=== trace_tap ===
===== config.mk =====
export PLATFORM = sky130hd
export DESIGN_NAME = trace_tap
export DESIGN_NICKNAME = d
export VERILOG_FILES = /design/src/rtl/trace_tap.sv
export SDC_FILE = /design/constraint.sdc
export NUM_CORES = 1
export LEC_CHECK = 0
export CORE_ASPECT_RATIO = 0.8
export CORE_MARGIN = 3
export CORE_UTILIZATION = 54
export DETAILED_ROUTE_END_ITERATION = 10
export PLACE_DENSITY = 0.85
export SLEW_MARGIN = 20
export SYNTH_ARGS = -nofsm -noshare
export SYNTH_HDL_FRONTEND = slang
export SYNTH_SLANG_ARGS = --single-unit

===== constraint.sdc =====
create_clock -name clk -period 2.7 [get_ports clk]
set_input_delay 0.54 -clock clk [delete_from_list [all_inputs] [get_ports clk]]
set_output_delay 0.54 -clock clk [all_outputs]
set_load 0.005 [all_outputs]

===== src/rtl/trace_tap.sv =====
// Purpose: tags instructions entering I with sequence IDs and follows them through X/M/R for the trace printer.
// Latency: every output is registered, so each reports the event of the previous clk edge (1 cycle).
// Backpressure: adv=0 holds all slots and ignores i_v; flush kills the I entry and the incoming instruction.
//
// Ports: clk, reset (async, active-low); i_v/i_pc/i_inst present an instruction; adv advances the pipe;
// flush kills I; pcv/pc_x redirect from X; rdv/rd_m/rd_data writeback from M.
// Outputs: inst_v_{i,x,m,r} with ci/cx/cm/cr stage-entry pulses; valid/pc/inst retire record;
// rdv_o/rd_o/rd_data_o writeback record; pcv_o/pc_x_o redirect record; flush_v/cf killed-ID report.
// Optional feature: define TRACE_FLUSH_REPORT_EN to build the killed-ID report; otherwise flush_v/cf are 0.
module trace_tap #(
    parameter int ID_W = 32
) (
    input  logic        clk,
    input  logic        reset,
    input  logic        i_v,
    input  logic [31:0] i_pc,
    input  logic [31:0] i_inst,
    input  logic        adv,
    input  logic        flush,
    input  logic        pcv,
    input  logic [31:0] pc_x,
    input  logic        rdv,
    input  logic [4:0]  rd_m,
    input  logic [31:0] rd_data,
    output logic        inst_v_i,
    output logic        inst_v_x,
    output logic        inst_v_m,
    output logic        inst_v_r,
    output logic [31:0] ci,
    output logic [31:0] cx,
    output logic [31:0] cm,
    output logic [31:0] cr,
    output logic        valid,
    output logic [31:0] pc,
    output logic [31:0] inst,
    output logic        rdv_o,
    output logic [4:0]  rd_o,
    output logic [31:0] rd_data_o,
    output logic        pcv_o,
    output logic [31:0] pc_x_o,
    output logic        flush_v,
    output logic [31:0] cf
);

    function automatic logic [31:0] ext_id(input logic [ID_W-1:0] id);
        ext_id           = '0;
        ext_id[ID_W-1:0] = id;
    endfunction

    // ID counter; wraps naturally at 2^ID_W.
    logic [ID_W-1:0] cnt;

    // I, X and M slots. The R slot is the retire output register set itself:
    // it is consumed on the same edge it would be overwritten, so it needs no
    // separate storage.
    logic            si_v, sx_v, sm_v;
    logic [ID_W-1:0] si_id, sx_id, sm_id;
    logic [31:0]     si_pc, sx_pc, sm_pc;
    logic [31:0]     si_inst, sx_inst, sm_inst;

    logic accept;
    logic mv_x;
    logic mv_m;
    logic mv_r;

    always_comb begin
        accept = i_v & adv & ~flush;
        // A flushed I entry never reaches X, even when the pipe advances.
        mv_x   = adv & si_v & ~flush;
        mv_m   = adv & sx_v;
        mv_r   = adv & sm_v;
    end

    always_ff @(posedge clk or negedge reset) begin
        if (!reset) begin
            cnt     <= '0;
            si_v    <= 1'b0;
            si_id   <= '0;
            si_pc   <= '0;
            si_inst <= '0;
            sx_v    <= 1'b0;
            sx_id   <= '0;
            sx_pc   <= '0;
            sx_inst <= '0;
            sm_v    <= 1'b0;
            sm_id   <= '0;
            sm_pc   <= '0;
            sm_inst <= '0;
        end else begin
            if (accept) begin
                cnt     <= cnt + ID_W'(1);
                si_v    <= 1'b1;
                si_id   <= cnt;
                si_pc   <= i_pc;
                si_inst <= i_inst;
            end else if (adv || flush) begin
                si_v    <= 1'b0;
            end
            if (adv) begin
                sx_v    <= mv_x;
                sx_id   <= si_id;
                sx_pc   <= si_pc;
                sx_inst <= si_inst;
                sm_v    <= sx_v;
                sm_id   <= sx_id;
                sm_pc   <= sx_pc;
                sm_inst <= sx_inst;
            end
        end
    end

    always_ff @(posedge clk or negedge reset) begin
        if (!reset) begin
            inst_v_i  <= 1'b0;
            inst_v_x  <= 1'b0;
            inst_v_m  <= 1'b0;
            inst_v_r  <= 1'b0;
            ci        <= '0;
            cx        <= '0;
            cm        <= '0;
            cr        <= '0;
            valid     <= 1'b0;
            pc        <= '0;
            inst      <= '0;
            rdv_o     <= 1'b0;
            rd_o      <= '0;
            rd_data_o <= '0;
            pcv_o     <= 1'b0;
            pc_x_o    <= '0;
        end else begin
            // Pulses mark a new arrival only, so a held stage never re-pulses.
            inst_v_i  <= accept;
            inst_v_x  <= mv_x;
            inst_v_m  <= mv_m;
            inst_v_r  <= mv_r;
            valid     <= mv_r;
            ci        <= ext_id(cnt);
            cx        <= ext_id(si_id);
            cm        <= ext_id(sx_id);
            cr        <= ext_id(sm_id);
            if (mv_r) begin
                pc   <= sm_pc;
                inst <= sm_inst;
            end
            // Side-band records are only meaningful when their stage holds a live entry.
            rdv_o     <= rdv & sm_v;
            rd_o      <= rd_m;
            rd_data_o <= rd_data;
            pcv_o     <= pcv & sx_v;
            pc_x_o    <= pc_x;
        end
    end

`ifdef TRACE_FLUSH_REPORT_EN
    always_ff @(posedge clk or negedge reset) begin
        if (!reset) begin
            flush_v <= 1'b0;
            cf      <= '0;
        end else begin
            flush_v <= flush & si_v;
            cf      <= ext_id(si_id);
        end
    end
`else
    assign flush_v = 1'b0;
    assign cf      = '0;
`endif

endmodule

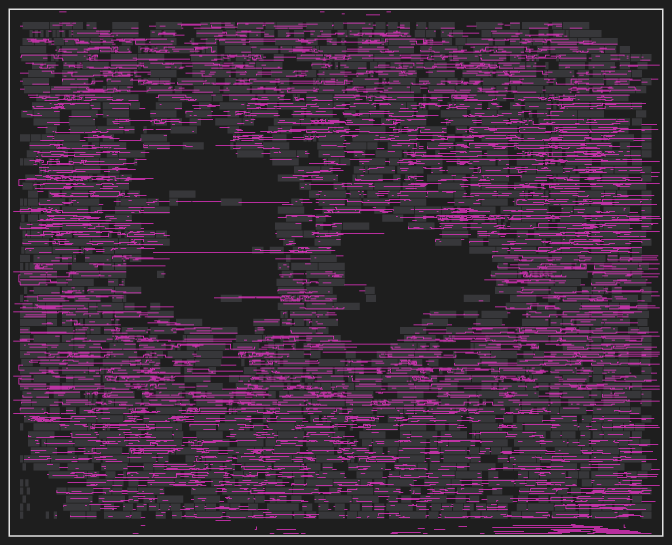
(trace_tap/layer_met1.png)
The wires run mostly horizontal. The longest straight run is 53.8 um. 1,725 nets have wire on it. The layer holds 39% of the routed length. The layer carries 17,900 um of wire.
DRT Wirelength: 46,300 um
routing usage on met1: 29.1%

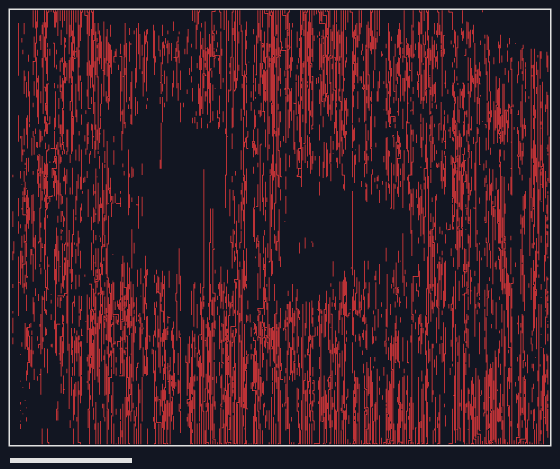
(trace_tap/layer_met2.png)
The bar under the picture is 50 um long.
1,759 nets have wire on it. The layer holds 52% of the routed length. The wires run mostly vertical. The longest straight run is 72.8 um.
met2 GRT Util: 41.4%
vias post-DR: 11,800

==> impl_metrics.toml <==
# synthesis and place-and-route metrics
[final_layout]
inv_count = 5
drive_above_1_share_pct = 21.3
clock_area_share_pct = 6.62

[yosys]
ys_types = 33
synth.cellmix.xorXnorShare_pct = 1.36
netlist.area_leader.share_pct = 74.0
ys_warn_count = 0

[floorplanning]
tap-cell-count = 480
io_pins = 441
die_x_um = 221
chip_area_mm2 = 0.0393
design.core.area_mm2 = 0.0361

[power_and_ir_drop]
leakage_nw = 12.8
switching_share_pct = 23.4
switchingPower_mw = 5.03
p_total_mw = 21.5
irDropWorstVdd_mv = 0.615
clkPwrFrac_pct = 34.5
comb-power_mw = 3.19
combinationalPowerShare_pct = 14.9

[final_timing]
timing.final.ws_setup_ns = 0.514
min_period_ns = 2.19
clock.fmax_ghz = 0.457

[worst_setup_path]
worstSetupStartpointType = "register"
path_class = "register to register"
cp.required_ns = 3.17
crit_path_cell_trace = "nand4_4 > nor4_4 > nand3_1 > xnor2_1"

[outcome]
status = "complete, no violations"

[cts]
cts_tree = "built"
cts_resized = 0

[place]
place_ws_ns = 0.289

[detailed_routing]
vias_per_cell = 5.13

[run]
warnings = 29

[grt]
grt_use_total_pct = 23.5
grt_pass1_wl_um = 72300
Yosys cell counts (all sizes together):
| cell type | count |
|---|---|
| nor3b | 1 |
| or2 | 1 |
| mux2 | 256 |
| inv | 5 |
| o21ai | 1 |
| nand3 | 13 |
| dfrtp | 590 |
| clkbuf | 19 |
| a21o | 2 |
| xor2 | 4 |
| and4 | 2 |
| nand2 | 299 |
| nor3 | 4 |
| and3 | 6 |
| ha | 1 |
| mux2i | 1 |
| nand4b | 2 |
| nand3b | 1 |
| nor4 | 2 |
| buf | 67 |
| xnor2 | 27 |
| conb | 1 |
| and2 | 4 |
| nor2 | 6 |
| nand4 | 13 |
worst paths after layout:
path / start / endpoint / slack [ns] / cells after the start
max: cnt[4] / cnt[24] / 0.51 / 4
min: sm_id[8] / cr[8] / 0.37 / 0
max reg2reg: cnt[4] / cnt[24] / 0.51 / 4
min reg2reg: sm_id[8] / cr[8] / 0.37 / 0
max in group asynchronous: reset / rd_data_o[4] / 1.23 / 3
min in group asynchronous: reset / rd_data_o[0] / 0.53 / 2
routing by layer:
layer  up-vias  track usage, %
met5         -               0
met4         0            7.43
li1       5180               -
met2       363            41.4
met1      6150            29.1
met3        90            5.66

=== wb_port_arbiter ===
===== config.mk =====
export PLATFORM = sky130hd
export DESIGN_NAME = wb_port_arbiter
export DESIGN_NICKNAME = d
export VERILOG_FILES = /design/src/rtl/wb_port_arbiter.sv
export SDC_FILE = /design/constraint.sdc
export NUM_CORES = 1
export LEC_CHECK = 0
export ABC_CLOCK_PERIOD_IN_PS = 6200
export CAP_MARGIN = 20
export CORE_UTILIZATION = 58
export CTS_CLUSTER_DIAMETER = 120
export DETAILED_ROUTE_END_ITERATION = 12
export PLACE_DENSITY = 0.86
export SYNTH_ARGS = -nofsm -noshare
export SYNTH_HDL_FRONTEND = slang
export SYNTH_SLANG_ARGS = --single-unit

===== constraint.sdc =====
create_clock -name clk -period 6.2 [get_ports clk]
set_clock_uncertainty 0.05 [all_clocks]
set_input_delay 1.24 -clock clk [delete_from_list [all_inputs] [get_ports clk]]
set_output_delay 1.24 -clock clk [all_outputs]
set_load 0.02 [all_outputs]

===== src/rtl/wb_port_arbiter.sv =====
// wb_port_arbiter: shares the register-file write port between pipeline
// writeback and a long-latency MDU. MDU results that lose arbitration are
// queued; a starvation counter or a full queue forces a one-cycle StallWB
// so the queue head can write. The rd values held in the queue are exported
// as a mask for the hazard unit.
module wb_port_arbiter #(
  parameter int DEPTH        = 4,
  parameter int STARVE_LIMIT = 8
) (
  input  logic        clk,
  input  logic        rst,
  input  logic        RegWriteW,
  input  logic [4:0]  RdW,
  input  logic [31:0] ResultW,
  input  logic        mdu_valid_i,
  input  logic [4:0]  mdu_rd_i,
  input  logic [31:0] mdu_data_i,
  output logic        mdu_ready_o,
  output logic        RegWriteRF,
  output logic [4:0]  RdRF,
  output logic [31:0] WDRF,
  output logic        StallWB,
  output logic [31:0] pending_mask_o
);

  localparam int AW = (DEPTH > 1) ? $clog2(DEPTH) : 1;
  localparam int CW = AW + 1;
  localparam int WW = $clog2(STARVE_LIMIT + 1);
  localparam logic [CW-1:0] FULL_COUNT = CW'(DEPTH);
  localparam logic [WW-1:0] WAIT_MAX   = WW'(STARVE_LIMIT);

  typedef enum logic {ARB, STEAL} state_t;

  state_t        state_reg, state_next;
  logic [AW-1:0] head_reg, tail_reg;
  logic [CW-1:0] count_reg, count_next;
  logic [WW-1:0] wait_reg, wait_next;

  // Queue storage; only entries between head and head+count are meaningful,
  // so the arrays need no reset.
  logic [4:0]    rd_mem   [DEPTH];
  logic [31:0]   data_mem [DEPTH];

  logic          fifo_empty;
  logic          pipe_wr;
  logic          mdu_wr;
  logic          push;
  logic          pop;
  logic          wr_en;
  logic [4:0]    wr_rd;
  logic [31:0]   wr_data;
  logic          stall;
  logic [31:0]   entry_mask [DEPTH];
  logic [31:0]   mask_or;

  assign fifo_empty  = (count_reg == '0);
  // Ready depends on the registered count only, so a same-cycle pop never
  // opens a slot early and there is no combinational path from the port.
  assign mdu_ready_o = (count_reg != FULL_COUNT);
  assign pipe_wr     = RegWriteW & (RdW != 5'd0);
  // x0 results are handshaken but never written or stored.
  assign mdu_wr      = mdu_valid_i & mdu_ready_o & (mdu_rd_i != 5'd0);

  // Port arbitration: steal cycle, then pipeline, then queue head, then bypass.
  always_comb begin
    wr_en   = 1'b0;
    wr_rd   = '0;
    wr_data = '0;
    stall   = 1'b0;
    push    = 1'b0;
    pop     = 1'b0;
    if (state_reg == STEAL) begin
      stall   = 1'b1;
      wr_en   = !fifo_empty;
      wr_rd   = rd_mem[head_reg];
      wr_data = data_mem[head_reg];
      pop     = !fifo_empty;
      push    = mdu_wr;
    end else if (pipe_wr) begin
      wr_en   = 1'b1;
      wr_rd   = RdW;
      wr_data = ResultW;
      push    = mdu_wr;
    end else if (!fifo_empty) begin
      wr_en   = 1'b1;
      wr_rd   = rd_mem[head_reg];
      wr_data = data_mem[head_reg];
      pop     = 1'b1;
      push    = mdu_wr;
    end else if (mdu_wr) begin
      // Empty queue and idle port: write the MDU result straight through.
      wr_en   = 1'b1;
      wr_rd   = mdu_rd_i;
      wr_data = mdu_data_i;
    end
  end

  // Occupancy, starvation counter and the decision to steal next cycle.
  always_comb begin
    count_next = count_reg;
    if (push && !pop) begin
      count_next = count_reg + CW'(1);
    end else if (!push && pop) begin
      count_next = count_reg - CW'(1);
    end
    wait_next = wait_reg;
    if (pop || fifo_empty) begin
      wait_next = '0;
    end else if (state_reg == ARB && wait_reg != WAIT_MAX) begin
      wait_next = wait_reg + WW'(1);
    end
    state_next = ARB;
    if (state_reg == ARB && count_next != '0 &&
        (count_next == FULL_COUNT || wait_next == WAIT_MAX)) begin
      state_next = STEAL;
    end
  end

  // Control registers; reset discards anything queued.
  always_ff @(posedge clk or negedge rst) begin
    if (!rst) begin
      state_reg <= ARB;
      head_reg  <= '0;
      tail_reg  <= '0;
      count_reg <= '0;
      wait_reg  <= '0;
    end else begin
      state_reg <= state_next;
      count_reg <= count_next;
      wait_reg  <= wait_next;
      if (push) begin
        tail_reg <= tail_reg + AW'(1);
      end
      if (pop) begin
        head_reg <= head_reg + AW'(1);
      end
    end
  end

  // Queue data write at the tail.
  always_ff @(posedge clk) begin
    if (push) begin
      rd_mem[tail_reg]   <= mdu_rd_i;
      data_mem[tail_reg] <= mdu_data_i;
    end
  end

  // Per-slot one-hot rd, qualified by whether the slot is currently occupied.
  genvar gi;
  for (gi = 0; gi < DEPTH; gi++) begin : g_entry
    logic [AW-1:0] offset;
    assign offset         = AW'(gi) - head_reg;
    assign entry_mask[gi] = ({1'b0, offset} < count_reg) ? (32'd1 << rd_mem[gi]) : 32'd0;
  end

  // OR of all occupied slots.
  always_comb begin
    mask_or = '0;
    for (int i = 0; i < DEPTH; i++) begin
      mask_or = mask_or | entry_mask[i];
    end
  end

  assign pending_mask_o = mask_or & ~32'd1;
  // Write-port outputs are forced idle while reset is asserted.
  assign RegWriteRF     = wr_en & rst;
  assign RdRF           = rst ? wr_rd : 5'd0;
  assign WDRF           = rst ? wr_data : 32'd0;
  assign StallWB        = stall & rst;

endmodule


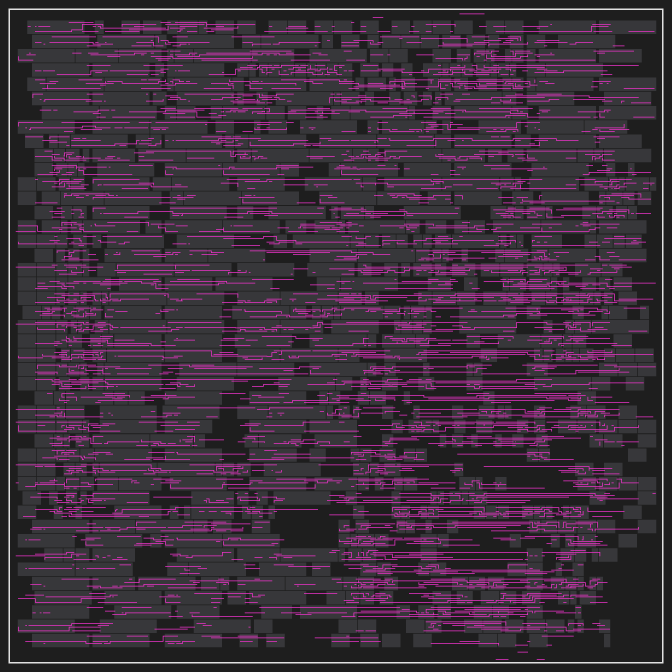
(wb_port_arbiter/layer_met1.png)
The longest straight run is 35.4 um. The layer carries 9,940 um of wire.
DRT Wirelength: 25,200 um
routing usage on met1: 45.1%
vias post-DR: 7,124

==> impl_metrics.toml <==
# synthesis and place-and-route metrics
[cts]
path_clk_slew_ns = 0.07
cts_setup_buffers = 0
cts_tree = "built"
cts_hold_buf = 0
clock-sinks = 160

[detailed_routing]
drcViolationCount = 0
wl_per_cell_um = 24.9
drtPass1Iterations = 6
ant_nets = 0

[power_and_ir_drop]
comb-power_mw = 2.00
powerSeq_mw = 1.67
clock_net_power_mw = 1.09
p_total_mw = 4.76

[yosys]
ys_sh_simple_pct = 14.0
ys_seq_share_pct = 54.7
ff_type = "edfxtp_1"
synth.cellmix.xorXnorShare_pct = 0.908
netlist_area_mm2 = 0.00868
ys_ff = 160
ys_cells = 698
ys_warn_count = 0

[final_layout]
logic_gates = 466
nFillCells = 905
seq_share_pct = 43.8
num-nets-final = 907
largest_reg_flops = 128
utilization_pct = 74.3

[worst_setup_path]
worstReg2RegEnd = "rd_mem[0][0]"
crit_end = "pending_mask_o[10]"

[min_path]
hold_class = "register to register"

[outcome]
status = "complete, no violations"

[grt]
grt_pass1_wl_um = 38900
grt_overflow = 0

[floorplanning]
chip_area_mm2 = 0.0155
die_x_um = 124
tap-cell-count = 184
design.core.area_mm2 = 0.0146

[final_timing]
hold_violations = 0
rsz0062_at_grt = "no"
slew_headroom_pct = 25.3
setup_viol_count_final = 0
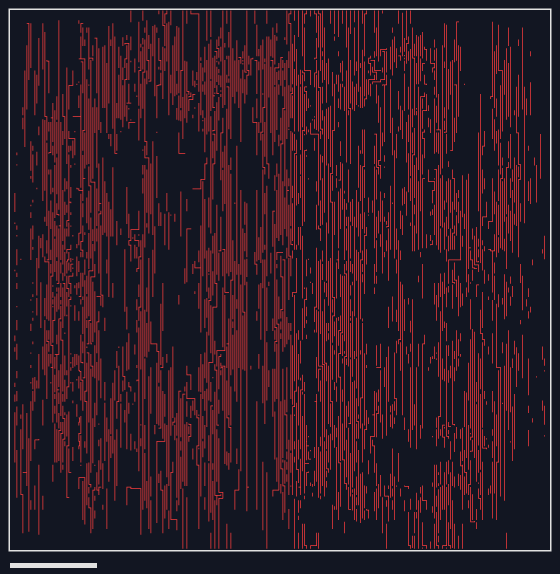
(wb_port_arbiter/layer_met2.png)
The bar under the picture is 20 um long.
The layer carries 12,400 um of wire. The layer holds 49% of the routed length. The longest straight run is 63.2 um.
met2 GRT Util: 51.8%

## critical path, cell delays in order (launching register included)
cell	delay, ns
dfrtp_2	1.10
inv_1	0.10
ha_1	0.33
a21boi_0	0.15
o21ba_2	0.29
nor4b_1	0.84
a22oi_1	0.20
o221ai_1	0.18
clkdlybuf4s50_1	0.66
## Yosys cell counts, drive strengths merged, types with 7 or more instances
cell / instances / share of area [%]
nor2b: 7 / 0.50
clkbuf: 41 / 1.8
nand2b: 10 / 0.72
inv: 14 / 0.61
nor3: 14 / 0.81
a21oi: 12 / 0.69
dfrtp: 12 / 3.5
a221o: 12 / 1.4
or3: 37 / 2.7
mux4: 37 / 9.6
o221ai: 14 / 1.4
a31oi: 36 / 2.6
nand2: 52 / 2.2
nor2: 26 / 1.2
o211ai: 36 / 3.1
a22oi: 10 / 0.87
edfxtp: 148 / 51
ha: 13 / 1.9
xnor2: 8 / 0.81
buf: 17 / 0.99
nand3: 42 / 2.4
o22ai: 16 / 1.2
## routing by layer
layer	up-vias	GRT usage [%]	share of wire, %
met5	-	0	0
met4	0	14.3	2.6
met3	69	6.01	8.8
met2	500	51.8	49
met1	3486	45.1	39
li1	3069	-	-

=== weight_load_sched ===
==> weight_load_sched/layer_met1.png <==
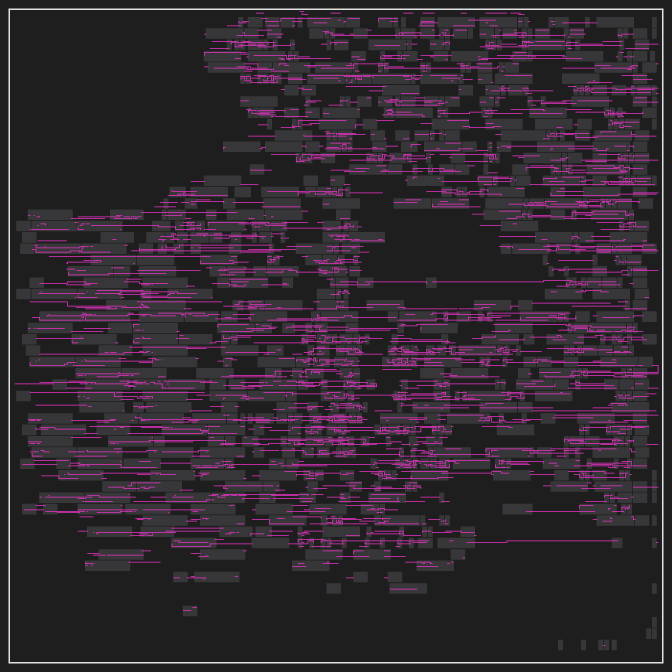
==> weight_load_sched/layer_met2.png <==
The bar under the picture is 50 um long.
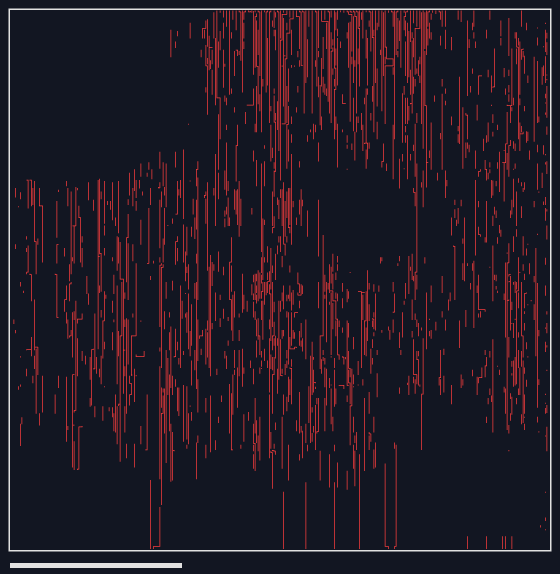
==> weight_load_sched/layer_met3.png <==
The bar under the picture is 50 um long.
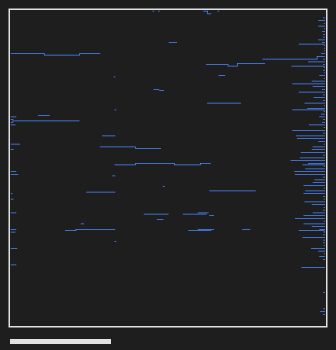
**src/rtl/weight_load_sched.sv**
```systemverilog
// weight_load_sched
//   Queued scheduler for the NPU weight-RAM write port. Load descriptors
//   {mem, len} are queued in a small FIFO; each one steers the next
//   AXI-Stream packet into RAM 'mem' at rows 0..len-1. It flags beat-count
//   and TLAST disagreement, and pulses 'done' once per descriptor.
//
//   Optional feature: define WLS_BEAT_COUNT_EN to build a saturating 32-bit
//   count of RAM writes on beat_total; otherwise beat_total is tied to 0.
//
// Ports
//   CLK, RST_N          clock, asynchronous active-low reset
//   cmd_valid/ready     descriptor push handshake (ready = FIFO not full)
//   cmd_mem, cmd_len    target RAM index, beat count (0 = no-op)
//   s_tdata/tvalid/tlast/tready   weight stream slave
//   ram_din, ram_reg_adr, ram_mem_adr, ram_we   registered RAM write port
//   busy                block active or descriptors pending
//   done                one-cycle pulse per completed descriptor
//   err                 sticky length/TLAST mismatch
//   beat_total          total beats written (see WLS_BEAT_COUNT_EN)
module weight_load_sched #(
   parameter int DATA_WIDTH = 64,
   parameter int ADR_WIDTH  = 12,
   parameter int MEM_BITS   = 3,
   parameter int QDEPTH     = 4
) (
   input  logic                  CLK,
   input  logic                  RST_N,
   input  logic                  cmd_valid,
   output logic                  cmd_ready,
   input  logic [MEM_BITS-1:0]   cmd_mem,
   input  logic [ADR_WIDTH-1:0]  cmd_len,
   input  logic [DATA_WIDTH-1:0] s_tdata,
   input  logic                  s_tvalid,
   input  logic                  s_tlast,
   output logic                  s_tready,
   output logic [DATA_WIDTH-1:0] ram_din,
   output logic [ADR_WIDTH-1:0]  ram_reg_adr,
   output logic [MEM_BITS-1:0]   ram_mem_adr,
   output logic                  ram_we,
   output logic                  busy,
   output logic                  done,
   output logic                  err,
   output logic [31:0]           beat_total
);

   localparam int PW = $clog2(QDEPTH);

   typedef struct packed {
      logic [MEM_BITS-1:0]  mem;
      logic [ADR_WIDTH-1:0] len;
   } desc_t;

   typedef enum logic [1:0] {S_IDLE, S_LOAD, S_DRAIN} state_t;

   state_t               state_q, state_d;
   desc_t                fifo_q [QDEPTH];
   desc_t                head;
   logic [PW:0]          wr_ptr, rd_ptr;
   logic                 full, empty, push, pop;
   logic [MEM_BITS-1:0]  cur_mem;
   logic [ADR_WIDTH-1:0] cur_len, cnt;
   logic                 is_last, beat, fin, mismatch, done_d;

   // ---------------- descriptor FIFO ----------------
   // Pointers carry one extra wrap bit so full/empty need no counter.
   assign empty     = (wr_ptr == rd_ptr);
   assign full      = (wr_ptr[PW] != rd_ptr[PW]) && (wr_ptr[PW-1:0] == rd_ptr[PW-1:0]);
   assign cmd_ready = !full;
   // Full is judged before any same-cycle pop, so a pop never frees room early.
   assign push      = cmd_valid && !full;
   assign head      = fifo_q[rd_ptr[PW-1:0]];

   always_ff @(posedge CLK) begin
      if (push) fifo_q[wr_ptr[PW-1:0]] <= '{mem: cmd_mem, len: cmd_len};
   end

   always_ff @(posedge CLK or negedge RST_N) begin
      if (!RST_N) begin
         wr_ptr <= '0;
         rd_ptr <= '0;
      end else begin
         if (push) wr_ptr <= wr_ptr + (PW+1)'(1);
         if (pop)  rd_ptr <= rd_ptr + (PW+1)'(1);
      end
   end

   // ---------------- control FSM ----------------
   // len-1 wraps at ADR_WIDTH, so only len==0 is special and it never reaches LOAD.
   assign is_last = (cnt == cur_len - ADR_WIDTH'(1));

   always_ff @(posedge CLK or negedge RST_N) begin
      if (!RST_N) state_q <= S_IDLE;
      else        state_q <= state_d;
   end

   always_comb begin
      state_d  = state_q;
      s_tready = 1'b0;
      pop      = 1'b0;
      beat     = 1'b0;
      fin      = 1'b0;
      mismatch = 1'b0;
      case (state_q)
         S_IDLE: begin
            if (!empty) begin
               pop = 1'b1;
               if (head.len != '0) state_d = S_LOAD;
            end
         end
         S_LOAD: begin
            s_tready = 1'b1;
            if (s_tvalid) begin
               beat = 1'b1;
               // Either the count or TLAST ends the descriptor; a short
               // packet's last beat is still written.
               if (is_last || s_tlast) begin
                  fin      = 1'b1;
                  mismatch = (is_last != s_tlast);
                  state_d  = (is_last && !s_tlast) ? S_DRAIN : S_IDLE;
               end
            end
         end
         S_DRAIN: begin
            s_tready = 1'b1;
            if (s_tvalid && s_tlast) state_d = S_IDLE;
         end
         default: state_d = S_IDLE;
      endcase
   end

   assign done_d = fin || (pop && head.len == '0);
   assign busy   = (state_q != S_IDLE) || !empty;

   // ---------------- datapath / registered outputs ----------------
   always_ff @(posedge CLK or negedge RST_N) begin
      if (!RST_N) begin
         cur_mem     <= '0;
         cur_len     <= '0;
         cnt         <= '0;
         ram_din     <= '0;
         ram_reg_adr <= '0;
         ram_mem_adr <= '0;
         ram_we      <= 1'b0;
         done        <= 1'b0;
         err         <= 1'b0;
      end else begin
         ram_we <= beat;
         done   <= done_d;
         if (mismatch) err <= 1'b1;
         if (pop) begin
            cur_mem <= head.mem;
            cur_len <= head.len;
            cnt     <= '0;
         end
         // Address/data only move on a write so they hold between beats.
         if (beat) begin
            ram_din     <= s_tdata;
            ram_reg_adr <= cnt;
            ram_mem_adr <= cur_mem;
            cnt         <= cnt + ADR_WIDTH'(1);
         end
      end
   end

`ifdef WLS_BEAT_COUNT_EN
   always_ff @(posedge CLK or negedge RST_N) begin
      if (!RST_N)                        beat_total <= '0;
      else if (ram_we && beat_total != '1) beat_total <= beat_total + 32'd1;
   end
`else
   assign beat_total = '0;
`endif

endmodule

```
**config.mk**
```make
export PLATFORM = sky130hd
export DESIGN_NAME = weight_load_sched
export DESIGN_NICKNAME = d
export VERILOG_FILES = /design/src/rtl/weight_load_sched.sv
export SDC_FILE = /design/constraint.sdc
export NUM_CORES = 1
export LEC_CHECK = 0
export CAP_MARGIN = 20
export CORE_UTILIZATION = 32
export DETAILED_ROUTE_END_ITERATION = 6
export PLACE_DENSITY = 0.62
export SLEW_MARGIN = 5
export SYNTH_ARGS = -nofsm -noshare
export SYNTH_HDL_FRONTEND = slang
export SYNTH_SLANG_ARGS = --single-unit
```
**constraint.sdc**
```tcl
create_clock -name CLK -period 3.13 [get_ports CLK]
set_input_delay 0.626 -clock CLK [delete_from_list [all_inputs] [get_ports CLK]]
set_output_delay 0.626 -clock CLK [all_outputs]
set_load 0.01 [all_outputs]
```
==> impl_metrics.toml <==
# synthesis and place-and-route metrics
[yosys]
ys_area_mm2 = 0.00765
synthTopLogicFamily = "simple AND/OR/NAND/NOR gates"
synth.cellmix.xorXnorShare_pct = 2.18
mux_area_share_pct = 7.46
yosys.cell_count.top_type = "nand2_1"
async_flop_share_pct = 66.1
netlist_area_mm2 = 0.00765
netlist.area_leader.share_pct = 38.3
avgSynthCellArea_um2 = 11.2
ys_seq_share_pct = 61.8

[min_path]
hold_class = "primary input to asynchronous set/reset pin"

[cts]
numCtsBuffers = 17
path_clk_slew_ns = 0.07
clockBufferDepth = 2
clock-sinks = 177
cts_root_buf = "clkbuf_16"

[final_layout]
buf_share_pct = 18.3
n_all_buffers = 194
drive_above_1_share_pct = 11.8
inv_count = 11
clock_buffers = 17
flops = 177
lay_top_count = "nand2_1"
largest_reg_flops = 64

[final_timing]
worst_slew_pin_slew_ns = 0.796
fin_skew_ns = 0.0136

[worst_setup_path]
worstSetupStartpointType = "register"
regToRegStartpoint = "cur_len[0]"

[floorplanning]
initCoreUtil_pct = 32.6
die_x_um = 157
tap-cell-count = 319

[detailed_routing]
vias_per_cell = 4.41

[outcome]
status = "complete, no violations"

[place]
dpl.hpwl_um = 11600
dpl_cell_area_mm2 = 0.00968
gp_congestion = 0.780

[grt]
grt_overflow = 0
grt_pass1_wl_um = 26400
grt_use_total_pct = 14.0
About weight_load_sched/layer_met1.png:
The layer carries 7,640 um of wire. 824 nets have wire on it.
routing usage on met1: 18.1%
DRT Wirelength: 16,700 um
vias post-DR: 5,278

About weight_load_sched/layer_met2.png:
The longest straight run is 49.0 um. The wires run mostly vertical. 780 nets have wire on it. The layer carries 7,820 um of wire.
met2 GRT Util: 22.5%

About weight_load_sched/layer_met3.png:
The wires run mostly horizontal. The layer carries 902 um of wire.
met3 usage: 3.90%

path summary, 6_finish.rpt:
path / to / slack [ns] / depth (start not counted)
min in group CLK: err / 0.46 / 1
worst max register to register: state_q[1] / 0.11 / 12
worst min register to register: err / 0.46 / 1
worst max-delay path: state_q[1] / 0.11 / 12
worst min-delay path: cur_len[4] / 0.27 / 1
max in group asynchronous: ram_din[44] / 2.14 / 2
worst max-delay path: stages, from the launching register on:
cell      delay [ns]
dfrtp_1         0.38
buf_4           0.15
or2_2           0.31
or3_1           0.36
a211oi_2        0.22
o211ai_1        0.14
a221o_1         0.29
ha_2            0.17
nand2b_1        0.13
a22o_1          0.25
nor2_2          0.16
mux2i_1         0.09
mux2_2          0.25
routing by layer:
layer / wire, um / part of all wire [%]
met2: 7820 / 47
met5: 0 / 0
met1: 7640 / 46
met3: 902 / 5.4
met4: 329 / 2.0
repair_timing:
action | in CTS | in global routing
setup buffers | 0 | 1
endpoints found under the setup margin | 0 | 1
hold endpoints to repair | 0 | 0
resized | 0 | 7
power by group:
part	switching, mW	internal, mW	total (mW)
Sequential	0.417	3.19	3.61
Clock	1.02	1.15	2.18
Combinational	1.84	1.94	3.78
Total	3.28	6.29	9.57

=== poc_arbiter ===
File: src/rtl/poc_arbiter.sv
// Two-requester round-robin arbiter that owns one byte at a time and hands it to
// the parallel output controller over its SR/BR register bus (query or interrupt mode).
module poc_arbiter #(
    parameter int POLL_GAP = 4
) (
    input  logic       CLK,
    input  logic       RST,
    input  logic       req0,
    input  logic       req1,
    input  logic [7:0] data0,
    input  logic [7:0] data1,
    output logic       ack0,
    output logic       ack1,
    output logic [1:0] grant,
    output logic       busy,
    input  logic       Switch,
    output logic       poc_sel,
    output logic       poc_rw,
    output logic       poc_addr,
    output logic [7:0] poc_dout,
    input  logic [7:0] poc_din,
    input  logic       poc_irq
);

    localparam int GAP_W = (POLL_GAP > 1) ? $clog2(POLL_GAP) : 1;

    localparam logic       ADDR_SR = 1'b0;
    localparam logic       ADDR_BR = 1'b1;
    localparam logic [7:0] SR_CFG  = 8'h81;

    typedef enum logic [3:0] {
        S_IDLE,
        S_GRANT,
        S_CFG,
        S_POLL_RD,
        S_POLL_CHK,
        S_POLL_WAIT,
        S_IRQ_WAIT,
        S_WR_BR,
        S_WR_SR,
        S_DONE
    } state_t;

    state_t             state;
    state_t             state_nxt;
    logic [7:0]         xfer_buf;
    logic               mode;
    logic               ie_set;
    logic               last_was1;
    logic [GAP_W-1:0]   gap_cnt;
    logic               pick1;
    logic               unused_din;

    // Only the ready bit of SR drives any decision.
    assign unused_din = ^poc_din[6:0];

    // NOTE: every variable assigned in always_comb gets a default first, so no latch is inferred.
    always_comb begin
        state_nxt = state;
        pick1     = req1 & (~req0 | ~last_was1);
        case (state)
            S_IDLE:      if (req0 | req1) state_nxt = S_GRANT;
            S_GRANT: begin
                if (!mode)        state_nxt = S_POLL_RD;
                else if (!ie_set) state_nxt = S_CFG;
                else              state_nxt = S_IRQ_WAIT;
            end
            S_CFG:       state_nxt = S_IRQ_WAIT;
            S_POLL_RD:   state_nxt = S_POLL_CHK;
            S_POLL_CHK:  state_nxt = poc_din[7] ? S_WR_BR : S_POLL_WAIT;
            S_POLL_WAIT: if (gap_cnt == '0) state_nxt = S_POLL_RD;
            S_IRQ_WAIT:  if (poc_irq) state_nxt = S_WR_BR;
            S_WR_BR:     state_nxt = S_WR_SR;
            S_WR_SR:     state_nxt = S_DONE;
            S_DONE:      state_nxt = S_IDLE;
            default:     state_nxt = S_IDLE;
        endcase
    end

    // Outputs are decoded from the next state so each strobe lines up with its state's cycle.
    // NOTE: sequential state uses non-blocking assignments so every register sees pre-edge values.
    always_ff @(posedge CLK) begin
        if (RST) begin
            state     <= S_IDLE;
            xfer_buf  <= '0;
            mode      <= 1'b0;
            ie_set    <= 1'b0;
            last_was1 <= 1'b1;
            gap_cnt   <= '0;
            grant     <= 2'b00;
            busy      <= 1'b0;
            ack0      <= 1'b0;
            ack1      <= 1'b0;
            poc_sel   <= 1'b0;
            poc_rw    <= 1'b0;
            poc_addr  <= 1'b0;
            poc_dout  <= '0;
        end else begin
            state    <= state_nxt;
            busy     <= (state_nxt != S_IDLE);
            ack0     <= 1'b0;
            ack1     <= 1'b0;
            poc_sel  <= 1'b0;
            poc_rw   <= 1'b0;
            poc_addr <= 1'b0;
            poc_dout <= '0;

            case (state)
                S_IDLE: begin
                    if (state_nxt == S_GRANT) begin
                        grant    <= pick1 ? 2'b10 : 2'b01;
                        xfer_buf <= pick1 ? data1 : data0;
                        mode     <= Switch;
                    end
                end
                S_CFG:       ie_set  <= 1'b1;
                S_POLL_CHK:  gap_cnt <= GAP_W'(POLL_GAP - 1);
                S_POLL_WAIT: if (gap_cnt != '0) gap_cnt <= gap_cnt - 1'b1;
                // A query-mode SR write clears IE in the POC, so the next interrupt transfer reconfigures.
                S_WR_SR:     if (!mode) ie_set <= 1'b0;
                S_DONE: begin
                    grant     <= 2'b00;
                    last_was1 <= grant[1];
                end
                default: ;
            endcase

            case (state_nxt)
                S_CFG: begin
                    poc_sel  <= 1'b1;
                    poc_rw   <= 1'b1;
                    poc_addr <= ADDR_SR;
                    poc_dout <= SR_CFG;
                end
                S_POLL_RD: begin
                    poc_sel  <= 1'b1;
                    poc_addr <= ADDR_SR;
                end
                S_WR_BR: begin
                    poc_sel  <= 1'b1;
                    poc_rw   <= 1'b1;
                    poc_addr <= ADDR_BR;
                    poc_dout <= xfer_buf;
                end
                S_WR_SR: begin
                    poc_sel  <= 1'b1;
                    poc_rw   <= 1'b1;
                    poc_addr <= ADDR_SR;
                    poc_dout <= {7'd0, mode};
                end
                S_DONE: begin
                    ack0 <= grant[0];
                    ack1 <= grant[1];
                end
                default: ;
            endcase
        end
    end

endmodule

File: config.mk
export PLATFORM = sky130hd
export DESIGN_NAME = poc_arbiter
export DESIGN_NICKNAME = d
export VERILOG_FILES = /design/src/rtl/poc_arbiter.sv
export SDC_FILE = /design/constraint.sdc
export NUM_CORES = 1
export LEC_CHECK = 0
export CAP_MARGIN = 20
export CELL_PAD_IN_SITES_DETAIL_PLACEMENT = 0
export CELL_PAD_IN_SITES_GLOBAL_PLACEMENT = 2
export CORE_UTILIZATION = 27
export DETAILED_ROUTE_END_ITERATION = 7
export GPL_ROUTABILITY_DRIVEN = 1
export PLACE_DENSITY_LB_ADDON = 0.3
export RECOVER_POWER = 100
export SYNTH_ARGS = -nofsm -noshare
export SYNTH_HDL_FRONTEND = slang
export SYNTH_SLANG_ARGS = --single-unit
File: constraint.sdc
create_clock -name CLK -period 2.2 [get_ports CLK]
set_input_delay 0.44 -clock CLK [delete_from_list [all_inputs] [get_ports CLK]]
set_output_delay 0.44 -clock CLK [all_outputs]
set_load 0.01 [all_outputs]
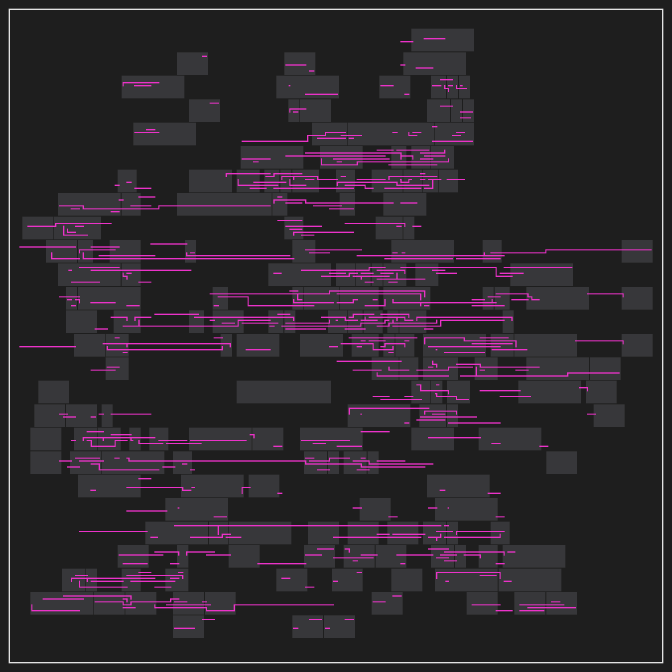
(poc_arbiter/layer_met1.png)
The layer carries 1,430 um of wire. The longest straight run is 30.8 um.
routing usage on met1: 15.2%
DRT Wirelength: 3140 um
vias post-DR: 1,175

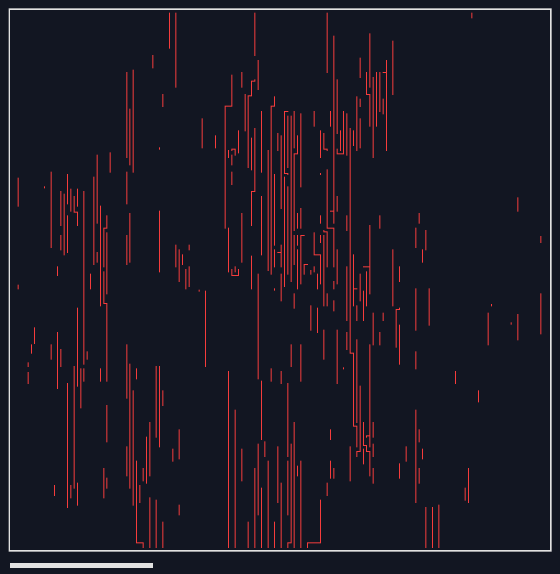
(poc_arbiter/layer_met2.png)
The bar under the picture is 20 um long.
The wires run mostly vertical. The layer holds 48% of the routed length.
met2 GRT Util: 20.7%

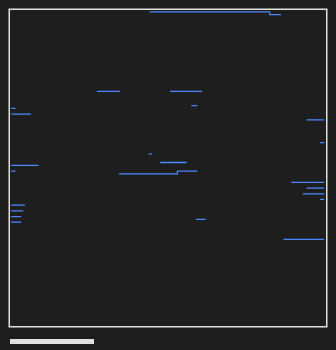
(poc_arbiter/layer_met3.png)
The bar under the picture is 20 um long.
19 nets have wire on it. The layer carries 126 um of wire. The wires run mostly horizontal.
met3 usage: 3.17%

==> impl_metrics.toml <==
# synthesis and place-and-route metrics
[outcome]
status = "complete, no violations"

[final_layout]
clock_area_share_pct = 6.85
drive_above_1_share_pct = 11.8
final_cell_count_no_fill = 256
num-nets-final = 216
seqCellArea_um2 = 661

[run]
drv_cap = 0

[worst_setup_path]
path_max_fanout = 11
regToRegSetupSlack_ns = 0.24
crit_path_cell_trace = "or3_1 > nor3_1 > clkbuf_1 > mux2i_1 > nor2_1"

[floorplanning]
initCoreUtil_pct = 28.3
chip_area_mm2 = 0.00571
tap-cell-count = 70
design.core.area_mm2 = 0.00517
die_x_um = 75.6

[grt]
grt_use_total_pct = 12.6
antenna_found_initial = 0
grt_pass1_wl_um = 5220

[power_and_ir_drop]
irDropWorstVdd_mv = 0.513
power.group.top = "combinational logic"
clock_net_power_uw = 695
seqPwrFrac_pct = 34.5
comb-power_mw = 1.06
powerSeq_uw = 923
combinationalPowerShare_pct = 39.6

[cts]
clockBufferDepth = 2
cts_hold_buf = 0
insertion_delay_ns = 0.29

[final_timing]
rsz0062_at_grt = "no"
min_period_over_period_pct = 89.0
setup_viol_count_final = 0
min_period_ns = 1.96

[min_path]
holdCritStartpoint = "xfer_buf[5]"
holdPathEnd = "poc_dout[5]"

[yosys]
synthTopLogicFamily = "simple AND/OR/NAND/NOR gates"
mux_area_share_pct = 6.85
netlist_area_mm2 = 0.00146
yosysTopAreaCell = "dfxtp_1"
ys_area_mm2 = 0.00146

[detailed_routing]
wl_per_cell_um = 12.3
registers in the layout, summed over array words and instances (netlist names):
register	count
ack1	1
gap_cnt	2
poc_addr	1
poc_sel	1
state	4
ack0	1
mode	1
busy	1
poc_rw	1
last_was1	1
grant	2
poc_dout	8
xfer_buf	8
ie_set	1
layer usage:
| layer | track usage (%) | vias to the layer above | share of wire, % |
|---|---|---|---|
| met1 | 15.2 | 547 | 46 |
| met3 | 3.17 | 7 | 4.0 |
| met4 | 6.79 | 0 | 2.5 |
| met2 | 20.7 | 26 | 48 |
| li1 | - | 595 | - |
| met5 | 0 | - | 0 |
worst max-delay path, delay by kind of cell, from the launching register on:
family	cells	cell delay (ns)
flops	1	0.43
simple gates	3	0.79
mux	1	0.23
buf+inv	1	0.39
layout by cell type, fill, tap and decap left out, types with 2 or more instances in the layout:
cell type / count
bufinv_16: 2
nor2b_1: 3
clkbuf_8: 5
buf_4: 2
and2_1: 5
nand2b_1: 4
nand2_1: 3
dfxtp_1: 33
a21oi_1: 5
a211oi_1: 11
inv_1: 3
nor2_1: 20
and3_1: 2
a2111oi_2: 2
nor3_1: 5
a21boi_1: 2
clkdlybuf4s50_1: 22
mux2i_1: 10
and2_0: 4
dlygate4sd3_1: 16

=== sram_ctr_ahb_addr_gen ===
==> sram_ctr_ahb_addr_gen/layer_met1.png <==
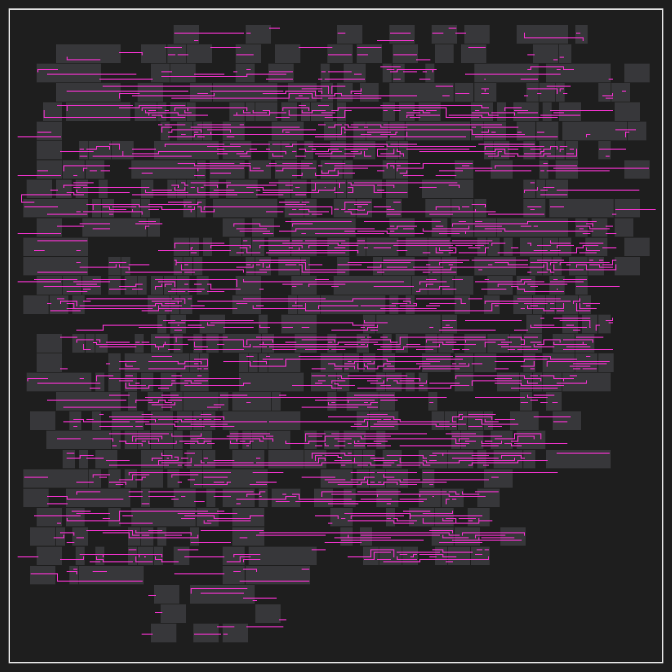
==> sram_ctr_ahb_addr_gen/layer_met2.png <==
The bar under the picture is 20 um long.
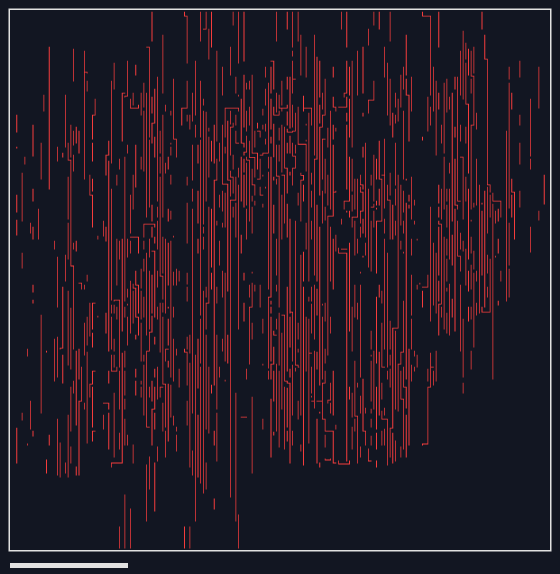
## src/rtl/sram_ctr_ahb_addr_gen.sv

```systemverilog
// rtl/sram_ctr_ahb_addr_gen.sv - AHB-Lite address-phase engine: SRAM word address, byte enables, strobes
// Sequential beats come from an internal byte-address register; SEQ haddr is only cross-checked.
module sram_ctr_ahb_addr_gen #(
  parameter int DATA_W    = 32,
  parameter int SRAM_AW   = 12,
  parameter int CHECK_SEQ = 1
) (
  input  logic                  hclk,
  input  logic                  hresetn,
  input  logic                  hsel,
  input  logic                  hready,
  input  logic [1:0]            htrans,
  input  logic [2:0]            hburst,
  input  logic [2:0]            hsize,
  input  logic                  hwrite,
  input  logic [31:0]           haddr,
  input  logic                  error_check,
  output logic [SRAM_AW-1:0]    sram_a,
  output logic [DATA_W/8-1:0]   sram_be,
  output logic                  sram_cs,
  output logic                  sram_we,
  output logic                  size_err,
  output logic                  seq_err
);
  localparam int NB = DATA_W / 8;
  localparam int LB = $clog2(NB);
  localparam int AW = SRAM_AW + LB;
  localparam logic [2:0] LB3 = 3'(LB);

  typedef enum logic {S_IDLE, S_BURST} state_t;
  state_t state_q, state_d;

  logic [AW-1:0] baddr_q, baddr_d;
  logic [4:0]    cnt_q, cnt_d;
  logic [2:0]    size_q, size_d;
  logic [2:0]    burst_q, burst_d;
  logic [NB-1:0] be_d;
  logic          cs_d, we_d, size_err_d, seq_err_d;

  logic          acc, idle_beat, is_seq, new_xfer, bad_size, is_wrap, is_fixed;
  logic [2:0]    lg_n;
  logic [4:0]    len;
  logic [AW-1:0] step, next, wmask, pred;
  logic          unused_haddr;

  assign unused_haddr = ^haddr[31:AW];
  assign sram_a       = baddr_q[AW-1:LB];

  function automatic logic [NB-1:0] lane_mask(input logic [AW-1:0] a, input logic [2:0] sz);
    logic [NB-1:0] m;
    for (int i = 0; i < NB; i++) m[i] = ((i >> sz) == (int'(a[LB-1:0]) >> sz));
    return m;
  endfunction

  // WRAPn boundary is n beats of the latched size; n = 4/8/16 maps to hburst[2:1] + 1 as a shift
  always_comb begin
    acc       = hsel & hready & htrans[1] & ~error_check;
    idle_beat = hsel & hready & ~error_check & (htrans == 2'b00);
    is_seq    = htrans[0];
    new_xfer  = ~is_seq | (state_q == S_IDLE);
    bad_size  = hsize > LB3;
    is_fixed  = burst_q[2:1] != 2'b00;
    is_wrap   = is_fixed & ~burst_q[0];
    lg_n      = {1'b0, burst_q[2:1]} + 3'd1;
    len       = 5'd1 << lg_n;
    step      = AW'(1) << size_q;
    next      = baddr_q + step;
    wmask     = (step << lg_n) - AW'(1);
    pred      = is_wrap ? ((baddr_q & ~wmask) | (next & wmask)) : next;
  end

  always_comb begin
    state_d    = state_q;
    baddr_d    = baddr_q;
    cnt_d      = cnt_q;
    size_d     = size_q;
    burst_d    = burst_q;
    be_d       = '0;
    cs_d       = 1'b0;
    we_d       = 1'b0;
    size_err_d = 1'b0;
    seq_err_d  = 1'b0;
    if (acc) begin
      if (bad_size) begin
        size_err_d = 1'b1;
      end else if (new_xfer) begin
        // a SEQ arriving outside a burst restarts as a NONSEQ SINGLE
        baddr_d   = haddr[AW-1:0];
        cnt_d     = 5'd1;
        size_d    = hsize;
        burst_d   = is_seq ? 3'b000 : hburst;
        state_d   = (is_seq || hburst == 3'b000) ? S_IDLE : S_BURST;
        seq_err_d = (CHECK_SEQ != 0) && is_seq;
        cs_d      = 1'b1;
        we_d      = hwrite;
        be_d      = lane_mask(haddr[AW-1:0], hsize);
      end else begin
        baddr_d   = pred;
        cnt_d     = cnt_q + 5'd1;
        if (is_fixed && (cnt_q + 5'd1 == len)) state_d = S_IDLE;
        seq_err_d = (CHECK_SEQ != 0) && (haddr[AW-1:0] != pred);
        cs_d      = 1'b1;
        we_d      = hwrite;
        be_d      = lane_mask(pred, size_q);
      end
    end else if (idle_beat) begin
      state_d = S_IDLE;
    end
  end

  always_ff @(posedge hclk or negedge hresetn) begin
    if (!hresetn) begin
      state_q  <= S_IDLE;
      baddr_q  <= '0;
      cnt_q    <= '0;
      size_q   <= '0;
      burst_q  <= '0;
      sram_be  <= '0;
      sram_cs  <= 1'b0;
      sram_we  <= 1'b0;
      size_err <= 1'b0;
      seq_err  <= 1'b0;
    end else begin
      state_q  <= state_d;
      baddr_q  <= baddr_d;
      cnt_q    <= cnt_d;
      size_q   <= size_d;
      burst_q  <= burst_d;
      sram_be  <= be_d;
      sram_cs  <= cs_d;
      sram_we  <= we_d;
      size_err <= size_err_d;
      seq_err  <= seq_err_d;
    end
  end
endmodule

```

## config.mk

```make
export PLATFORM = sky130hd
export DESIGN_NAME = sram_ctr_ahb_addr_gen
export DESIGN_NICKNAME = d
export VERILOG_FILES = /design/src/rtl/sram_ctr_ahb_addr_gen.sv
export SDC_FILE = /design/constraint.sdc
export NUM_CORES = 1
export LEC_CHECK = 0
export ABC_CLOCK_PERIOD_IN_PS = 4000
export CAP_MARGIN = 0
export CORE_MARGIN = 1.5
export CORE_UTILIZATION = 44
export DETAILED_ROUTE_END_ITERATION = 10
export GPL_TIMING_DRIVEN = 0
export PLACE_DENSITY = 0.69
export SLEW_MARGIN = 20
export SYNTH_ARGS = -nofsm -noshare
export SYNTH_HDL_FRONTEND = slang
export SYNTH_SLANG_ARGS = --single-unit
```

## constraint.sdc

```tcl
create_clock -name hclk -period 4 [get_ports hclk]
set_input_delay 0.8 -clock hclk [delete_from_list [all_inputs] [get_ports hclk]]
set_output_delay 0.8 -clock hclk [all_outputs]
set_load 0.03 [all_outputs]
```

==> impl_metrics.toml <==
# synthesis and place-and-route metrics
[run]
warnings = 49

[final_timing]
worst_slew_pin_slew_ns = 0.717
clock.fmax_ghz = 0.257
rsz0062_at_grt = "no"

[yosys]
ys_area_mm2 = 0.00347
netlist.area_leader.share_pct = 24.5
ys_cells = 438
yosysTopAreaCell = "dfrtp_1"
edf_count = 0
ff_type = "dfrtp_1"

[floorplanning]
chip_area_mm2 = 0.00843
io_pins = 66

[worst_setup_path]
cp.depth = 14
regToRegStartpoint = "size_q[0]"
cp.required_ns = 4.18
r2r_cells = 14

[outcome]
status = "complete, no violations"

[detailed_routing]
vias_per_cell = 6.03
dr_wl_met2_um = 4910

[power_and_ir_drop]
clkPwrFrac_pct = 18.4
p_total_mw = 2.17
leakage_nw = 1.70
p_int_mw = 1.19

[place]
place_ws_ns = -0.346
dpl.hpwl_um = 8050

[grt]
globalRouteMet3Util_pct = 2.82
grt_use_total_pct = 25.7

[min_path]
hold_class = "primary input to asynchronous set/reset pin"

[cts]
numCtsBuffers = 5
cts_tree = "built"
clockBufferDepth = 2
path_clk_slew_ns = 0.08

[final_layout]
syn2layout_area_growth_pct = 22.6
lay_top_cells = "clkdlybuf4s50_1 (46), nand2_1 (36), nor2_1 (34)"
Notes on sram_ctr_ahb_addr_gen/layer_met1.png above:
486 nets have wire on it. The layer carries 4,760 um of wire. The longest straight run is 42.3 um.
routing usage on met1: 35.6%
DRT Wirelength: 10,700 um
vias post-DR: 3,583

Notes on sram_ctr_ahb_addr_gen/layer_met2.png above:
The layer carries 4,910 um of wire. The layer holds 46% of the routed length. 439 nets have wire on it. The longest straight run is 50.5 um. The wires run mostly vertical.
met2 GRT Util: 41.0%

==> synthesized netlist by cell type (all sizes together) (5+ instances only) <==
library cell / instances
o22ai: 6
a22o: 6
nand3: 12
and3: 5
a21oi: 28
buf: 26
xor2: 13
and2: 10
clkbuf: 20
nor2: 34
o21ai: 36
nor3: 10
inv: 14
ha: 12
a211oi: 8
nand2: 36
xnor2: 24
a31oi: 11
dfrtp: 34
==> layout make-up <==
class,instances,area [um2]
fill,749,3430
tap,102,128
clock buffer,5,68.8
multi-input combinational,344,2350
clock inverter,3,68.8
sequential,34,852
buffer,44,249
timing repair buffer,48,485
inverter,14,52.6
==> kinds of logic (layout without fill, tap and decap cells) <==
| logic type | after synthesis | in the layout | share of synthesized area, % |
|---|---|---|---|
| and+or+nand+nor | 149 | 149 | 23.1 |
| AOI/OAI and AO/OA | 138 | 138 | 27.4 |
| buffers and inverters | 60 | 114 | 8.86 |
| xor gates and xnor gates | 37 | 37 | 9.33 |
| DFF | 34 | 34 | 24.5 |
| adders and majority gates | 13 | 13 | 4.61 |
| muxes | 7 | 7 | 2.16 |
==> state kept, by name, summed over array words and instances, names as in the netlist, 3 cells and up <==
signal   count
size_q       3
cnt_q        5
burst_q      3
baddr_q     14
sram_be      4

=== semaforo_ctrl ===
==> semaforo_ctrl/layer_met3.png <==
The bar under the picture is 20 um long.
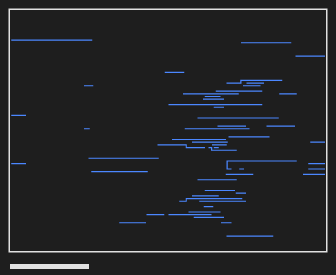
==> semaforo_ctrl/layer_met2.png <==
The bar under the picture is 20 um long.
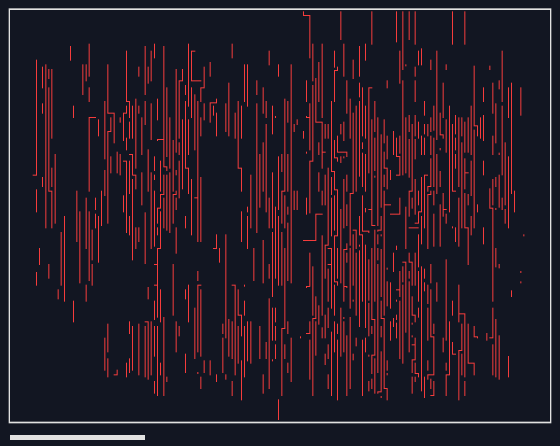
**src/rtl/semaforo_pkg.sv**
```systemverilog
// Shared encodings for the traffic-light controller and the light block it drives.
package semaforo_pkg;

    // Lamp feedback codes, ordered {green, yellow, red}.
    localparam logic [2:0] LAMP_OFF    = 3'b000;
    localparam logic [2:0] LAMP_RED    = 3'b001;
    localparam logic [2:0] LAMP_YELLOW = 3'b010;
    localparam logic [2:0] LAMP_GREEN  = 3'b100;
    localparam logic [2:0] LAMP_ERROR  = 3'b111;

    typedef enum logic [3:0] {
        ST_IDLE,
        ST_WAIT_ON,
        ST_HOLD_GREEN,
        ST_REQ_RED,
        ST_WAIT_RED,
        ST_HOLD_RED,
        ST_REQ_GREEN,
        ST_WAIT_GREEN,
        ST_FAULT
    } ctrl_state_e;

    typedef enum logic [2:0] {
        LS_OFF,
        LS_GREEN,
        LS_YELLOW_R,
        LS_RED,
        LS_YELLOW_G
    } light_state_e;

    function automatic logic [2:0] lamp_code(input light_state_e s);
        case (s)
            LS_GREEN:                 return LAMP_GREEN;
            LS_RED:                   return LAMP_RED;
            LS_YELLOW_R, LS_YELLOW_G: return LAMP_YELLOW;
            default:                  return LAMP_OFF;
        endcase
    endfunction

    // True for any pattern with more than one lamp lit (includes LAMP_ERROR).
    function automatic logic lamp_multi(input logic [2:0] fb);
        return !(fb inside {LAMP_OFF, LAMP_RED, LAMP_YELLOW, LAMP_GREEN});
    endfunction

endpackage

```
**src/rtl/semaforo_ped_sync.sv**
```systemverilog
// Pedestrian button: 2-flop synchronizer followed by a rising-edge detector.
module semaforo_ped_sync (
    input  logic clklf,
    input  logic reset,
    input  logic ped_req,
    output logic ped_pulse
);

    logic [2:0] sync_q;
    logic [2:0] sync_d;

    always_comb begin
        sync_d = {sync_q[1:0], ped_req};
    end

    always_ff @(posedge clklf) begin
        if (reset) begin
            sync_q <= '0;
        end else begin
            sync_q <= sync_d;
        end
    end

    // sync_q[1] is the synchronized level; sync_q[2] is its previous value.
    assign ped_pulse = sync_q[1] & ~sync_q[2];

endmodule

```
**src/rtl/semaforo_ctrl.sv**
```systemverilog
// Traffic-light sequencer: commands the light block and checks every transition
// against lamp feedback, dropping into a sticky FAULT on anything unexpected.
module semaforo_ctrl
    import semaforo_pkg::*;
#(
    parameter int CNT_W       = 16,
    parameter int T_GREEN     = 40000,
    parameter int T_GREEN_MIN = 10000,
    parameter int T_RED       = 20000,
    parameter int T_ACK       = 32768
) (
    input  logic        clklf,
    input  logic        reset,
    input  logic        enable,
    input  logic        start_red,
    input  logic        ped_req,
    input  logic        green_i,
    input  logic        yellow_i,
    input  logic        red_i,
    output logic        en,
    output logic        set,
    output logic        change,
    output logic        ped_walk,
    output logic        fault,
    output ctrl_state_e state_dbg,
    output logic        ped_pend_dbg
);

    if (T_GREEN_MIN < 1 || T_GREEN_MIN > T_GREEN || T_RED < 1 || T_ACK < 1 ||
        longint'(T_GREEN) >= (longint'(1) << CNT_W) ||
        longint'(T_RED)   >= (longint'(1) << CNT_W) ||
        longint'(T_ACK)   >= (longint'(1) << CNT_W)) begin : g_bad_params
        $error("semaforo_ctrl: timing parameters out of range");
    end

    localparam logic [CNT_W-1:0] G_LAST    = CNT_W'(T_GREEN - 1);
    localparam logic [CNT_W-1:0] GMIN_LAST = CNT_W'(T_GREEN_MIN - 1);
    localparam logic [CNT_W-1:0] R_LAST    = CNT_W'(T_RED - 1);
    localparam logic [CNT_W-1:0] ACK_LAST  = CNT_W'(T_ACK - 1);

    function automatic logic [CNT_W-1:0] sat_inc(input logic [CNT_W-1:0] v);
        return (&v) ? v : v + 1'b1;
    endfunction

    ctrl_state_e      state_q, state_d;
    logic [CNT_W-1:0] dwell_q, dwell_d;
    logic [CNT_W-1:0] ack_q, ack_d;
    logic             en_q, en_d, set_q, set_d, change_q, change_d;
    logic             walk_q, walk_d, fault_q, fault_d, ped_pend_q, ped_pend_d;
    logic             ped_pulse, fault_cond, ack_out;
    logic [2:0]       fb;

    semaforo_ped_sync u_ped_sync (
        .clklf     (clklf),
        .reset     (reset),
        .ped_req   (ped_req),
        .ped_pulse (ped_pulse)
    );

    assign fb      = {green_i, yellow_i, red_i};
    assign ack_out = (ack_q >= ACK_LAST);

    // Command handshake: change is a request held high until the lamps answer
    // with YELLOW, then dropped on the next cycle so it is already low by the
    // time the target colour shows; the light treats change as a toggle.
    always_comb begin
        case (state_q)
            ST_WAIT_ON, ST_REQ_RED, ST_REQ_GREEN:
                fault_cond = lamp_multi(fb) || ack_out;
            ST_WAIT_RED:
                fault_cond = ack_out || !(fb == LAMP_YELLOW || fb == LAMP_RED);
            ST_WAIT_GREEN:
                fault_cond = ack_out || !(fb == LAMP_YELLOW || fb == LAMP_GREEN);
            ST_HOLD_GREEN: fault_cond = (fb != LAMP_GREEN);
            ST_HOLD_RED:   fault_cond = (fb != LAMP_RED);
            default:       fault_cond = 1'b0;
        endcase
    end

    always_comb begin
        state_d  = state_q;
        en_d     = en_q;
        set_d    = set_q;
        change_d = change_q;
        walk_d   = walk_q;
        fault_d  = fault_q;

        if (state_q == ST_FAULT) begin
            state_d = ST_FAULT;
        end else if (fault_cond) begin
            state_d  = ST_FAULT;
            en_d     = 1'b0;
            change_d = 1'b0;
            walk_d   = 1'b0;
            fault_d  = 1'b1;
        end else if (!enable && state_q != ST_IDLE) begin
            state_d  = ST_IDLE;
            en_d     = 1'b0;
            change_d = 1'b0;
            walk_d   = 1'b0;
        end else begin
            case (state_q)
                ST_IDLE: if (enable) begin
                    state_d = ST_WAIT_ON;
                    en_d    = 1'b1;
                    set_d   = start_red;
                end
                ST_WAIT_ON: if (fb == (set_q ? LAMP_RED : LAMP_GREEN)) begin
                    state_d = set_q ? ST_HOLD_RED : ST_HOLD_GREEN;
                    walk_d  = set_q;
                end
                ST_HOLD_GREEN: if (dwell_q == G_LAST || (ped_pend_q && dwell_q >= GMIN_LAST)) begin
                    state_d  = ST_REQ_RED;
                    change_d = 1'b1;
                end
                ST_REQ_RED: if (fb == LAMP_YELLOW) begin
                    state_d  = ST_WAIT_RED;
                    change_d = 1'b0;
                end
                ST_WAIT_RED: if (fb == LAMP_RED) begin
                    state_d = ST_HOLD_RED;
                    walk_d  = 1'b1;
                end
                ST_HOLD_RED: if (dwell_q == R_LAST) begin
                    state_d  = ST_REQ_GREEN;
                    change_d = 1'b1;
                    walk_d   = 1'b0;
                end
                ST_REQ_GREEN: if (fb == LAMP_YELLOW) begin
                    state_d  = ST_WAIT_GREEN;
                    change_d = 1'b0;
                end
                ST_WAIT_GREEN: if (fb == LAMP_GREEN) begin
                    state_d = ST_HOLD_GREEN;
                end
                default: state_d = state_q;
            endcase
        end

        // Both counters restart on every state entry and only run where they matter.
        dwell_d = '0;
        ack_d   = '0;
        if (state_d == state_q) begin
            if (state_q inside {ST_HOLD_GREEN, ST_HOLD_RED}) begin
                dwell_d = sat_inc(dwell_q);
            end
            if (state_q inside {ST_WAIT_ON, ST_REQ_RED, ST_REQ_GREEN, ST_WAIT_RED, ST_WAIT_GREEN}) begin
                ack_d = sat_inc(ack_q);
            end
        end

        if (state_d == ST_HOLD_RED || state_q == ST_HOLD_RED) begin
            ped_pend_d = 1'b0;
        end else if (ped_pulse) begin
            ped_pend_d = 1'b1;
        end else begin
            ped_pend_d = ped_pend_q;
        end
    end

    always_ff @(posedge clklf) begin
        if (reset) begin
            state_q    <= ST_IDLE;
            dwell_q    <= '0;
            ack_q      <= '0;
            en_q       <= 1'b0;
            set_q      <= 1'b0;
            change_q   <= 1'b0;
            walk_q     <= 1'b0;
            fault_q    <= 1'b0;
            ped_pend_q <= 1'b0;
        end else begin
            state_q    <= state_d;
            dwell_q    <= dwell_d;
            ack_q      <= ack_d;
            en_q       <= en_d;
            set_q      <= set_d;
            change_q   <= change_d;
            walk_q     <= walk_d;
            fault_q    <= fault_d;
            ped_pend_q <= ped_pend_d;
        end
    end

    assign en           = en_q;
    assign set          = set_q;
    assign change       = change_q;
    assign ped_walk     = walk_q;
    assign fault        = fault_q;
    assign state_dbg    = state_q;
    assign ped_pend_dbg = ped_pend_q;

endmodule

```
**config.mk**
```make
export PLATFORM = sky130hd
export DESIGN_NAME = semaforo_ctrl
export DESIGN_NICKNAME = d
export VERILOG_FILES = /design/src/rtl/semaforo_pkg.sv /design/src/rtl/semaforo_ped_sync.sv /design/src/rtl/semaforo_ctrl.sv
export SDC_FILE = /design/constraint.sdc
export NUM_CORES = 1
export LEC_CHECK = 0
export CAP_MARGIN = 20
export CORE_ASPECT_RATIO = 0.75
export CORE_MARGIN = 2
export CORE_UTILIZATION = 65
export CTS_BUF_LIST = sky130_fd_sc_hd__clkbuf_4 sky130_fd_sc_hd__clkbuf_8
export CTS_CLUSTER_DIAMETER = 200
export DETAILED_ROUTE_END_ITERATION = 10
export PLACE_DENSITY_LB_ADDON = 0.25
export SYNTH_ARGS = -nofsm -noshare
export SYNTH_HDL_FRONTEND = slang
export SYNTH_HIERARCHICAL = 1
export SYNTH_SLANG_ARGS = --single-unit
```
**constraint.sdc**
```tcl
create_clock -name clklf -period 4.7 [get_ports clklf]
set_clock_uncertainty 0.1 [all_clocks]
set_input_delay 0.47 -clock clklf [delete_from_list [all_inputs] [get_ports clklf]]
set_output_delay 0.47 -clock clklf [all_outputs]
set_load 0.005 [all_outputs]
```
==> impl_metrics.toml <==
# synthesis and place-and-route metrics
[outcome]
status = "complete, no violations"

[yosys]
top_cells_by_area = "dfxtp_1 (32%), nor2_1 (4.9%), xor2_1 (4.7%), nand2_1 (4.0%), nor3_1 (3.7%)"
avgSynthCellArea_um2 = 8.38
ys_warn_count = 6
async_flop_share_pct = 0
yosys.cell_count.top_type = "dfxtp_1"
netlist_area_mm2 = 0.00282
ys_types = 69

[final_layout]
seqCellArea_um2 = 901
seq_share_pct = 29.8
clock_area_share_pct = 2.73
drive_above_1_share_pct = 10.6
num-nets-final = 350
comb_area_share_pct = 58.6
inv_count = 6
nFillCells = 329

[final_timing]
clock.fmax_ghz = 0.291

[min_path]
holdPathEnd = "u_ped_sync/sync_q[1]"
holdCritStartpoint = "u_ped_sync/sync_q[0]"

[run]
warnings = 26

[cts]
cts_tree = "built"
clockBufferDepth = 2
cts_root_buf = "clkbuf_8"

[power_and_ir_drop]
seqPwrFrac_pct = 50.7
power.density_mw_per_mm2 = 276
leakage_nw = 0.956
powerSeq_uw = 422
combinationalPowerShare_pct = 21.2

[worst_setup_path]
regToRegStartpoint = "state_dbg[0]"

[floorplanning]
design.core.area_mm2 = 0.00410
tap-cell-count = 55

[detailed_routing]
drtPass1Iterations = 4

[place]
port_buffers = 17
gp_congestion = 0.926

[grt]
antenna_found_initial = 0
## Picture notes: semaforo_ctrl/layer_met3.png
The layer carries 430 um of wire. 43 nets have wire on it.
met3 usage: 5.95%
DRT Wirelength: 6230 um
vias post-DR: 2,526

## Picture notes: semaforo_ctrl/layer_met2.png
The layer carries 2,810 um of wire. The layer holds 45% of the routed length. 293 nets have wire on it. The wires run mostly vertical.
met2 GRT Util: 42.4%

[sequential cells by signal, indices dropped and copies added, names as in the netlist]
| register | flops |
|---|---|
| ped_walk | 1 |
| state_dbg | 4 |
| u_ped_sync/sync_q | 3 |
| change | 1 |
| en | 1 |
| ack_q | 16 |
| ped_pend_dbg | 1 |
| dwell_q | 16 |
| fault | 1 |
| set | 1 |
[logic make-up after synthesis]
family / synth area share (%)
and+or+nand+nor: 36.8
adders and majority gates: 0.889
DFF: 32.0
AOI/OAI and AO/OA: 16.0
buffers and inverters: 5.07
muxes: 1.78
xor gates and xnor gates: 7.51
[layer usage]
layer | share of wire (%) | global-route usage [%]
met1 | 47 | 39.4
met2 | 45 | 42.4
met3 | 6.9 | 5.95
met4 | 1.1 | 10.9
met5 | 0 | 0
[cell usage in the layout, fill, tap and decap left out, types with 4 or more instances in the layout]
master	n
nor3_2	10
nor4_1	5
a21oi_1	19
xnor2_1	6
mux2i_1	5
nor2_1	37
a211oi_1	5
clkdlybuf4s50_1	17
nand4_1	14
xor2_1	15
nand3_1	16
clkbuf_8	5
nor3_1	21
nor2b_1	6
o21ai_0	9
nor3b_1	4
dfxtp_1	45
inv_1	6
nand2_1	30

=== and4_stim_gen_flat ===
==> and4_stim_gen_flat/layer_met3.png <==
The bar under the picture is 20 um long.
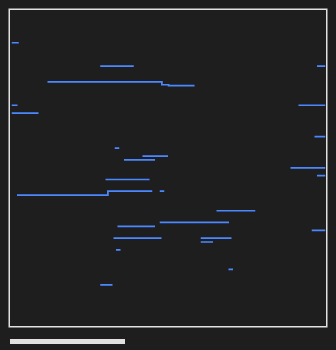
==> and4_stim_gen_flat/layer_met2.png <==
The bar under the picture is 20 um long.
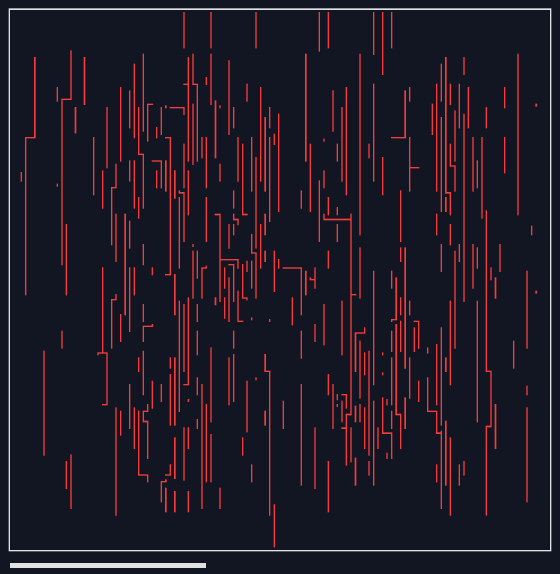
==> and4_stim_gen_flat/metal_density.png <==
The bar under the picture is 20 um long. The die is cut into 11 by 11 equal tiles; dark purple is low, yellow is high, scaled to the fullest tile. Values are wire area over tile area, all layers added.
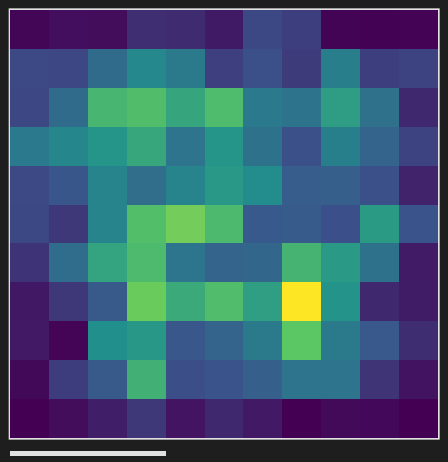
==> src/rtl/and4_stim_gen_if.sv <==
// Handshake and stimulus bundle between the and4 stimulus generator and its controller.
// The master drives start/stop and observes the channel outputs and run status.
interface and4_stim_gen_if #(
  parameter int CW = 8
);
  logic          i_start;
  logic          i_stop;
  logic          o_a;
  logic          o_b;
  logic          o_c;
  logic          o_d;
  logic          o_busy;
  logic          o_done;
  logic [CW-1:0] o_tick_cnt;

  modport master (
    output i_start, i_stop,
    input  o_a, o_b, o_c, o_d, o_busy, o_done, o_tick_cnt
  );

  modport slave (
    input  i_start, i_stop,
    output o_a, o_b, o_c, o_d, o_busy, o_done, o_tick_cnt
  );
endinterface

==> src/rtl/and4_stim_gen.sv <==
// Clocked four-channel square-wave stimulus for the 4-input gate stage.
// Each channel toggles every HP_x prescaled ticks; a run lasts RUN_TICKS ticks.
module and4_stim_gen #(
  parameter int DIV       = 1,
  parameter int HP_A      = 6,
  parameter int HP_B      = 10,
  parameter int HP_C      = 15,
  parameter int HP_D      = 20,
  parameter int RUN_TICKS = 100,
  parameter int CW        = 8
) (
  input logic            clk,
  input logic            rst,
  and4_stim_gen_if.slave bus
);
  localparam int PW = $clog2(DIV + 1);
  localparam int AW = $clog2(HP_A + 1);
  localparam int BW = $clog2(HP_B + 1);
  localparam int XW = $clog2(HP_C + 1);
  localparam int DW = $clog2(HP_D + 1);

  typedef enum logic [1:0] {
    S_IDLE = 2'd0,
    S_RUN  = 2'd1,
    S_DONE = 2'd2
  } state_t;

  state_t        r_state;
  logic          r_busy;
  logic          r_done;
  logic          r_a;
  logic          r_b;
  logic          r_c;
  logic          r_d;
  logic [CW-1:0] r_tick_cnt;
  logic [PW-1:0] r_psc;
  logic [AW-1:0] r_cnt_a;
  logic [BW-1:0] r_cnt_b;
  logic [XW-1:0] r_cnt_c;
  logic [DW-1:0] r_cnt_d;
  logic          w_tick;

  assign w_tick         = (r_psc == PW'(DIV - 1));
  assign bus.o_a        = r_a;
  assign bus.o_b        = r_b;
  assign bus.o_c        = r_c;
  assign bus.o_d        = r_d;
  assign bus.o_busy     = r_busy;
  assign bus.o_done     = r_done;
  assign bus.o_tick_cnt = r_tick_cnt;

  // Run-control FSM with prescaler, channel counters and registered status.
  always_ff @(posedge clk or posedge rst) begin
    if (rst) begin
      r_state    <= S_IDLE;
      r_busy     <= 1'b0;
      r_done     <= 1'b0;
      r_a        <= 1'b0;
      r_b        <= 1'b0;
      r_c        <= 1'b0;
      r_d        <= 1'b0;
      r_tick_cnt <= '0;
      r_psc      <= '0;
      r_cnt_a    <= '0;
      r_cnt_b    <= '0;
      r_cnt_c    <= '0;
      r_cnt_d    <= '0;
    end else begin
      case (r_state)
        S_IDLE, S_DONE: begin
          // stop has priority: start only takes effect when stop is low
          if (bus.i_start && !bus.i_stop) begin
            r_state    <= S_RUN;
            r_busy     <= 1'b1;
            r_done     <= 1'b0;
            r_a        <= 1'b0;
            r_b        <= 1'b0;
            r_c        <= 1'b0;
            r_d        <= 1'b0;
            r_tick_cnt <= '0;
            r_psc      <= '0;
            r_cnt_a    <= '0;
            r_cnt_b    <= '0;
            r_cnt_c    <= '0;
            r_cnt_d    <= '0;
          end
        end
        S_RUN: begin
          if (bus.i_stop) begin
            r_state <= S_IDLE;
            r_busy  <= 1'b0;
          end else if (w_tick) begin
            r_psc      <= '0;
            r_tick_cnt <= r_tick_cnt + CW'(1);
            if (r_cnt_a == AW'(HP_A - 1)) begin
              r_cnt_a <= '0;
              r_a     <= ~r_a;
            end else begin
              r_cnt_a <= r_cnt_a + AW'(1);
            end
            if (r_cnt_b == BW'(HP_B - 1)) begin
              r_cnt_b <= '0;
              r_b     <= ~r_b;
            end else begin
              r_cnt_b <= r_cnt_b + BW'(1);
            end
            if (r_cnt_c == XW'(HP_C - 1)) begin
              r_cnt_c <= '0;
              r_c     <= ~r_c;
            end else begin
              r_cnt_c <= r_cnt_c + XW'(1);
            end
            if (r_cnt_d == DW'(HP_D - 1)) begin
              r_cnt_d <= '0;
              r_d     <= ~r_d;
            end else begin
              r_cnt_d <= r_cnt_d + DW'(1);
            end
            // the final tick still toggles and counts before entering DONE
            if (r_tick_cnt == CW'(RUN_TICKS - 1)) begin
              r_state <= S_DONE;
              r_busy  <= 1'b0;
              r_done  <= 1'b1;
            end
          end else begin
            r_psc <= r_psc + PW'(1);
          end
        end
        default: begin
          r_state <= S_IDLE;
          r_busy  <= 1'b0;
          r_done  <= 1'b0;
        end
      endcase
    end
  end
endmodule

==> src/flat_wrapper.sv <==
// flat-port wrapper written by rule: the top's interface ports become plain ports
module and4_stim_gen_flat 
#(
  parameter int DIV       = 1,
  parameter int HP_A      = 6,
  parameter int HP_B      = 10,
  parameter int HP_C      = 15,
  parameter int HP_D      = 20,
  parameter int RUN_TICKS = 100,
  parameter int CW        = 8
)
  (clk, rst, bus_i_start, bus_i_stop, bus_o_a, bus_o_b, bus_o_c, bus_o_d, bus_o_busy, bus_o_done, bus_o_tick_cnt);
  and4_stim_gen_if #(.CW(CW)) bus_i ();
  input logic clk;
  input logic rst;
  input wire logic [$bits(bus_i.i_start)-1:0] bus_i_start;
  input wire logic [$bits(bus_i.i_stop)-1:0] bus_i_stop;
  output wire logic [$bits(bus_i.o_a)-1:0] bus_o_a;
  output wire logic [$bits(bus_i.o_b)-1:0] bus_o_b;
  output wire logic [$bits(bus_i.o_c)-1:0] bus_o_c;
  output wire logic [$bits(bus_i.o_d)-1:0] bus_o_d;
  output wire logic [$bits(bus_i.o_busy)-1:0] bus_o_busy;
  output wire logic [$bits(bus_i.o_done)-1:0] bus_o_done;
  output wire logic [$bits(bus_i.o_tick_cnt)-1:0] bus_o_tick_cnt;
  assign bus_i.i_start = bus_i_start;
  assign bus_i.i_stop = bus_i_stop;
  assign bus_o_a = bus_i.o_a;
  assign bus_o_b = bus_i.o_b;
  assign bus_o_c = bus_i.o_c;
  assign bus_o_d = bus_i.o_d;
  assign bus_o_busy = bus_i.o_busy;
  assign bus_o_done = bus_i.o_done;
  assign bus_o_tick_cnt = bus_i.o_tick_cnt;
  and4_stim_gen #(.DIV(DIV), .HP_A(HP_A), .HP_B(HP_B), .HP_C(HP_C), .HP_D(HP_D), .RUN_TICKS(RUN_TICKS), .CW(CW)) u_core (.clk(clk), .rst(rst), .bus(bus_i));
endmodule
==> config.mk <==
export PLATFORM = sky130hd
export DESIGN_NAME = and4_stim_gen_flat
export DESIGN_NICKNAME = d
export VERILOG_FILES = /design/src/rtl/and4_stim_gen_if.sv /design/src/rtl/and4_stim_gen.sv /design/src/flat_wrapper.sv
export SDC_FILE = /design/constraint.sdc
export NUM_CORES = 1
export LEC_CHECK = 0
export ABC_AREA = 1
export CORE_UTILIZATION = 60
export CTS_CLUSTER_SIZE = 20
export DETAILED_ROUTE_END_ITERATION = 10
export PLACE_DENSITY = 0.89
export SLEW_MARGIN = 20
export SYNTH_ARGS = -nofsm -noshare
export SYNTH_HDL_FRONTEND = slang
export SYNTH_SLANG_ARGS = --single-unit
==> constraint.sdc <==
create_clock -name clk -period 2.2 [get_ports clk]
set_clock_uncertainty 0.1 [all_clocks]
set_input_delay 0.44 -clock clk [delete_from_list [all_inputs] [get_ports clk]]
set_output_delay 0.44 -clock clk [all_outputs]
set_load 0.01 [all_outputs]
==> impl_metrics.toml <==
# synthesis and place-and-route metrics
[detailed_routing]
drcViolationCount = 0
wl_met3_um = 136
dr.max_layer_used = "met4"
vias_per_cell = 5.26

[worst_setup_path]
cp.required_ns = 1.66
path_class = "register to primary output"

[cts]
cts_resized = 0
cts_hold_buf = 0

[place]
port_buffers = 17
dp.cells = 258

[power_and_ir_drop]
power.density_mw_per_mm2 = 832

[final_layout]
utilization_pct = 76.7
fin_area_mm2 = 0.00197
largest_reg_flops = 8

[yosys]
ys_sh_simple_pct = 31.3
ys_types = 24
fp_nets = 222

[outcome]
status = "complete, no violations"

[floorplanning]
die.size.y_um = 55
design.core.area_mm2 = 0.00257

[grt]
grt_pass1_wl_um = 4970
## Picture notes: and4_stim_gen_flat/layer_met3.png
The layer holds 4.5% of the routed length. 19 nets have wire on it. The layer carries 136 um of wire. The wires run mostly horizontal.
vias post-DR: 1,399
met3 usage: 8.20%
DRT Wirelength: 3020 um

## Picture notes: and4_stim_gen_flat/layer_met2.png
The longest straight run is 20.4 um. The wires run mostly vertical. The layer carries 1,330 um of wire.
met2 GRT Util: 37.1%

## Picture notes: and4_stim_gen_flat/metal_density.png
The mean over all tiles is 0.16. 6.6% of the tiles are nearly empty. The fullest tile reaches 0.51. The densest ninth of the die: centre.
DR WL/cell: 11.3 um
Total Routing Usage GR: 24.3%

synthesized netlist by cell type (all sizes together):
master | n | area (um2)
nand4 | 3 | 18.8
a21boi | 1 | 7.51
o21ai | 9 | 45.0
o21a | 1 | 7.51
a21oi | 14 | 70.1
o22ai | 2 | 12.5
inv | 24 | 90.1
buf | 4 | 41.3
nand2 | 57 | 231
nand3 | 20 | 113
ha | 6 | 75.1
dfrtp | 32 | 801
nor3 | 2 | 10.0
xor2 | 1 | 8.76
or2 | 3 | 18.8
nor2 | 32 | 128
nand3b | 1 | 7.51
layout make-up:
cell class / instances / area (um2) / area share, %
clock buffer: 7 / 65.1 / 3.30
clock inverter: 1 / 30.0 / 1.52
inverter: 24 / 90.1 / 4.57
multi-input combinational: 152 / 753 / 38.2
sequential: 32 / 801 / 40.7
tap: 30 / 37.5 / 1.91
timing repair buffer: 20 / 193 / 9.78
cell families (layout without fill, tap and decap cells):
family / Yosys count / after routing
buffers and inverters: 28 / 52
and+or+nand+nor: 118 / 118
xor gates and xnor gates: 1 / 1
AOI/OAI and AO/OA: 27 / 27
DFF: 32 / 32
adders and majority gates: 6 / 6

=== pipe_stage_reg ===
==> pipe_stage_reg/layer_met1.png <==
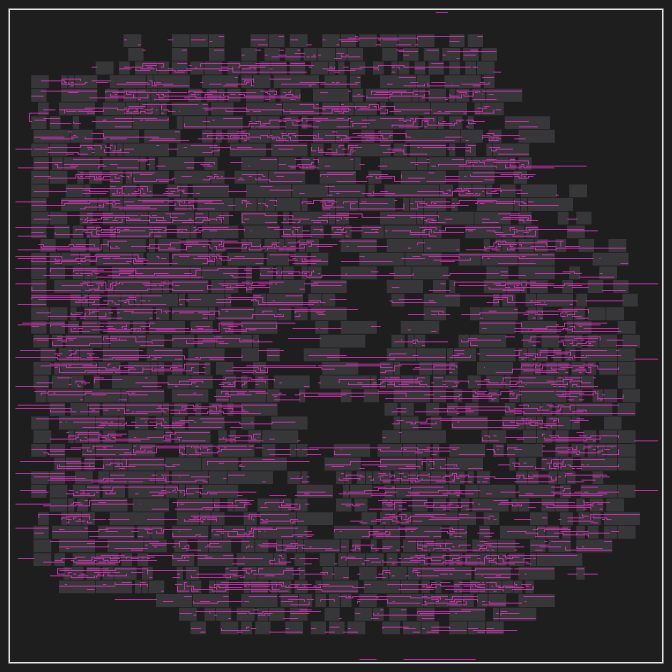
==> pipe_stage_reg/layer_met2.png <==
The bar under the picture is 50 um long.
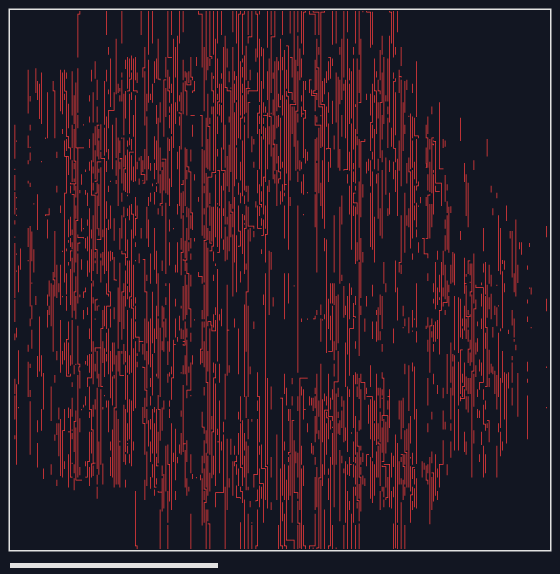
$ cat src/rtl/pipe_stage_reg.sv
`default_nettype none
// ============================================================================
// Module   : pipe_stage_reg
// Brief    : Pipeline stage register with a two-entry main/skid buffer,
//            hold (load-use freeze) and flush (redirect) controls, plus
//            saturating stall and flush performance counters.
// Revision : 1.0 - initial release
// ============================================================================
module pipe_stage_reg #(
    parameter int                DATA_W = 64,
    parameter logic [DATA_W-1:0] BUBBLE = '0,
    parameter int                CNT_W  = 16
) (
    input  logic              clk,
    input  logic              reset,
    input  logic              flush,
    input  logic              hold,
    input  logic              in_valid,
    input  logic [DATA_W-1:0] in_data,
    output logic              in_ready,
    output logic              out_valid,
    output logic [DATA_W-1:0] out_data,
    input  logic              out_ready,
    output logic [1:0]        occupancy,
    output logic [CNT_W-1:0]  stall_cycles,
    output logic [CNT_W-1:0]  flush_count
);

    // Slot state: main drives the output, skid absorbs one payload when
    // the downstream stalls after in_ready was already promised.
    logic              r_main_valid;
    logic [DATA_W-1:0] r_main_data;
    logic              r_skid_valid;
    logic [DATA_W-1:0] r_skid_data;
    logic [1:0]        r_occupancy;
    logic [CNT_W-1:0]  r_stall_cycles;
    logic [CNT_W-1:0]  r_flush_count;

    // Handshake and next-state wires
    logic              w_in_ready;
    logic              w_out_valid;
    logic              w_accept;
    logic              w_xfer;
    logic              w_main_valid_nxt;
    logic [DATA_W-1:0] w_main_data_nxt;
    logic              w_skid_valid_nxt;
    logic [DATA_W-1:0] w_skid_data_nxt;
    logic              w_stall;

    // The skid only fills when main could not drain, so in_ready depends on
    // the skid alone; hold and flush both refuse new payloads.
    assign w_in_ready  = !r_skid_valid && !hold && !flush;
    assign w_out_valid = r_main_valid && !hold;
    assign w_accept    = in_valid && w_in_ready;
    assign w_xfer      = w_out_valid && out_ready;

    // A stall cycle is one where a held main entry does not leave; flush
    // cycles are excluded because the entry is being discarded instead.
    assign w_stall     = r_main_valid && !w_xfer && !flush;

    // Next-state of both slots. Hold needs no explicit branch: it forces
    // accept and xfer low, which leaves every slot unchanged.
    always_comb begin
        w_main_valid_nxt = r_main_valid;
        w_main_data_nxt  = r_main_data;
        w_skid_valid_nxt = r_skid_valid;
        w_skid_data_nxt  = r_skid_data;

        if (flush) begin
            w_main_valid_nxt = 1'b0;
            w_main_data_nxt  = BUBBLE;
            w_skid_valid_nxt = 1'b0;
            w_skid_data_nxt  = BUBBLE;
        end else if (!r_main_valid) begin
            // Empty stage: skid is necessarily empty too, so load main.
            if (w_accept) begin
                w_main_valid_nxt = 1'b1;
                w_main_data_nxt  = in_data;
            end
        end else if (w_xfer) begin
            if (r_skid_valid) begin
                // Drain the skid into main; in_ready was low this cycle.
                w_main_data_nxt  = r_skid_data;
                w_skid_valid_nxt = 1'b0;
                w_skid_data_nxt  = BUBBLE;
            end else if (w_accept) begin
                // Pass-through: replace the departing entry directly.
                w_main_data_nxt  = in_data;
            end else begin
                w_main_valid_nxt = 1'b0;
                w_main_data_nxt  = BUBBLE;
            end
        end else if (w_accept) begin
            // Main is stuck: park the new payload behind it.
            w_skid_valid_nxt = 1'b1;
            w_skid_data_nxt  = in_data;
        end
    end

    // Register both slots and the occupancy derived from the next valid bits.
    always_ff @(posedge clk) begin
        if (!reset) begin
            r_main_valid <= 1'b0;
            r_main_data  <= BUBBLE;
            r_skid_valid <= 1'b0;
            r_skid_data  <= BUBBLE;
            r_occupancy  <= 2'd0;
        end else begin
            r_main_valid <= w_main_valid_nxt;
            r_main_data  <= w_main_data_nxt;
            r_skid_valid <= w_skid_valid_nxt;
            r_skid_data  <= w_skid_data_nxt;
            r_occupancy  <= {1'b0, w_main_valid_nxt} + {1'b0, w_skid_valid_nxt};
        end
    end

    // Saturating performance counters; they stick at all-ones until reset.
    always_ff @(posedge clk) begin
        if (!reset) begin
            r_stall_cycles <= '0;
            r_flush_count  <= '0;
        end else begin
            if (w_stall && (r_stall_cycles != {CNT_W{1'b1}})) begin
                r_stall_cycles <= r_stall_cycles + CNT_W'(1);
            end
            if (flush && (r_flush_count != {CNT_W{1'b1}})) begin
                r_flush_count <= r_flush_count + CNT_W'(1);
            end
        end
    end

    assign in_ready     = w_in_ready;
    assign out_valid    = w_out_valid;
    assign out_data     = r_main_valid ? r_main_data : BUBBLE;
    assign occupancy    = r_occupancy;
    assign stall_cycles = r_stall_cycles;
    assign flush_count  = r_flush_count;

endmodule
`default_nettype wire

$ cat config.mk
export PLATFORM = sky130hd
export DESIGN_NAME = pipe_stage_reg
export DESIGN_NICKNAME = d
export VERILOG_FILES = /design/src/rtl/pipe_stage_reg.sv
export SDC_FILE = /design/constraint.sdc
export NUM_CORES = 1
export LEC_CHECK = 0
export CORE_MARGIN = 4
export CORE_UTILIZATION = 50
export DETAILED_ROUTE_END_ITERATION = 7
export GPL_ROUTABILITY_DRIVEN = 0
export PLACE_DENSITY = 0.89
export SLEW_MARGIN = 20
export SYNTH_ARGS = -nofsm -noshare
export SYNTH_HDL_FRONTEND = slang
export SYNTH_SLANG_ARGS = --single-unit
$ cat constraint.sdc
create_clock -name clk -period 2.15 [get_ports clk]
set_clock_uncertainty 0.15 [all_clocks]
set_input_delay 0.215 -clock clk [delete_from_list [all_inputs] [get_ports clk]]
set_output_delay 0.215 -clock clk [all_outputs]
set_load 0.03 [all_outputs]
==> impl_metrics.toml <==
# synthesis and place-and-route metrics
[worst_setup_path]
critPathTopFamily = "simple AND/OR/NAND/NOR gates"
crit_path_cell_trace = "or4b_1 > a21oi_4 > buf_12 > buf_12 > nor2_1 > a211oi_2"
path_class = "register to register"
cp_num_buf_inv = 2
cp_common_cell = "buf_12"

[final_timing]
slew_headroom_pct = 62.9
setup_viol_count_final = 0
finalMaxSlewViolations = 0
min_period_ns = 2.05
worst_slew_pin_slew_ns = 0.552
min_period_over_period_pct = 95.4

[power_and_ir_drop]
clkPwrFrac_pct = 46.5
switching_share_pct = 22.9
power.density_mw_per_mm2 = 683
leakage_nw = 3.74
p_int_mw = 5.36

[yosys]
netlist_area_mm2 = 0.00743
ys_sh_aoi_pct = 27.8
avgSynthCellArea_um2 = 9.25
syn-instance-count = 803
ys_cells = 803
synthTopLogicFamily = "AND-OR/OR-AND gates"
ys_sh_simple_pct = 21.1
top_cells_by_count = "dfxtp_1 (164), a22oi_1 (129), nor2_1 (125), and2_1 (70), a211oi_2 (56)"
top_cells_by_area = "dfxtp_1 (44%), a22oi_1 (13%), a211oi_2 (9.4%), nor2_1 (6.3%), and2_1 (5.9%)"
yosysTopAreaCell = "dfxtp_1"
mux_area_share_pct = 1.21
ys_warn_count = 0
ff_type = "dfxtp_1"

[final_layout]
syn2layout_area_growth_pct = 36.9
final_cell_count_no_fill = 1167

[detailed_routing]
dr_wl_met2_um = 10300
drtIter0Drc = 555

[cts]
h-tree-depth = 4
insertion_delay_ns = 0.43

[floorplanning]
chip_area_mm2 = 0.0169
die.size.y_um = 130

[min_path]
hold_class = "primary input to register"

[grt]
grt_max_degree = 54

[place]
port_buffers = 169

[outcome]
status = "complete, no violations"
## Picture notes: pipe_stage_reg/layer_met1.png
The layer holds 41% of the routed length. The wires run mostly horizontal. The layer carries 8,470 um of wire. The longest straight run is 32.7 um. 948 nets have wire on it.
DRT Wirelength: 20,600 um
vias post-DR: 6,903
routing usage on met1: 30.6%

## Picture notes: pipe_stage_reg/layer_met2.png
The layer carries 10,300 um of wire. The wires run mostly vertical. 923 nets have wire on it.
met2 GRT Util: 41.0%

metrics by stage:
step / worst slack [ns] / area (um2) / TNS [ns] / util, % / power (mW)
floorplan: 0.0473 / 7430 / 0 / - / 3.48
global placement: -0.152 / 9600 / -8.55 / 66.1 / 3.76
detailed placement: -0.206 / 9600 / -11.55 / 66.1 / 3.78
CTS: 0.0696 / 10100 / 0 / 69.8 / 6.97
global route: 0.0149 / 10200 / 0 / 69.9 / 7.14
finish: 0.0986 / 10200 / 0 / 69.9 / 6.94
path summary, 6_finish.rpt:
path,depth (start not counted),from,to,slack [ns]
setup / recovery,6,r_main_valid,r_main_data[22],0.1
hold / removal,3,in_data[16],r_skid_data[16],0.30
hold reg to reg,2,r_main_data[3],r_main_data[3],0.35
setup reg to reg,6,r_main_valid,r_main_data[22],0.1
tightest hold or removal path: cells and delay by family:
family	cells	cell delay (ns)
buf+inv	1	0.48
compound gates	1	0.07
simple gates	1	0.07
layout make-up:
type	instances	area, um2	area share, %
inverter	5	18.8	0.185
clock buffer	21	450	4.43
sequential	164	3280	32.3
tap	184	230	2.27
timing repair buffer	219	2190	21.6
multi-input combinational	563	3810	37.5
clock inverter	11	175	1.72

=== multi_edge_detect_flat ===
==> multi_edge_detect_flat/layer_met1.png <==
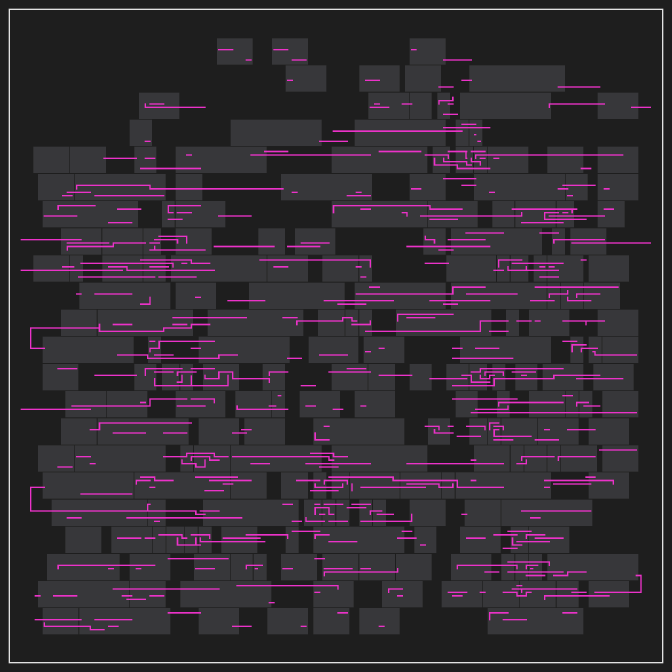
### config.mk
export PLATFORM = sky130hd
export DESIGN_NAME = multi_edge_detect_flat
export DESIGN_NICKNAME = d
export VERILOG_FILES = /design/src/rtl/multi_edge_detect_if.sv /design/src/rtl/multi_edge_detect.sv /design/src/flat_wrapper.sv
export SDC_FILE = /design/constraint.sdc
export NUM_CORES = 1
export LEC_CHECK = 0
export ABC_AREA = 1
export CORE_MARGIN = 2
export CORE_UTILIZATION = 35
export CTS_CLUSTER_SIZE = 12
export DETAILED_ROUTE_END_ITERATION = 16
export PLACE_DENSITY = 0.71
export SYNTH_ARGS = -nofsm -noshare
export SYNTH_HDL_FRONTEND = slang
export SYNTH_SLANG_ARGS = --single-unit
### constraint.sdc
create_clock -name clk -period 0.8 [get_ports clk]
set_clock_uncertainty 0.05 [all_clocks]
set_input_delay 0.16 -clock clk [delete_from_list [all_inputs] [get_ports clk]]
set_output_delay 0.16 -clock clk [all_outputs]
set_load 0.02 [all_outputs]
### src/rtl/multi_edge_detect_if.sv
// Channel bus for multi_edge_detect: raw inputs and controls in, pulses and status out.
interface multi_edge_detect_if #(
  parameter int WIDTH = 8
);
  logic [WIDTH-1:0]   sig_i;
  logic [2*WIDTH-1:0] mode_i;
  logic [WIDTH-1:0]   clear_i;
  logic [WIDTH-1:0]   irq_mask_i;
  logic [WIDTH-1:0]   pulse_o;
  logic [WIDTH-1:0]   level_o;
  logic [WIDTH-1:0]   event_o;
  logic               irq_o;

  // Side that drives the channels and consumes status (IO / interrupt logic).
  modport master (
    output sig_i, mode_i, clear_i, irq_mask_i,
    input  pulse_o, level_o, event_o, irq_o
  );

  // The edge detector itself.
  modport slave (
    input  sig_i, mode_i, clear_i, irq_mask_i,
    output pulse_o, level_o, event_o, irq_o
  );
endinterface

### src/rtl/multi_edge_detect.sv
// Multi-channel synchronising edge detector with per-channel mode, hold-off
// lockout, sticky event flags and a masked interrupt request.
module multi_edge_detect #(
  parameter int WIDTH       = 8,
  parameter int SYNC_STAGES = 2,
  parameter int HOLDOFF     = 0
) (
  input logic                clk,
  input logic                reset_n,
  multi_edge_detect_if.slave bus
);

  // Hold-off counter is at least one bit wide so HOLDOFF=0 still elaborates.
  localparam int            CW        = (HOLDOFF < 1) ? 1 : $clog2(HOLDOFF + 1);
  localparam logic [CW-1:0] HOLD_LOAD = CW'(HOLDOFF);

  logic [WIDTH-1:0] sync_q [SYNC_STAGES];
  logic [WIDTH-1:0] sync_d [SYNC_STAGES];
  logic [WIDTH-1:0] hist_q,  hist_d;
  logic [WIDTH-1:0] pulse_q, pulse_d;
  logic [WIDTH-1:0] event_q, event_d;
  logic [CW-1:0]    hold_q [WIDTH];
  logic [CW-1:0]    hold_d [WIDTH];
  logic [WIDTH-1:0] rise, fall, hit;

  // Input pipeline: shift raw inputs through the synchroniser, history follows last stage.
  always_comb begin
    sync_d[0] = bus.sig_i;
    for (int k = 1; k < SYNC_STAGES; k++) begin
      sync_d[k] = sync_q[k-1];
    end
    // History tracks the synchronised level in every mode, so switching mode
    // never manufactures an edge out of a stale history bit.
    hist_d = sync_q[SYNC_STAGES-1];
  end

  // Edge detection, hold-off lockout and sticky event next-state per channel.
  always_comb begin
    // NOTE: every output of a combinational block gets a default before any
    // conditional assignment; a path that leaves one unassigned infers a latch.
    rise    = '0;
    fall    = '0;
    hit     = '0;
    pulse_d = '0;
    event_d = event_q;
    for (int i = 0; i < WIDTH; i++) begin
      hold_d[i] = hold_q[i];
    end

    for (int i = 0; i < WIDTH; i++) begin
      rise[i] = sync_q[SYNC_STAGES-1][i] & ~hist_q[i];
      fall[i] = ~sync_q[SYNC_STAGES-1][i] & hist_q[i];
      // An edge seen while the lockout runs is dropped, never deferred.
      hit[i]  = ((bus.mode_i[2*i] & rise[i]) | (bus.mode_i[2*i+1] & fall[i]))
                & (hold_q[i] == '0);

      pulse_d[i] = hit[i];

      // Lockout runs down in every mode, including off.
      if (HOLDOFF == 0) begin
        hold_d[i] = '0;
      end else if (hit[i]) begin
        hold_d[i] = HOLD_LOAD;
      end else if (hold_q[i] != '0) begin
        hold_d[i] = hold_q[i] - CW'(1);
      end

      // A new event beats a same-cycle clear so no edge is ever lost to software.
      if (hit[i]) begin
        event_d[i] = 1'b1;
      end else if (bus.clear_i[i]) begin
        event_d[i] = 1'b0;
      end
    end
  end

  // State registers with asynchronous active-low reset.
  always_ff @(posedge clk or negedge reset_n) begin
    if (!reset_n) begin
      // NOTE: the synchroniser and hold-off counters are flop arrays, not a
      // memory, so they are reset like any other register; a stale hold-off
      // count would otherwise swallow the first edge after reset.
      for (int k = 0; k < SYNC_STAGES; k++) begin
        sync_q[k] <= '0;
      end
      for (int i = 0; i < WIDTH; i++) begin
        hold_q[i] <= '0;
      end
      hist_q  <= '0;
      pulse_q <= '0;
      event_q <= '0;
    end else begin
      // NOTE: sequential state uses non-blocking assignment so every flop
      // samples the pre-edge values regardless of statement order.
      for (int k = 0; k < SYNC_STAGES; k++) begin
        sync_q[k] <= sync_d[k];
      end
      for (int i = 0; i < WIDTH; i++) begin
        hold_q[i] <= hold_d[i];
      end
      hist_q  <= hist_d;
      pulse_q <= pulse_d;
      event_q <= event_d;
    end
  end

  assign bus.pulse_o = pulse_q;
  assign bus.level_o = sync_q[SYNC_STAGES-1];
  assign bus.event_o = event_q;
  // Interrupt follows the mask combinationally; masking never clears a flag.
  assign bus.irq_o   = |(event_q & bus.irq_mask_i);

endmodule

### src/flat_wrapper.sv
// flat-port wrapper written by rule: the top's interface ports become plain ports
module multi_edge_detect_flat 
#(
  parameter int WIDTH       = 8,
  parameter int SYNC_STAGES = 2,
  parameter int HOLDOFF     = 0
)
  (clk, reset_n, bus_sig_i, bus_mode_i, bus_clear_i, bus_irq_mask_i, bus_pulse_o, bus_level_o, bus_event_o, bus_irq_o);
  multi_edge_detect_if #(.WIDTH(WIDTH)) bus_i ();
  input logic clk;
  input logic reset_n;
  input wire logic [$bits(bus_i.sig_i)-1:0] bus_sig_i;
  input wire logic [$bits(bus_i.mode_i)-1:0] bus_mode_i;
  input wire logic [$bits(bus_i.clear_i)-1:0] bus_clear_i;
  input wire logic [$bits(bus_i.irq_mask_i)-1:0] bus_irq_mask_i;
  output wire logic [$bits(bus_i.pulse_o)-1:0] bus_pulse_o;
  output wire logic [$bits(bus_i.level_o)-1:0] bus_level_o;
  output wire logic [$bits(bus_i.event_o)-1:0] bus_event_o;
  output wire logic [$bits(bus_i.irq_o)-1:0] bus_irq_o;
  assign bus_i.sig_i = bus_sig_i;
  assign bus_i.mode_i = bus_mode_i;
  assign bus_i.clear_i = bus_clear_i;
  assign bus_i.irq_mask_i = bus_irq_mask_i;
  assign bus_pulse_o = bus_i.pulse_o;
  assign bus_level_o = bus_i.level_o;
  assign bus_event_o = bus_i.event_o;
  assign bus_irq_o = bus_i.irq_o;
  multi_edge_detect #(.WIDTH(WIDTH), .SYNC_STAGES(SYNC_STAGES), .HOLDOFF(HOLDOFF)) u_core (.clk(clk), .reset_n(reset_n), .bus(bus_i));
endmodule
==> impl_metrics.toml <==
# synthesis and place-and-route metrics
[floorplanning]
die_x_um = 65.4
die.size.y_um = 65.4
rows = 22

[final_timing]
hold_violations = 0
worst_slew_pin_slew_ns = 0.209
timing.final.ws_setup_ns = -0.558
setup_viol_count_final = 41
timing.setup.tns_ns = -9.20

[grt]
busiest_layer = "met2"
grt_overflow = 0

[worst_setup_path]
crit_end = "bus_irq_o"
regToRegSetupSlack_ns = -0.14
worstReg2RegEnd = "u_core.bus.event_o[0]"
cp_common_cell = "nand2_2"
path_class = "register to primary output"
critPathLaunch = "u_core.bus.event_o[0]"

[place]
dpl_cell_area_mm2 = 0.00220
dpl.hpwl_um = 2370

[detailed_routing]
wl_met1_um = 1220
dr.max_layer_used = "met4"

[power_and_ir_drop]
irDropWorstVdd_mv = 1.07

[final_layout]
num-nets-final = 255

[outcome]
status = "complete, but fails checks"
violations = "setup timing"
Notes on multi_edge_detect_flat/layer_met1.png above:
The longest straight run is 16.6 um. 215 nets have wire on it. The layer holds 37% of the routed length.
routing usage on met1: 16.6%
vias post-DR: 1,142
DRT Wirelength: 3310 um

==> where the power goes <==
part           switching [mW]  internal (mW)  leakage, nW  total (mW)
registers              0.0872           2.17        0.464        2.25
logic                   0.411          0.585        0.710       0.996
clock network           0.698          0.698       0.0434        1.40
total                    1.20           3.45         1.22        4.64
==> state kept, by name, summed over array words and instances, names as in the netlist <==
name and flops:
u_core.bus.event_o 8, u_core.bus.level_o 8, u_core.bus.pulse_o 8, u_core.hist_q 8, u_core.sync_d 8
==> synth_stat cells <==
master	instances	area (um2)
nor2_1	10	37.5
nand3_1	16	80.1
dfrtp_1	40	1000
inv_1	16	60.1
nand2_1	37	139
==> cells by family (layout without fill, tap and decap cells) <==
| group | count (synthesis) | after routing | synth area share (%) |
|---|---|---|---|
| AND/OR/NAND/NOR | 63 | 63 | 19.5 |
| flip-flops | 40 | 40 | 76.0 |
| buffers and inverters | 16 | 111 | 4.56 |
==> cell type report <==
class,count,area [um2],area share [%]
Inverter,16,75.1,3.00
Timing Repair Buffer,87,916,36.6
Clock inverter,2,15.0,0.600
Sequential cell,40,1020,40.8
Tap cell,48,60.1,2.40
Multi-Input combinational cell,63,332,13.3
Clock buffer,6,82.6,3.30

=== hilo_muldiv_unit ===
--- config.mk ---
export PLATFORM = sky130hd
export DESIGN_NAME = hilo_muldiv_unit
export DESIGN_NICKNAME = d
export VERILOG_FILES = /design/src/rtl/muldiv_pkg.sv /design/src/rtl/hilo_muldiv_unit_div_step.sv /design/src/rtl/hilo_muldiv_unit.sv
export SDC_FILE = /design/constraint.sdc
export NUM_CORES = 2
export LEC_CHECK = 0
export CORE_ASPECT_RATIO = 1.5
export CORE_MARGIN = 2
export CORE_UTILIZATION = 45
export CTS_BUF_LIST = sky130_fd_sc_hd__clkbuf_4 sky130_fd_sc_hd__clkbuf_8
export DETAILED_ROUTE_END_ITERATION = 10
export GPL_TIMING_DRIVEN = 0
export PLACE_DENSITY = 0.64
export SYNTH_ARGS = -nofsm -noshare
export SYNTH_HDL_FRONTEND = slang
export SYNTH_SLANG_ARGS = --single-unit
--- constraint.sdc ---
create_clock -name clk -period 13.73 [get_ports clk]
set_clock_uncertainty 0.05 [all_clocks]
set_input_delay 3.4325 -clock clk [delete_from_list [all_inputs] [get_ports clk]]
set_output_delay 3.4325 -clock clk [all_outputs]
set_load 0.1 [all_outputs]
--- src/rtl/muldiv_pkg.sv ---
// Shared types and helpers for the HI/LO multiply/divide unit.
// Holds the FSM encoding, the op encoding and the magnitude helper.
package muldiv_pkg;

  typedef enum logic [1:0] {
    IDLE = 2'd0,
    RUN  = 2'd1,
    DONE = 2'd2
  } state_e;

  localparam logic OP_MUL = 1'b0;
  localparam logic OP_DIV = 1'b1;

  localparam int MAX_W = 64;

  typedef struct packed {
    logic opDiv;
    logic resNeg;
    logic remNeg;
  } mode_t;

  function automatic logic [MAX_W-1:0] abs_w(
    input logic [MAX_W-1:0] x,
    input logic             sgn
  );
    return (sgn && x[MAX_W-1]) ? -x : x;
  endfunction

endpackage

--- src/rtl/hilo_muldiv_unit_div_step.sv ---
// One restoring-division iteration on {rem,quo}.
// Shifts left, trial-subtracts the divisor, sets the quotient bit.
module div_step import muldiv_pkg::*; #(
  parameter int WIDTH = 32
) (
  input  logic [2*WIDTH:0]  acc,
  input  logic [WIDTH-1:0]  divisor,
  output logic [2*WIDTH:0]  accNxt
);

  logic [2*WIDTH:0] shifted;
  logic [WIDTH+1:0] diff;

  always_comb begin
    shifted = {acc[2*WIDTH-1:0], 1'b0};
    diff    = {1'b0, shifted[2*WIDTH:WIDTH]}
            - {2'b00, divisor};
    if (diff[WIDTH+1]) begin
      accNxt = shifted;
    end else begin
      accNxt = {diff[WIDTH:0],
                shifted[WIDTH-1:1], 1'b1};
    end
  end

endmodule

--- src/rtl/hilo_muldiv_unit.sv ---
// Multi-cycle MULT/MULTU/DIV/DIVU unit feeding HI/LO.
// Stalls EX while busy; flush aborts without touching HI/LO.
module hilo_muldiv_unit import muldiv_pkg::*; #(
  parameter int WIDTH    = 32,
  parameter int MUL_ITER = 0
) (
  input  logic             clk,
  input  logic             rst,
  input  logic             start_i,
  input  logic             op_div_i,
  input  logic             signed_i,
  input  logic             flush_i,
  input  logic [WIDTH-1:0] a_i,
  input  logic [WIDTH-1:0] b_i,
  output logic             stall_o,
  output logic             busy_o,
  output logic             done_o,
  output logic [WIDTH-1:0] hi_o,
  output logic [WIDTH-1:0] lo_o
);

  localparam int AW = 2*WIDTH + 1;
  localparam int CW = $clog2(WIDTH + 1);

  state_e           state;
  state_e           stateNxt;
  mode_t            mode;
  logic [AW-1:0]    acc;
  logic [AW-1:0]    accDiv;
  logic [AW-1:0]    accMul;
  logic [WIDTH:0]   mulSum;
  logic [WIDTH-1:0] opnd;
  logic [CW-1:0]    cnt;
  logic [WIDTH-1:0] hiHold;
  logic [WIDTH-1:0] loHold;
  logic [WIDTH-1:0] hiRes;
  logic [WIDTH-1:0] loRes;
  logic [WIDTH-1:0] aMag;
  logic [WIDTH-1:0] bMag;
  logic [MAX_W-1:0] aAbs;
  logic [MAX_W-1:0] bAbs;
  logic [2*WIDTH-1:0] mulFull;
  logic [2*WIDTH-1:0] prodS;
  logic [WIDTH-1:0] quoS;
  logic [WIDTH-1:0] remS;
  logic             accept;
  logic             inRun;
  logic             inDone;
  logic             lastStep;
  logic             aNeg;
  logic             bNeg;

  assign aAbs = abs_w(MAX_W'($signed(a_i)), signed_i);
  assign bAbs = abs_w(MAX_W'($signed(b_i)), signed_i);
  assign aMag = aAbs[WIDTH-1:0];
  assign bMag = bAbs[WIDTH-1:0];
  assign aNeg = signed_i & a_i[WIDTH-1];
  assign bNeg = signed_i & b_i[WIDTH-1];

  assign accept   = (state == IDLE) & start_i & ~flush_i;
  assign inRun    = (state == RUN);
  assign inDone   = (state == DONE);
  assign lastStep = (cnt == CW'(1));

  assign mulFull = {{WIDTH{1'b0}}, aMag}
                 * {{WIDTH{1'b0}}, bMag};

  div_step #(.WIDTH(WIDTH)) uDivStep (
    .acc     (acc),
    .divisor (opnd),
    .accNxt  (accDiv)
  );

  // Shift-add: conditionally add multiplicand, then shift right.
  always_comb begin
    mulSum = acc[AW-1:WIDTH]
           + (acc[0] ? {1'b0, opnd} : '0);
    accMul = {1'b0, mulSum, acc[WIDTH-1:1]};
  end

  always_comb begin
    prodS = mode.resNeg ? -acc[2*WIDTH-1:0]
                        : acc[2*WIDTH-1:0];
    quoS  = mode.resNeg ? -acc[WIDTH-1:0]
                        : acc[WIDTH-1:0];
    remS  = mode.remNeg ? -acc[2*WIDTH-1:WIDTH]
                        : acc[2*WIDTH-1:WIDTH];
    if (mode.opDiv == OP_DIV) begin
      hiRes = remS;
      loRes = quoS;
    end else begin
      hiRes = prodS[2*WIDTH-1:WIDTH];
      loRes = prodS[WIDTH-1:0];
    end
  end

  always_ff @(posedge clk) begin
    if (rst) state <= IDLE;
    else     state <= stateNxt;
  end

  always_comb begin
    stateNxt = state;
    unique case (state)
      IDLE: begin
        if (accept) begin
          if (op_div_i == OP_MUL && MUL_ITER == 0)
            stateNxt = DONE;
          else
            stateNxt = RUN;
        end
      end
      RUN: begin
        if (flush_i)       stateNxt = IDLE;
        else if (lastStep) stateNxt = DONE;
      end
      DONE:    stateNxt = IDLE;
      default: stateNxt = IDLE;
    endcase
  end

  always_comb begin
    busy_o  = (state != IDLE) & ~rst;
    done_o  = inDone & ~rst;
    stall_o = accept | inRun;
    hi_o    = done_o ? hiRes : hiHold;
    lo_o    = done_o ? loRes : loHold;
  end

  always_ff @(posedge clk) begin
    if (rst) begin
      mode   <= '0;
      acc    <= '0;
      opnd   <= '0;
      cnt    <= '0;
      hiHold <= '0;
      loHold <= '0;
    end else begin
      unique case (1'b1)
        accept: begin
          mode.opDiv  <= op_div_i;
          mode.resNeg <= aNeg ^ bNeg;
          mode.remNeg <= aNeg;
          cnt         <= CW'(WIDTH);
          if (op_div_i == OP_DIV) begin
            acc  <= {{(WIDTH+1){1'b0}}, aMag};
            opnd <= bMag;
          end else if (MUL_ITER == 0) begin
            acc  <= {1'b0, mulFull};
            opnd <= aMag;
          end else begin
            acc  <= {{(WIDTH+1){1'b0}}, bMag};
            opnd <= aMag;
          end
        end
        inRun: begin
          if (!flush_i) begin
            cnt <= cnt - CW'(1);
            acc <= mode.opDiv ? accDiv : accMul;
          end
        end
        inDone: begin
          hiHold <= hiRes;
          loHold <= loRes;
        end
        default: ;
      endcase
    end
  end

endmodule
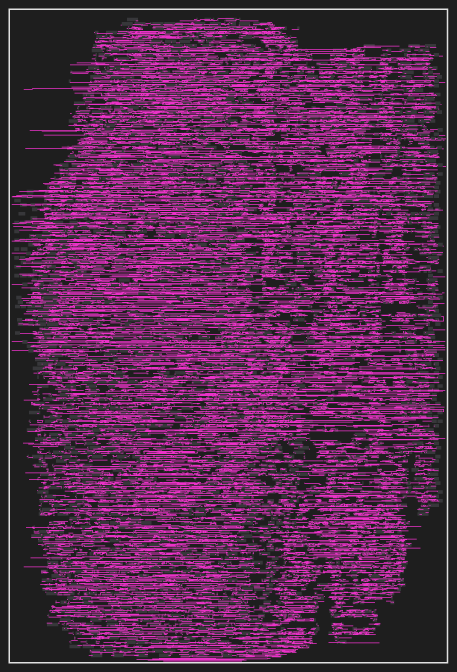
(hilo_muldiv_unit/layer_met1.png)
The layer carries 70.8 mm of wire. The longest straight run is 88.3 um. 6,811 nets have wire on it. The layer holds 32% of the routed length.
DRT Wirelength: 219,000 um
vias post-DR: 44,400
routing usage on met1: 43.5%

==> impl_metrics.toml <==
# synthesis and place-and-route metrics
[final_timing]
finalMaxSlewViolations = 0
timing.final.ws_setup_ns = -0.0507
setup_viol_count_final = 1

[floorplanning]
rows = 145

[min_path]
hold_class = "register to register"

[run]
drv_cap = 1

[cts]
insertion_delay_ns = 0.58

[final_layout]
seq_share_pct = 6.44
top_register = "acc"
lay_top_cells = "inv_1 (942), fa_1 (895), nor2_1 (862)"

[worst_setup_path]
max_stage_delay_ns = 0.86
path_class = "primary input to register"

[detailed_routing]
drcViolationCount = 2

[grt]
grt_pass1_vias = 46200

[outcome]
violations = "DRC, capacitance limit, setup timing"
status = "complete, but fails checks"
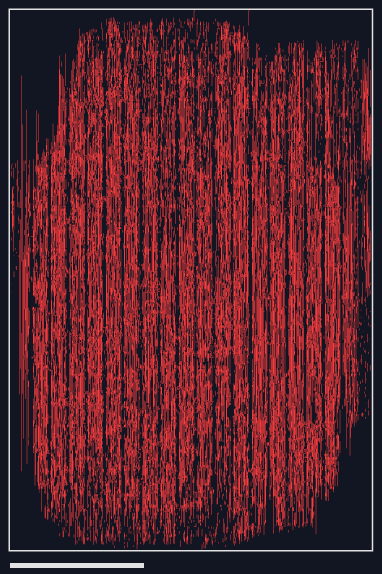
(hilo_muldiv_unit/layer_met2.png)
The bar under the picture is 100 um long.
The wires run mostly vertical. The layer carries 99.9 mm of wire. The longest straight run is 200 um. 6,293 nets have wire on it.
met2 GRT Util: 66.0%

-- cell families after synthesis --
| kind of cell | Yosys count | share of synthesized area (%) |
|---|---|---|
| AND/OR/NAND/NOR | 1931 | 17.0 |
| buffers and inverters | 1270 | 10.1 |
| adder cells (fa/ha/maj) | 1231 | 46.7 |
| AND-OR/OR-AND | 885 | 12.4 |
| XOR/XNOR | 288 | 5.35 |
| flip-flops | 172 | 7.26 |
| multiplexers | 53 | 1.14 |
-- metal layers --
layer | track usage (%) | wire [um] | vias up
met5 | 0 | 84 | -
met3 | 9.11 | 20600 | 1078
met4 | 39.9 | 27800 | 12
met1 | 43.5 | 70800 | 21800
li1 | - | - | 18800
met2 | 66.0 | 99900 | 2702
-- path summary, 6_finish.rpt --
path | startpoint | to | slack [ns] | cells past startpoint
worst min-delay path | hiHold[7] | hiHold[7] | 0.39 | 2
worst max-delay path | b_i[31] | acc[49] | -0.05 | 29
worst max register to register | acc[0] | acc[63] | 8.52 | 14
worst min register to register | hiHold[7] | hiHold[7] | 0.39 | 2
-- what timing repair did --
action,CTS,global route
hold buffers,0,0
resized,243,155
pin swaps,21,19
endpoints found under the hold margin,0,0
setup endpoints to repair,45,25
setup buffers,28,28

=== sipo_deser ===
==> sipo_deser/clocks.png <==
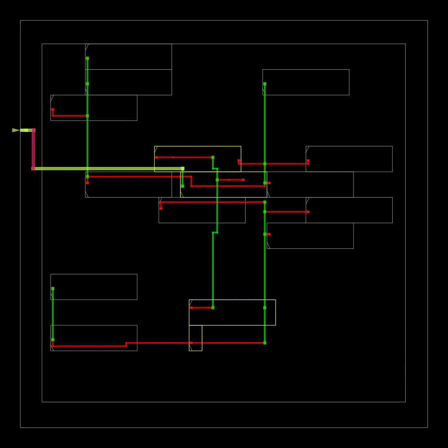
**src/rtl/sipo_pkg.sv**
```systemverilog
// sipo_pkg: shared types and constants for the serial-link deserializer.
//   state_t          - shift FSM states (IDLE: no bits held, SHIFT: partial word)
//   SIPO_WIDTH_DEF   - default word length
//   MSB_FIRST_ON/OFF - bit-order selection values for the MSB_FIRST parameter
package sipo_pkg;

  typedef enum logic {
    IDLE  = 1'b0,
    SHIFT = 1'b1
  } state_t;

  localparam int SIPO_WIDTH_DEF = 4;

  localparam bit MSB_FIRST_ON  = 1'b1;  // first bit received lands in po[WIDTH-1]
  localparam bit MSB_FIRST_OFF = 1'b0;  // first bit received lands in po[0]

endpackage

```
**src/rtl/sipo_deser.sv**
```systemverilog
// sipo_deser: serial-in/parallel-out deserializer, receive end of the serial link.
// Assembles WIDTH qualified serial bits into a word and holds it on po under a
// valid/ready handshake. A word that completes while the previous one is still
// unaccepted is dropped and flagged on the sticky overrun bit.
// Ports:
//   clk, reset_n     - clock, asynchronous active-low reset
//   si, si_valid     - serial bit and its qualifier
//   sof              - start of frame (with si_valid): si is bit 0 of a new word
//   po, po_valid     - assembled word and its valid
//   po_ready         - consumer accepts po this cycle
//   overrun, clr_ovr - sticky drop flag and its synchronous clear
//   busy             - partial word in progress
module sipo_deser
  import sipo_pkg::*;
#(
  parameter int WIDTH     = SIPO_WIDTH_DEF,
  parameter bit MSB_FIRST = MSB_FIRST_ON
) (
  input  logic             clk,
  input  logic             reset_n,
  input  logic             si,
  input  logic             si_valid,
  input  logic             sof,
  output logic [WIDTH-1:0] po,
  output logic             po_valid,
  input  logic             po_ready,
  output logic             overrun,
  input  logic             clr_ovr,
  output logic             busy
);

  localparam int CW = $clog2(WIDTH);
  localparam logic [CW-1:0] LAST = CW'(WIDTH - 1);

  state_t           state_q, state_d;
  logic [CW-1:0]    cnt_q, cnt_d;
  logic [WIDTH-1:0] shreg, sh_base, sh_nxt;
  logic             complete, load, drop;

  // A resync starts from an empty register so stale partial bits can never
  // leak into the next word.
  always_comb begin
    sh_base = sof ? '0 : shreg;
    if (MSB_FIRST) sh_nxt = {sh_base[WIDTH-2:0], si};
    else           sh_nxt = {si, sh_base[WIDTH-1:1]};
  end

  // sof always restarts at count 1, so it can never complete a word (WIDTH >= 2).
  assign complete = si_valid && !sof && (cnt_q == LAST);
  assign load     = complete && (!po_valid || po_ready);
  assign drop     = complete && po_valid && !po_ready;
  assign busy     = (cnt_q != '0);

  always_comb begin
    state_d = state_q;
    cnt_d   = cnt_q;
    if (si_valid) begin
      if (sof) begin
        state_d = SHIFT;
        cnt_d   = CW'(1);
      end else begin
        case (state_q)
          IDLE: begin
            state_d = SHIFT;
            cnt_d   = CW'(1);
          end
          SHIFT: begin
            if (cnt_q == LAST) begin
              state_d = IDLE;
              cnt_d   = '0;
            end else begin
              cnt_d   = cnt_q + CW'(1);
            end
          end
          default: begin
            state_d = IDLE;
            cnt_d   = '0;
          end
        endcase
      end
    end
  end

  always_ff @(posedge clk or negedge reset_n) begin
    if (!reset_n) begin
      state_q <= IDLE;
      cnt_q   <= '0;
    end else begin
      state_q <= state_d;
      cnt_q   <= cnt_d;
    end
  end

  always_ff @(posedge clk or negedge reset_n) begin
    if (!reset_n) begin
      shreg    <= '0;
      po       <= '0;
      po_valid <= 1'b0;
      overrun  <= 1'b0;
    end else begin
      if (si_valid) shreg <= sh_nxt;
      // po is only written on load, so it stays stable while stalled and
      // keeps its last value after acceptance.
      if (load) begin
        po       <= sh_nxt;
        po_valid <= 1'b1;
      end else if (po_ready) begin
        po_valid <= 1'b0;
      end
      // set wins over clear
      if (drop)         overrun <= 1'b1;
      else if (clr_ovr) overrun <= 1'b0;
    end
  end

endmodule
```
**config.mk**
```make
export PLATFORM = sky130hd
export DESIGN_NAME = sipo_deser
export DESIGN_NICKNAME = d
export VERILOG_FILES = /design/src/rtl/sipo_pkg.sv /design/src/rtl/sipo_deser.sv
export SDC_FILE = /design/constraint.sdc
export NUM_CORES = 1
export LEC_CHECK = 0
export CELL_PAD_IN_SITES_DETAIL_PLACEMENT = 0
export CELL_PAD_IN_SITES_GLOBAL_PLACEMENT = 1
export CORE_MARGIN = 2
export CORE_UTILIZATION = 35
export CTS_BUF_LIST = sky130_fd_sc_hd__clkbuf_16
export CTS_CLUSTER_SIZE = 24
export DETAILED_ROUTE_END_ITERATION = 10
export PLACE_DENSITY_LB_ADDON = 0.1
export SLEW_MARGIN = 5
export SYNTH_ARGS = -nofsm -noshare
export SYNTH_HDL_FRONTEND = slang
export SYNTH_SLANG_ARGS = --single-unit
```
**constraint.sdc**
```tcl
create_clock -name clk -period 1.7 [get_ports clk]
set_clock_uncertainty 0.2 [all_clocks]
set_input_delay 0.255 -clock clk [delete_from_list [all_inputs] [get_ports clk]]
set_output_delay 0.255 -clock clk [all_outputs]
set_load 0.03 [all_outputs]
```
==> impl_metrics.toml <==
# synthesis and place-and-route metrics
[final_timing]
rsz0062_at_grt = "no"
worst_slew_pin_slew_ns = 0.536
min_period_ns = 1.52
min_period_over_period_pct = 89.5

[yosys]
top_cells_by_count = "dfrtp_1 (12), mux2_2 (8), inv_1 (4), nor2b_1 (3)"
yosys.area_share.adder_pct = 4.63
yosysTopAreaCell = "dfrtp_1"
ys_cells = 41
mux_area_share_pct = 16.7
netlist_area_um2 = 541
avgSynthCellArea_um2 = 13.2

[grt]
grt_pass1_vias = 389
antenna_found_initial = 0
grt_pass1_wl_um = 1670
met1_usage_pct = 13.8
grt_overflow = 0
globalRouteMet3Util_pct = 3.83

[worst_setup_path]
worstSetupEndpointType = "register"

[power_and_ir_drop]
power.density_mw_per_mm2 = 1310
switchingPower_uw = 275

[floorplanning]
die.size.y_um = 43.3

[outcome]
status = "complete, no violations"

[detailed_routing]
dr.max_layer_used = "met4"
vias_per_cell = 4.51
wl_per_cell_um = 13.0
via_count = 343
ant_nets = 0

[cts]
cts_root_buf = "clkbuf_16"
cts_resized = 4

[min_path]
hold_class = "primary input to asynchronous set/reset pin"

[place]
place_ws_ns = -0.0374
Notes on sipo_deser/clocks.png above:
clk ins delay skew pair: 0.23 ns
clock sink total: 12

registers in the layout (all words and copies together) (netlist names):
register,cells
state_q,1
overrun,1
po_valid,1
cnt_q,2
po,4
shreg,3
layout make-up:
type                            count  area [um2]
Fill cell                         131         693
Clock buffer                        3        75.1
Tap cell                           16        20.0
Clock inverter                      1        3.75
Sequential cell                    12         300
Timing Repair Buffer               16         150
Inverter                            4        15.0
Multi-Input combinational cell     24         214
stage by stage:
step	util, %	power [mW]
2_1_floorplan	-	0.509
3_3_place_gp	47.5	0.613
3_5_place_dp	47.5	0.623
4_1_cts	52.6	1.04
5_1_grt	52.9	1.07
6_report	52.9	1.02
worst max-delay path, stage by stage, from the launching register on:
cell      delay [ns]
dfrtp_1         0.36
ha_1            0.22
nand3b_4        0.10
nor2b_4         0.17
mux2_2          0.35
final timing paths:
check	start	endpoint	slack [ns]	cells after the start
setup / recovery	cnt_q[0]	po[3]	0.18	4
hold / removal	reset_n	cnt_q[0]	0.17	1
setup reg to reg	cnt_q[0]	po[3]	0.18	4
hold reg to reg	shreg[0]	shreg[0]	0.29	1
max in group asynchronous	reset_n	shreg[1]	0.77	1
min in group clk	shreg[0]	shreg[0]	0.29	1


==> notes/layouts.md <==
Pictures saved along the way, in no particular order.

Signal wires on met4.
Plate I
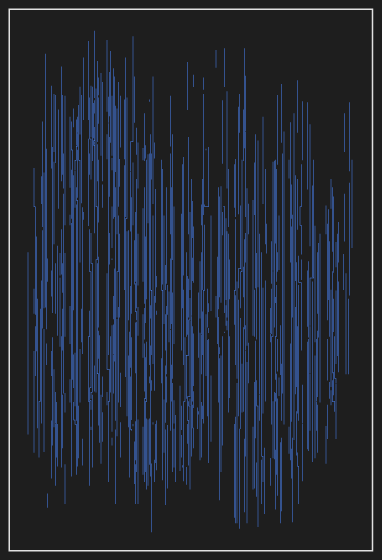
Plate II
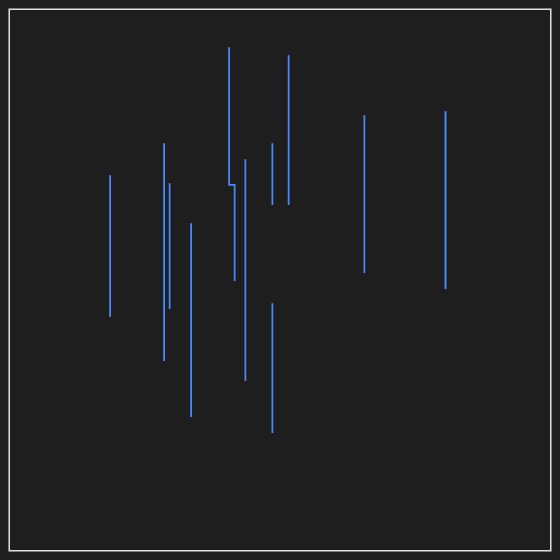
Plate III
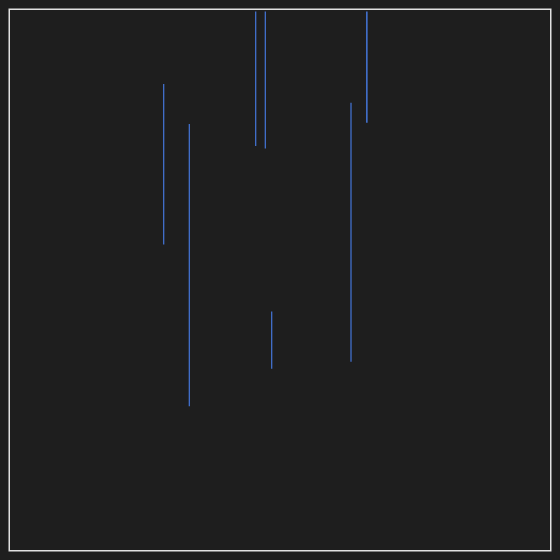
Plate IV
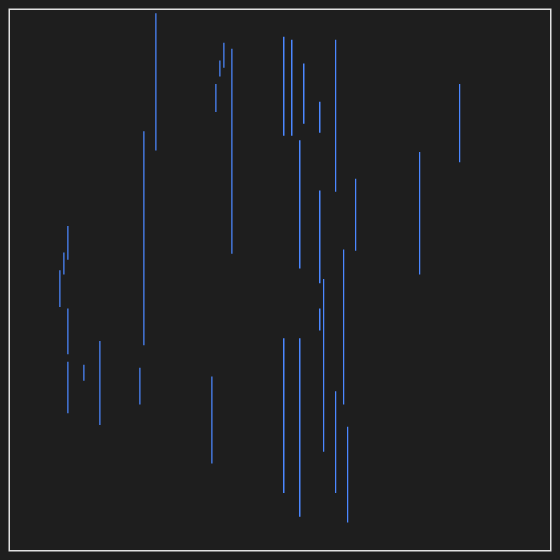
Plate V
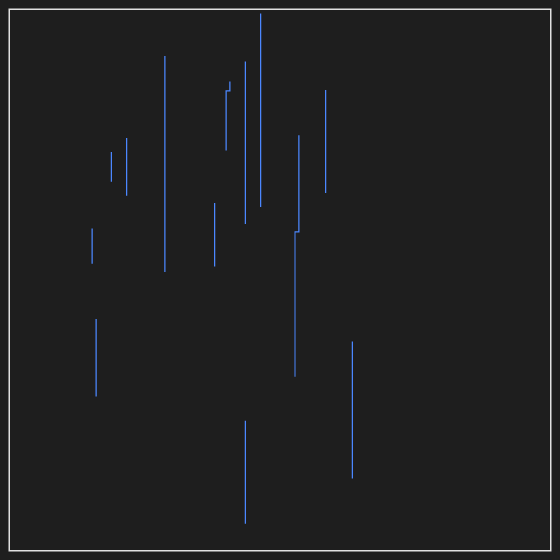
Plate VI
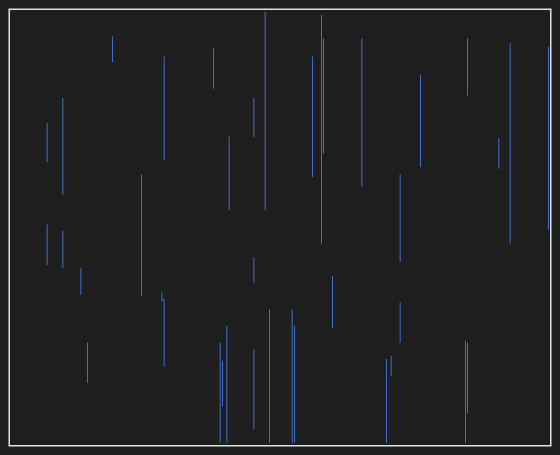
For trace_tap, see Plate VI.
For hilo_muldiv_unit, see Plate I.
For weight_load_sched, see Plate III.
For sram_ctr_ahb_addr_gen, see Plate II.
For pipe_stage_reg, see Plate V.
For wb_port_arbiter, see Plate IV.

Key to Plate V:
The wires run mostly vertical. The layer holds 1.7% of the routed length. 10 nets have wire on it. The layer carries 356 um of wire.


==> notes/layouts.md <==
Pictures saved along the way, in no particular order.

Signal metal coverage by tile.
image #1
The bar under the picture is 20 um long. The die is cut into 15 by 15 equal tiles; dark purple is low, yellow is high, scaled to the fullest tile. Values are wire area over tile area, all layers added.
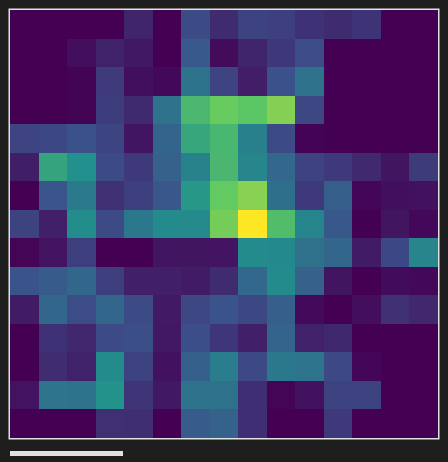
image #2
The bar under the picture is 20 um long. The die is cut into 13 by 13 equal tiles; dark purple is low, yellow is high, scaled to the fullest tile. Values are wire area over tile area, all layers added.
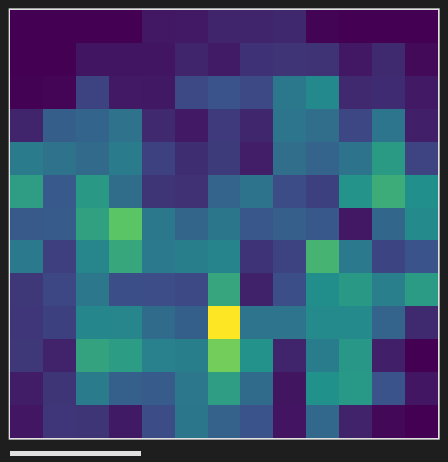
image #3
The bar under the picture is 20 um long. The die is cut into 16 by 12 equal tiles; dark purple is low, yellow is high, scaled to the fullest tile. Values are wire area over tile area, all layers added.
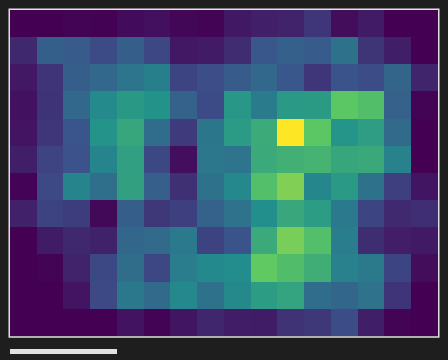
image #4
The bar under the picture is 10 um long. The die is cut into 9 by 9 equal tiles; dark purple is low, yellow is high, scaled to the fullest tile. Values are wire area over tile area, all layers added.
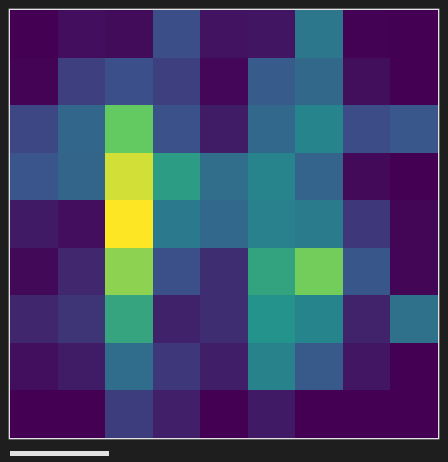
image #4: sipo_deser
image #3: semaforo_ctrl
image #1: poc_arbiter
image #2: multi_edge_detect_flat
Of these, smallest die: image #4
Of these, largest die: image #1

Power figures rest on the tool's default switching activity, not on a simulated workload.
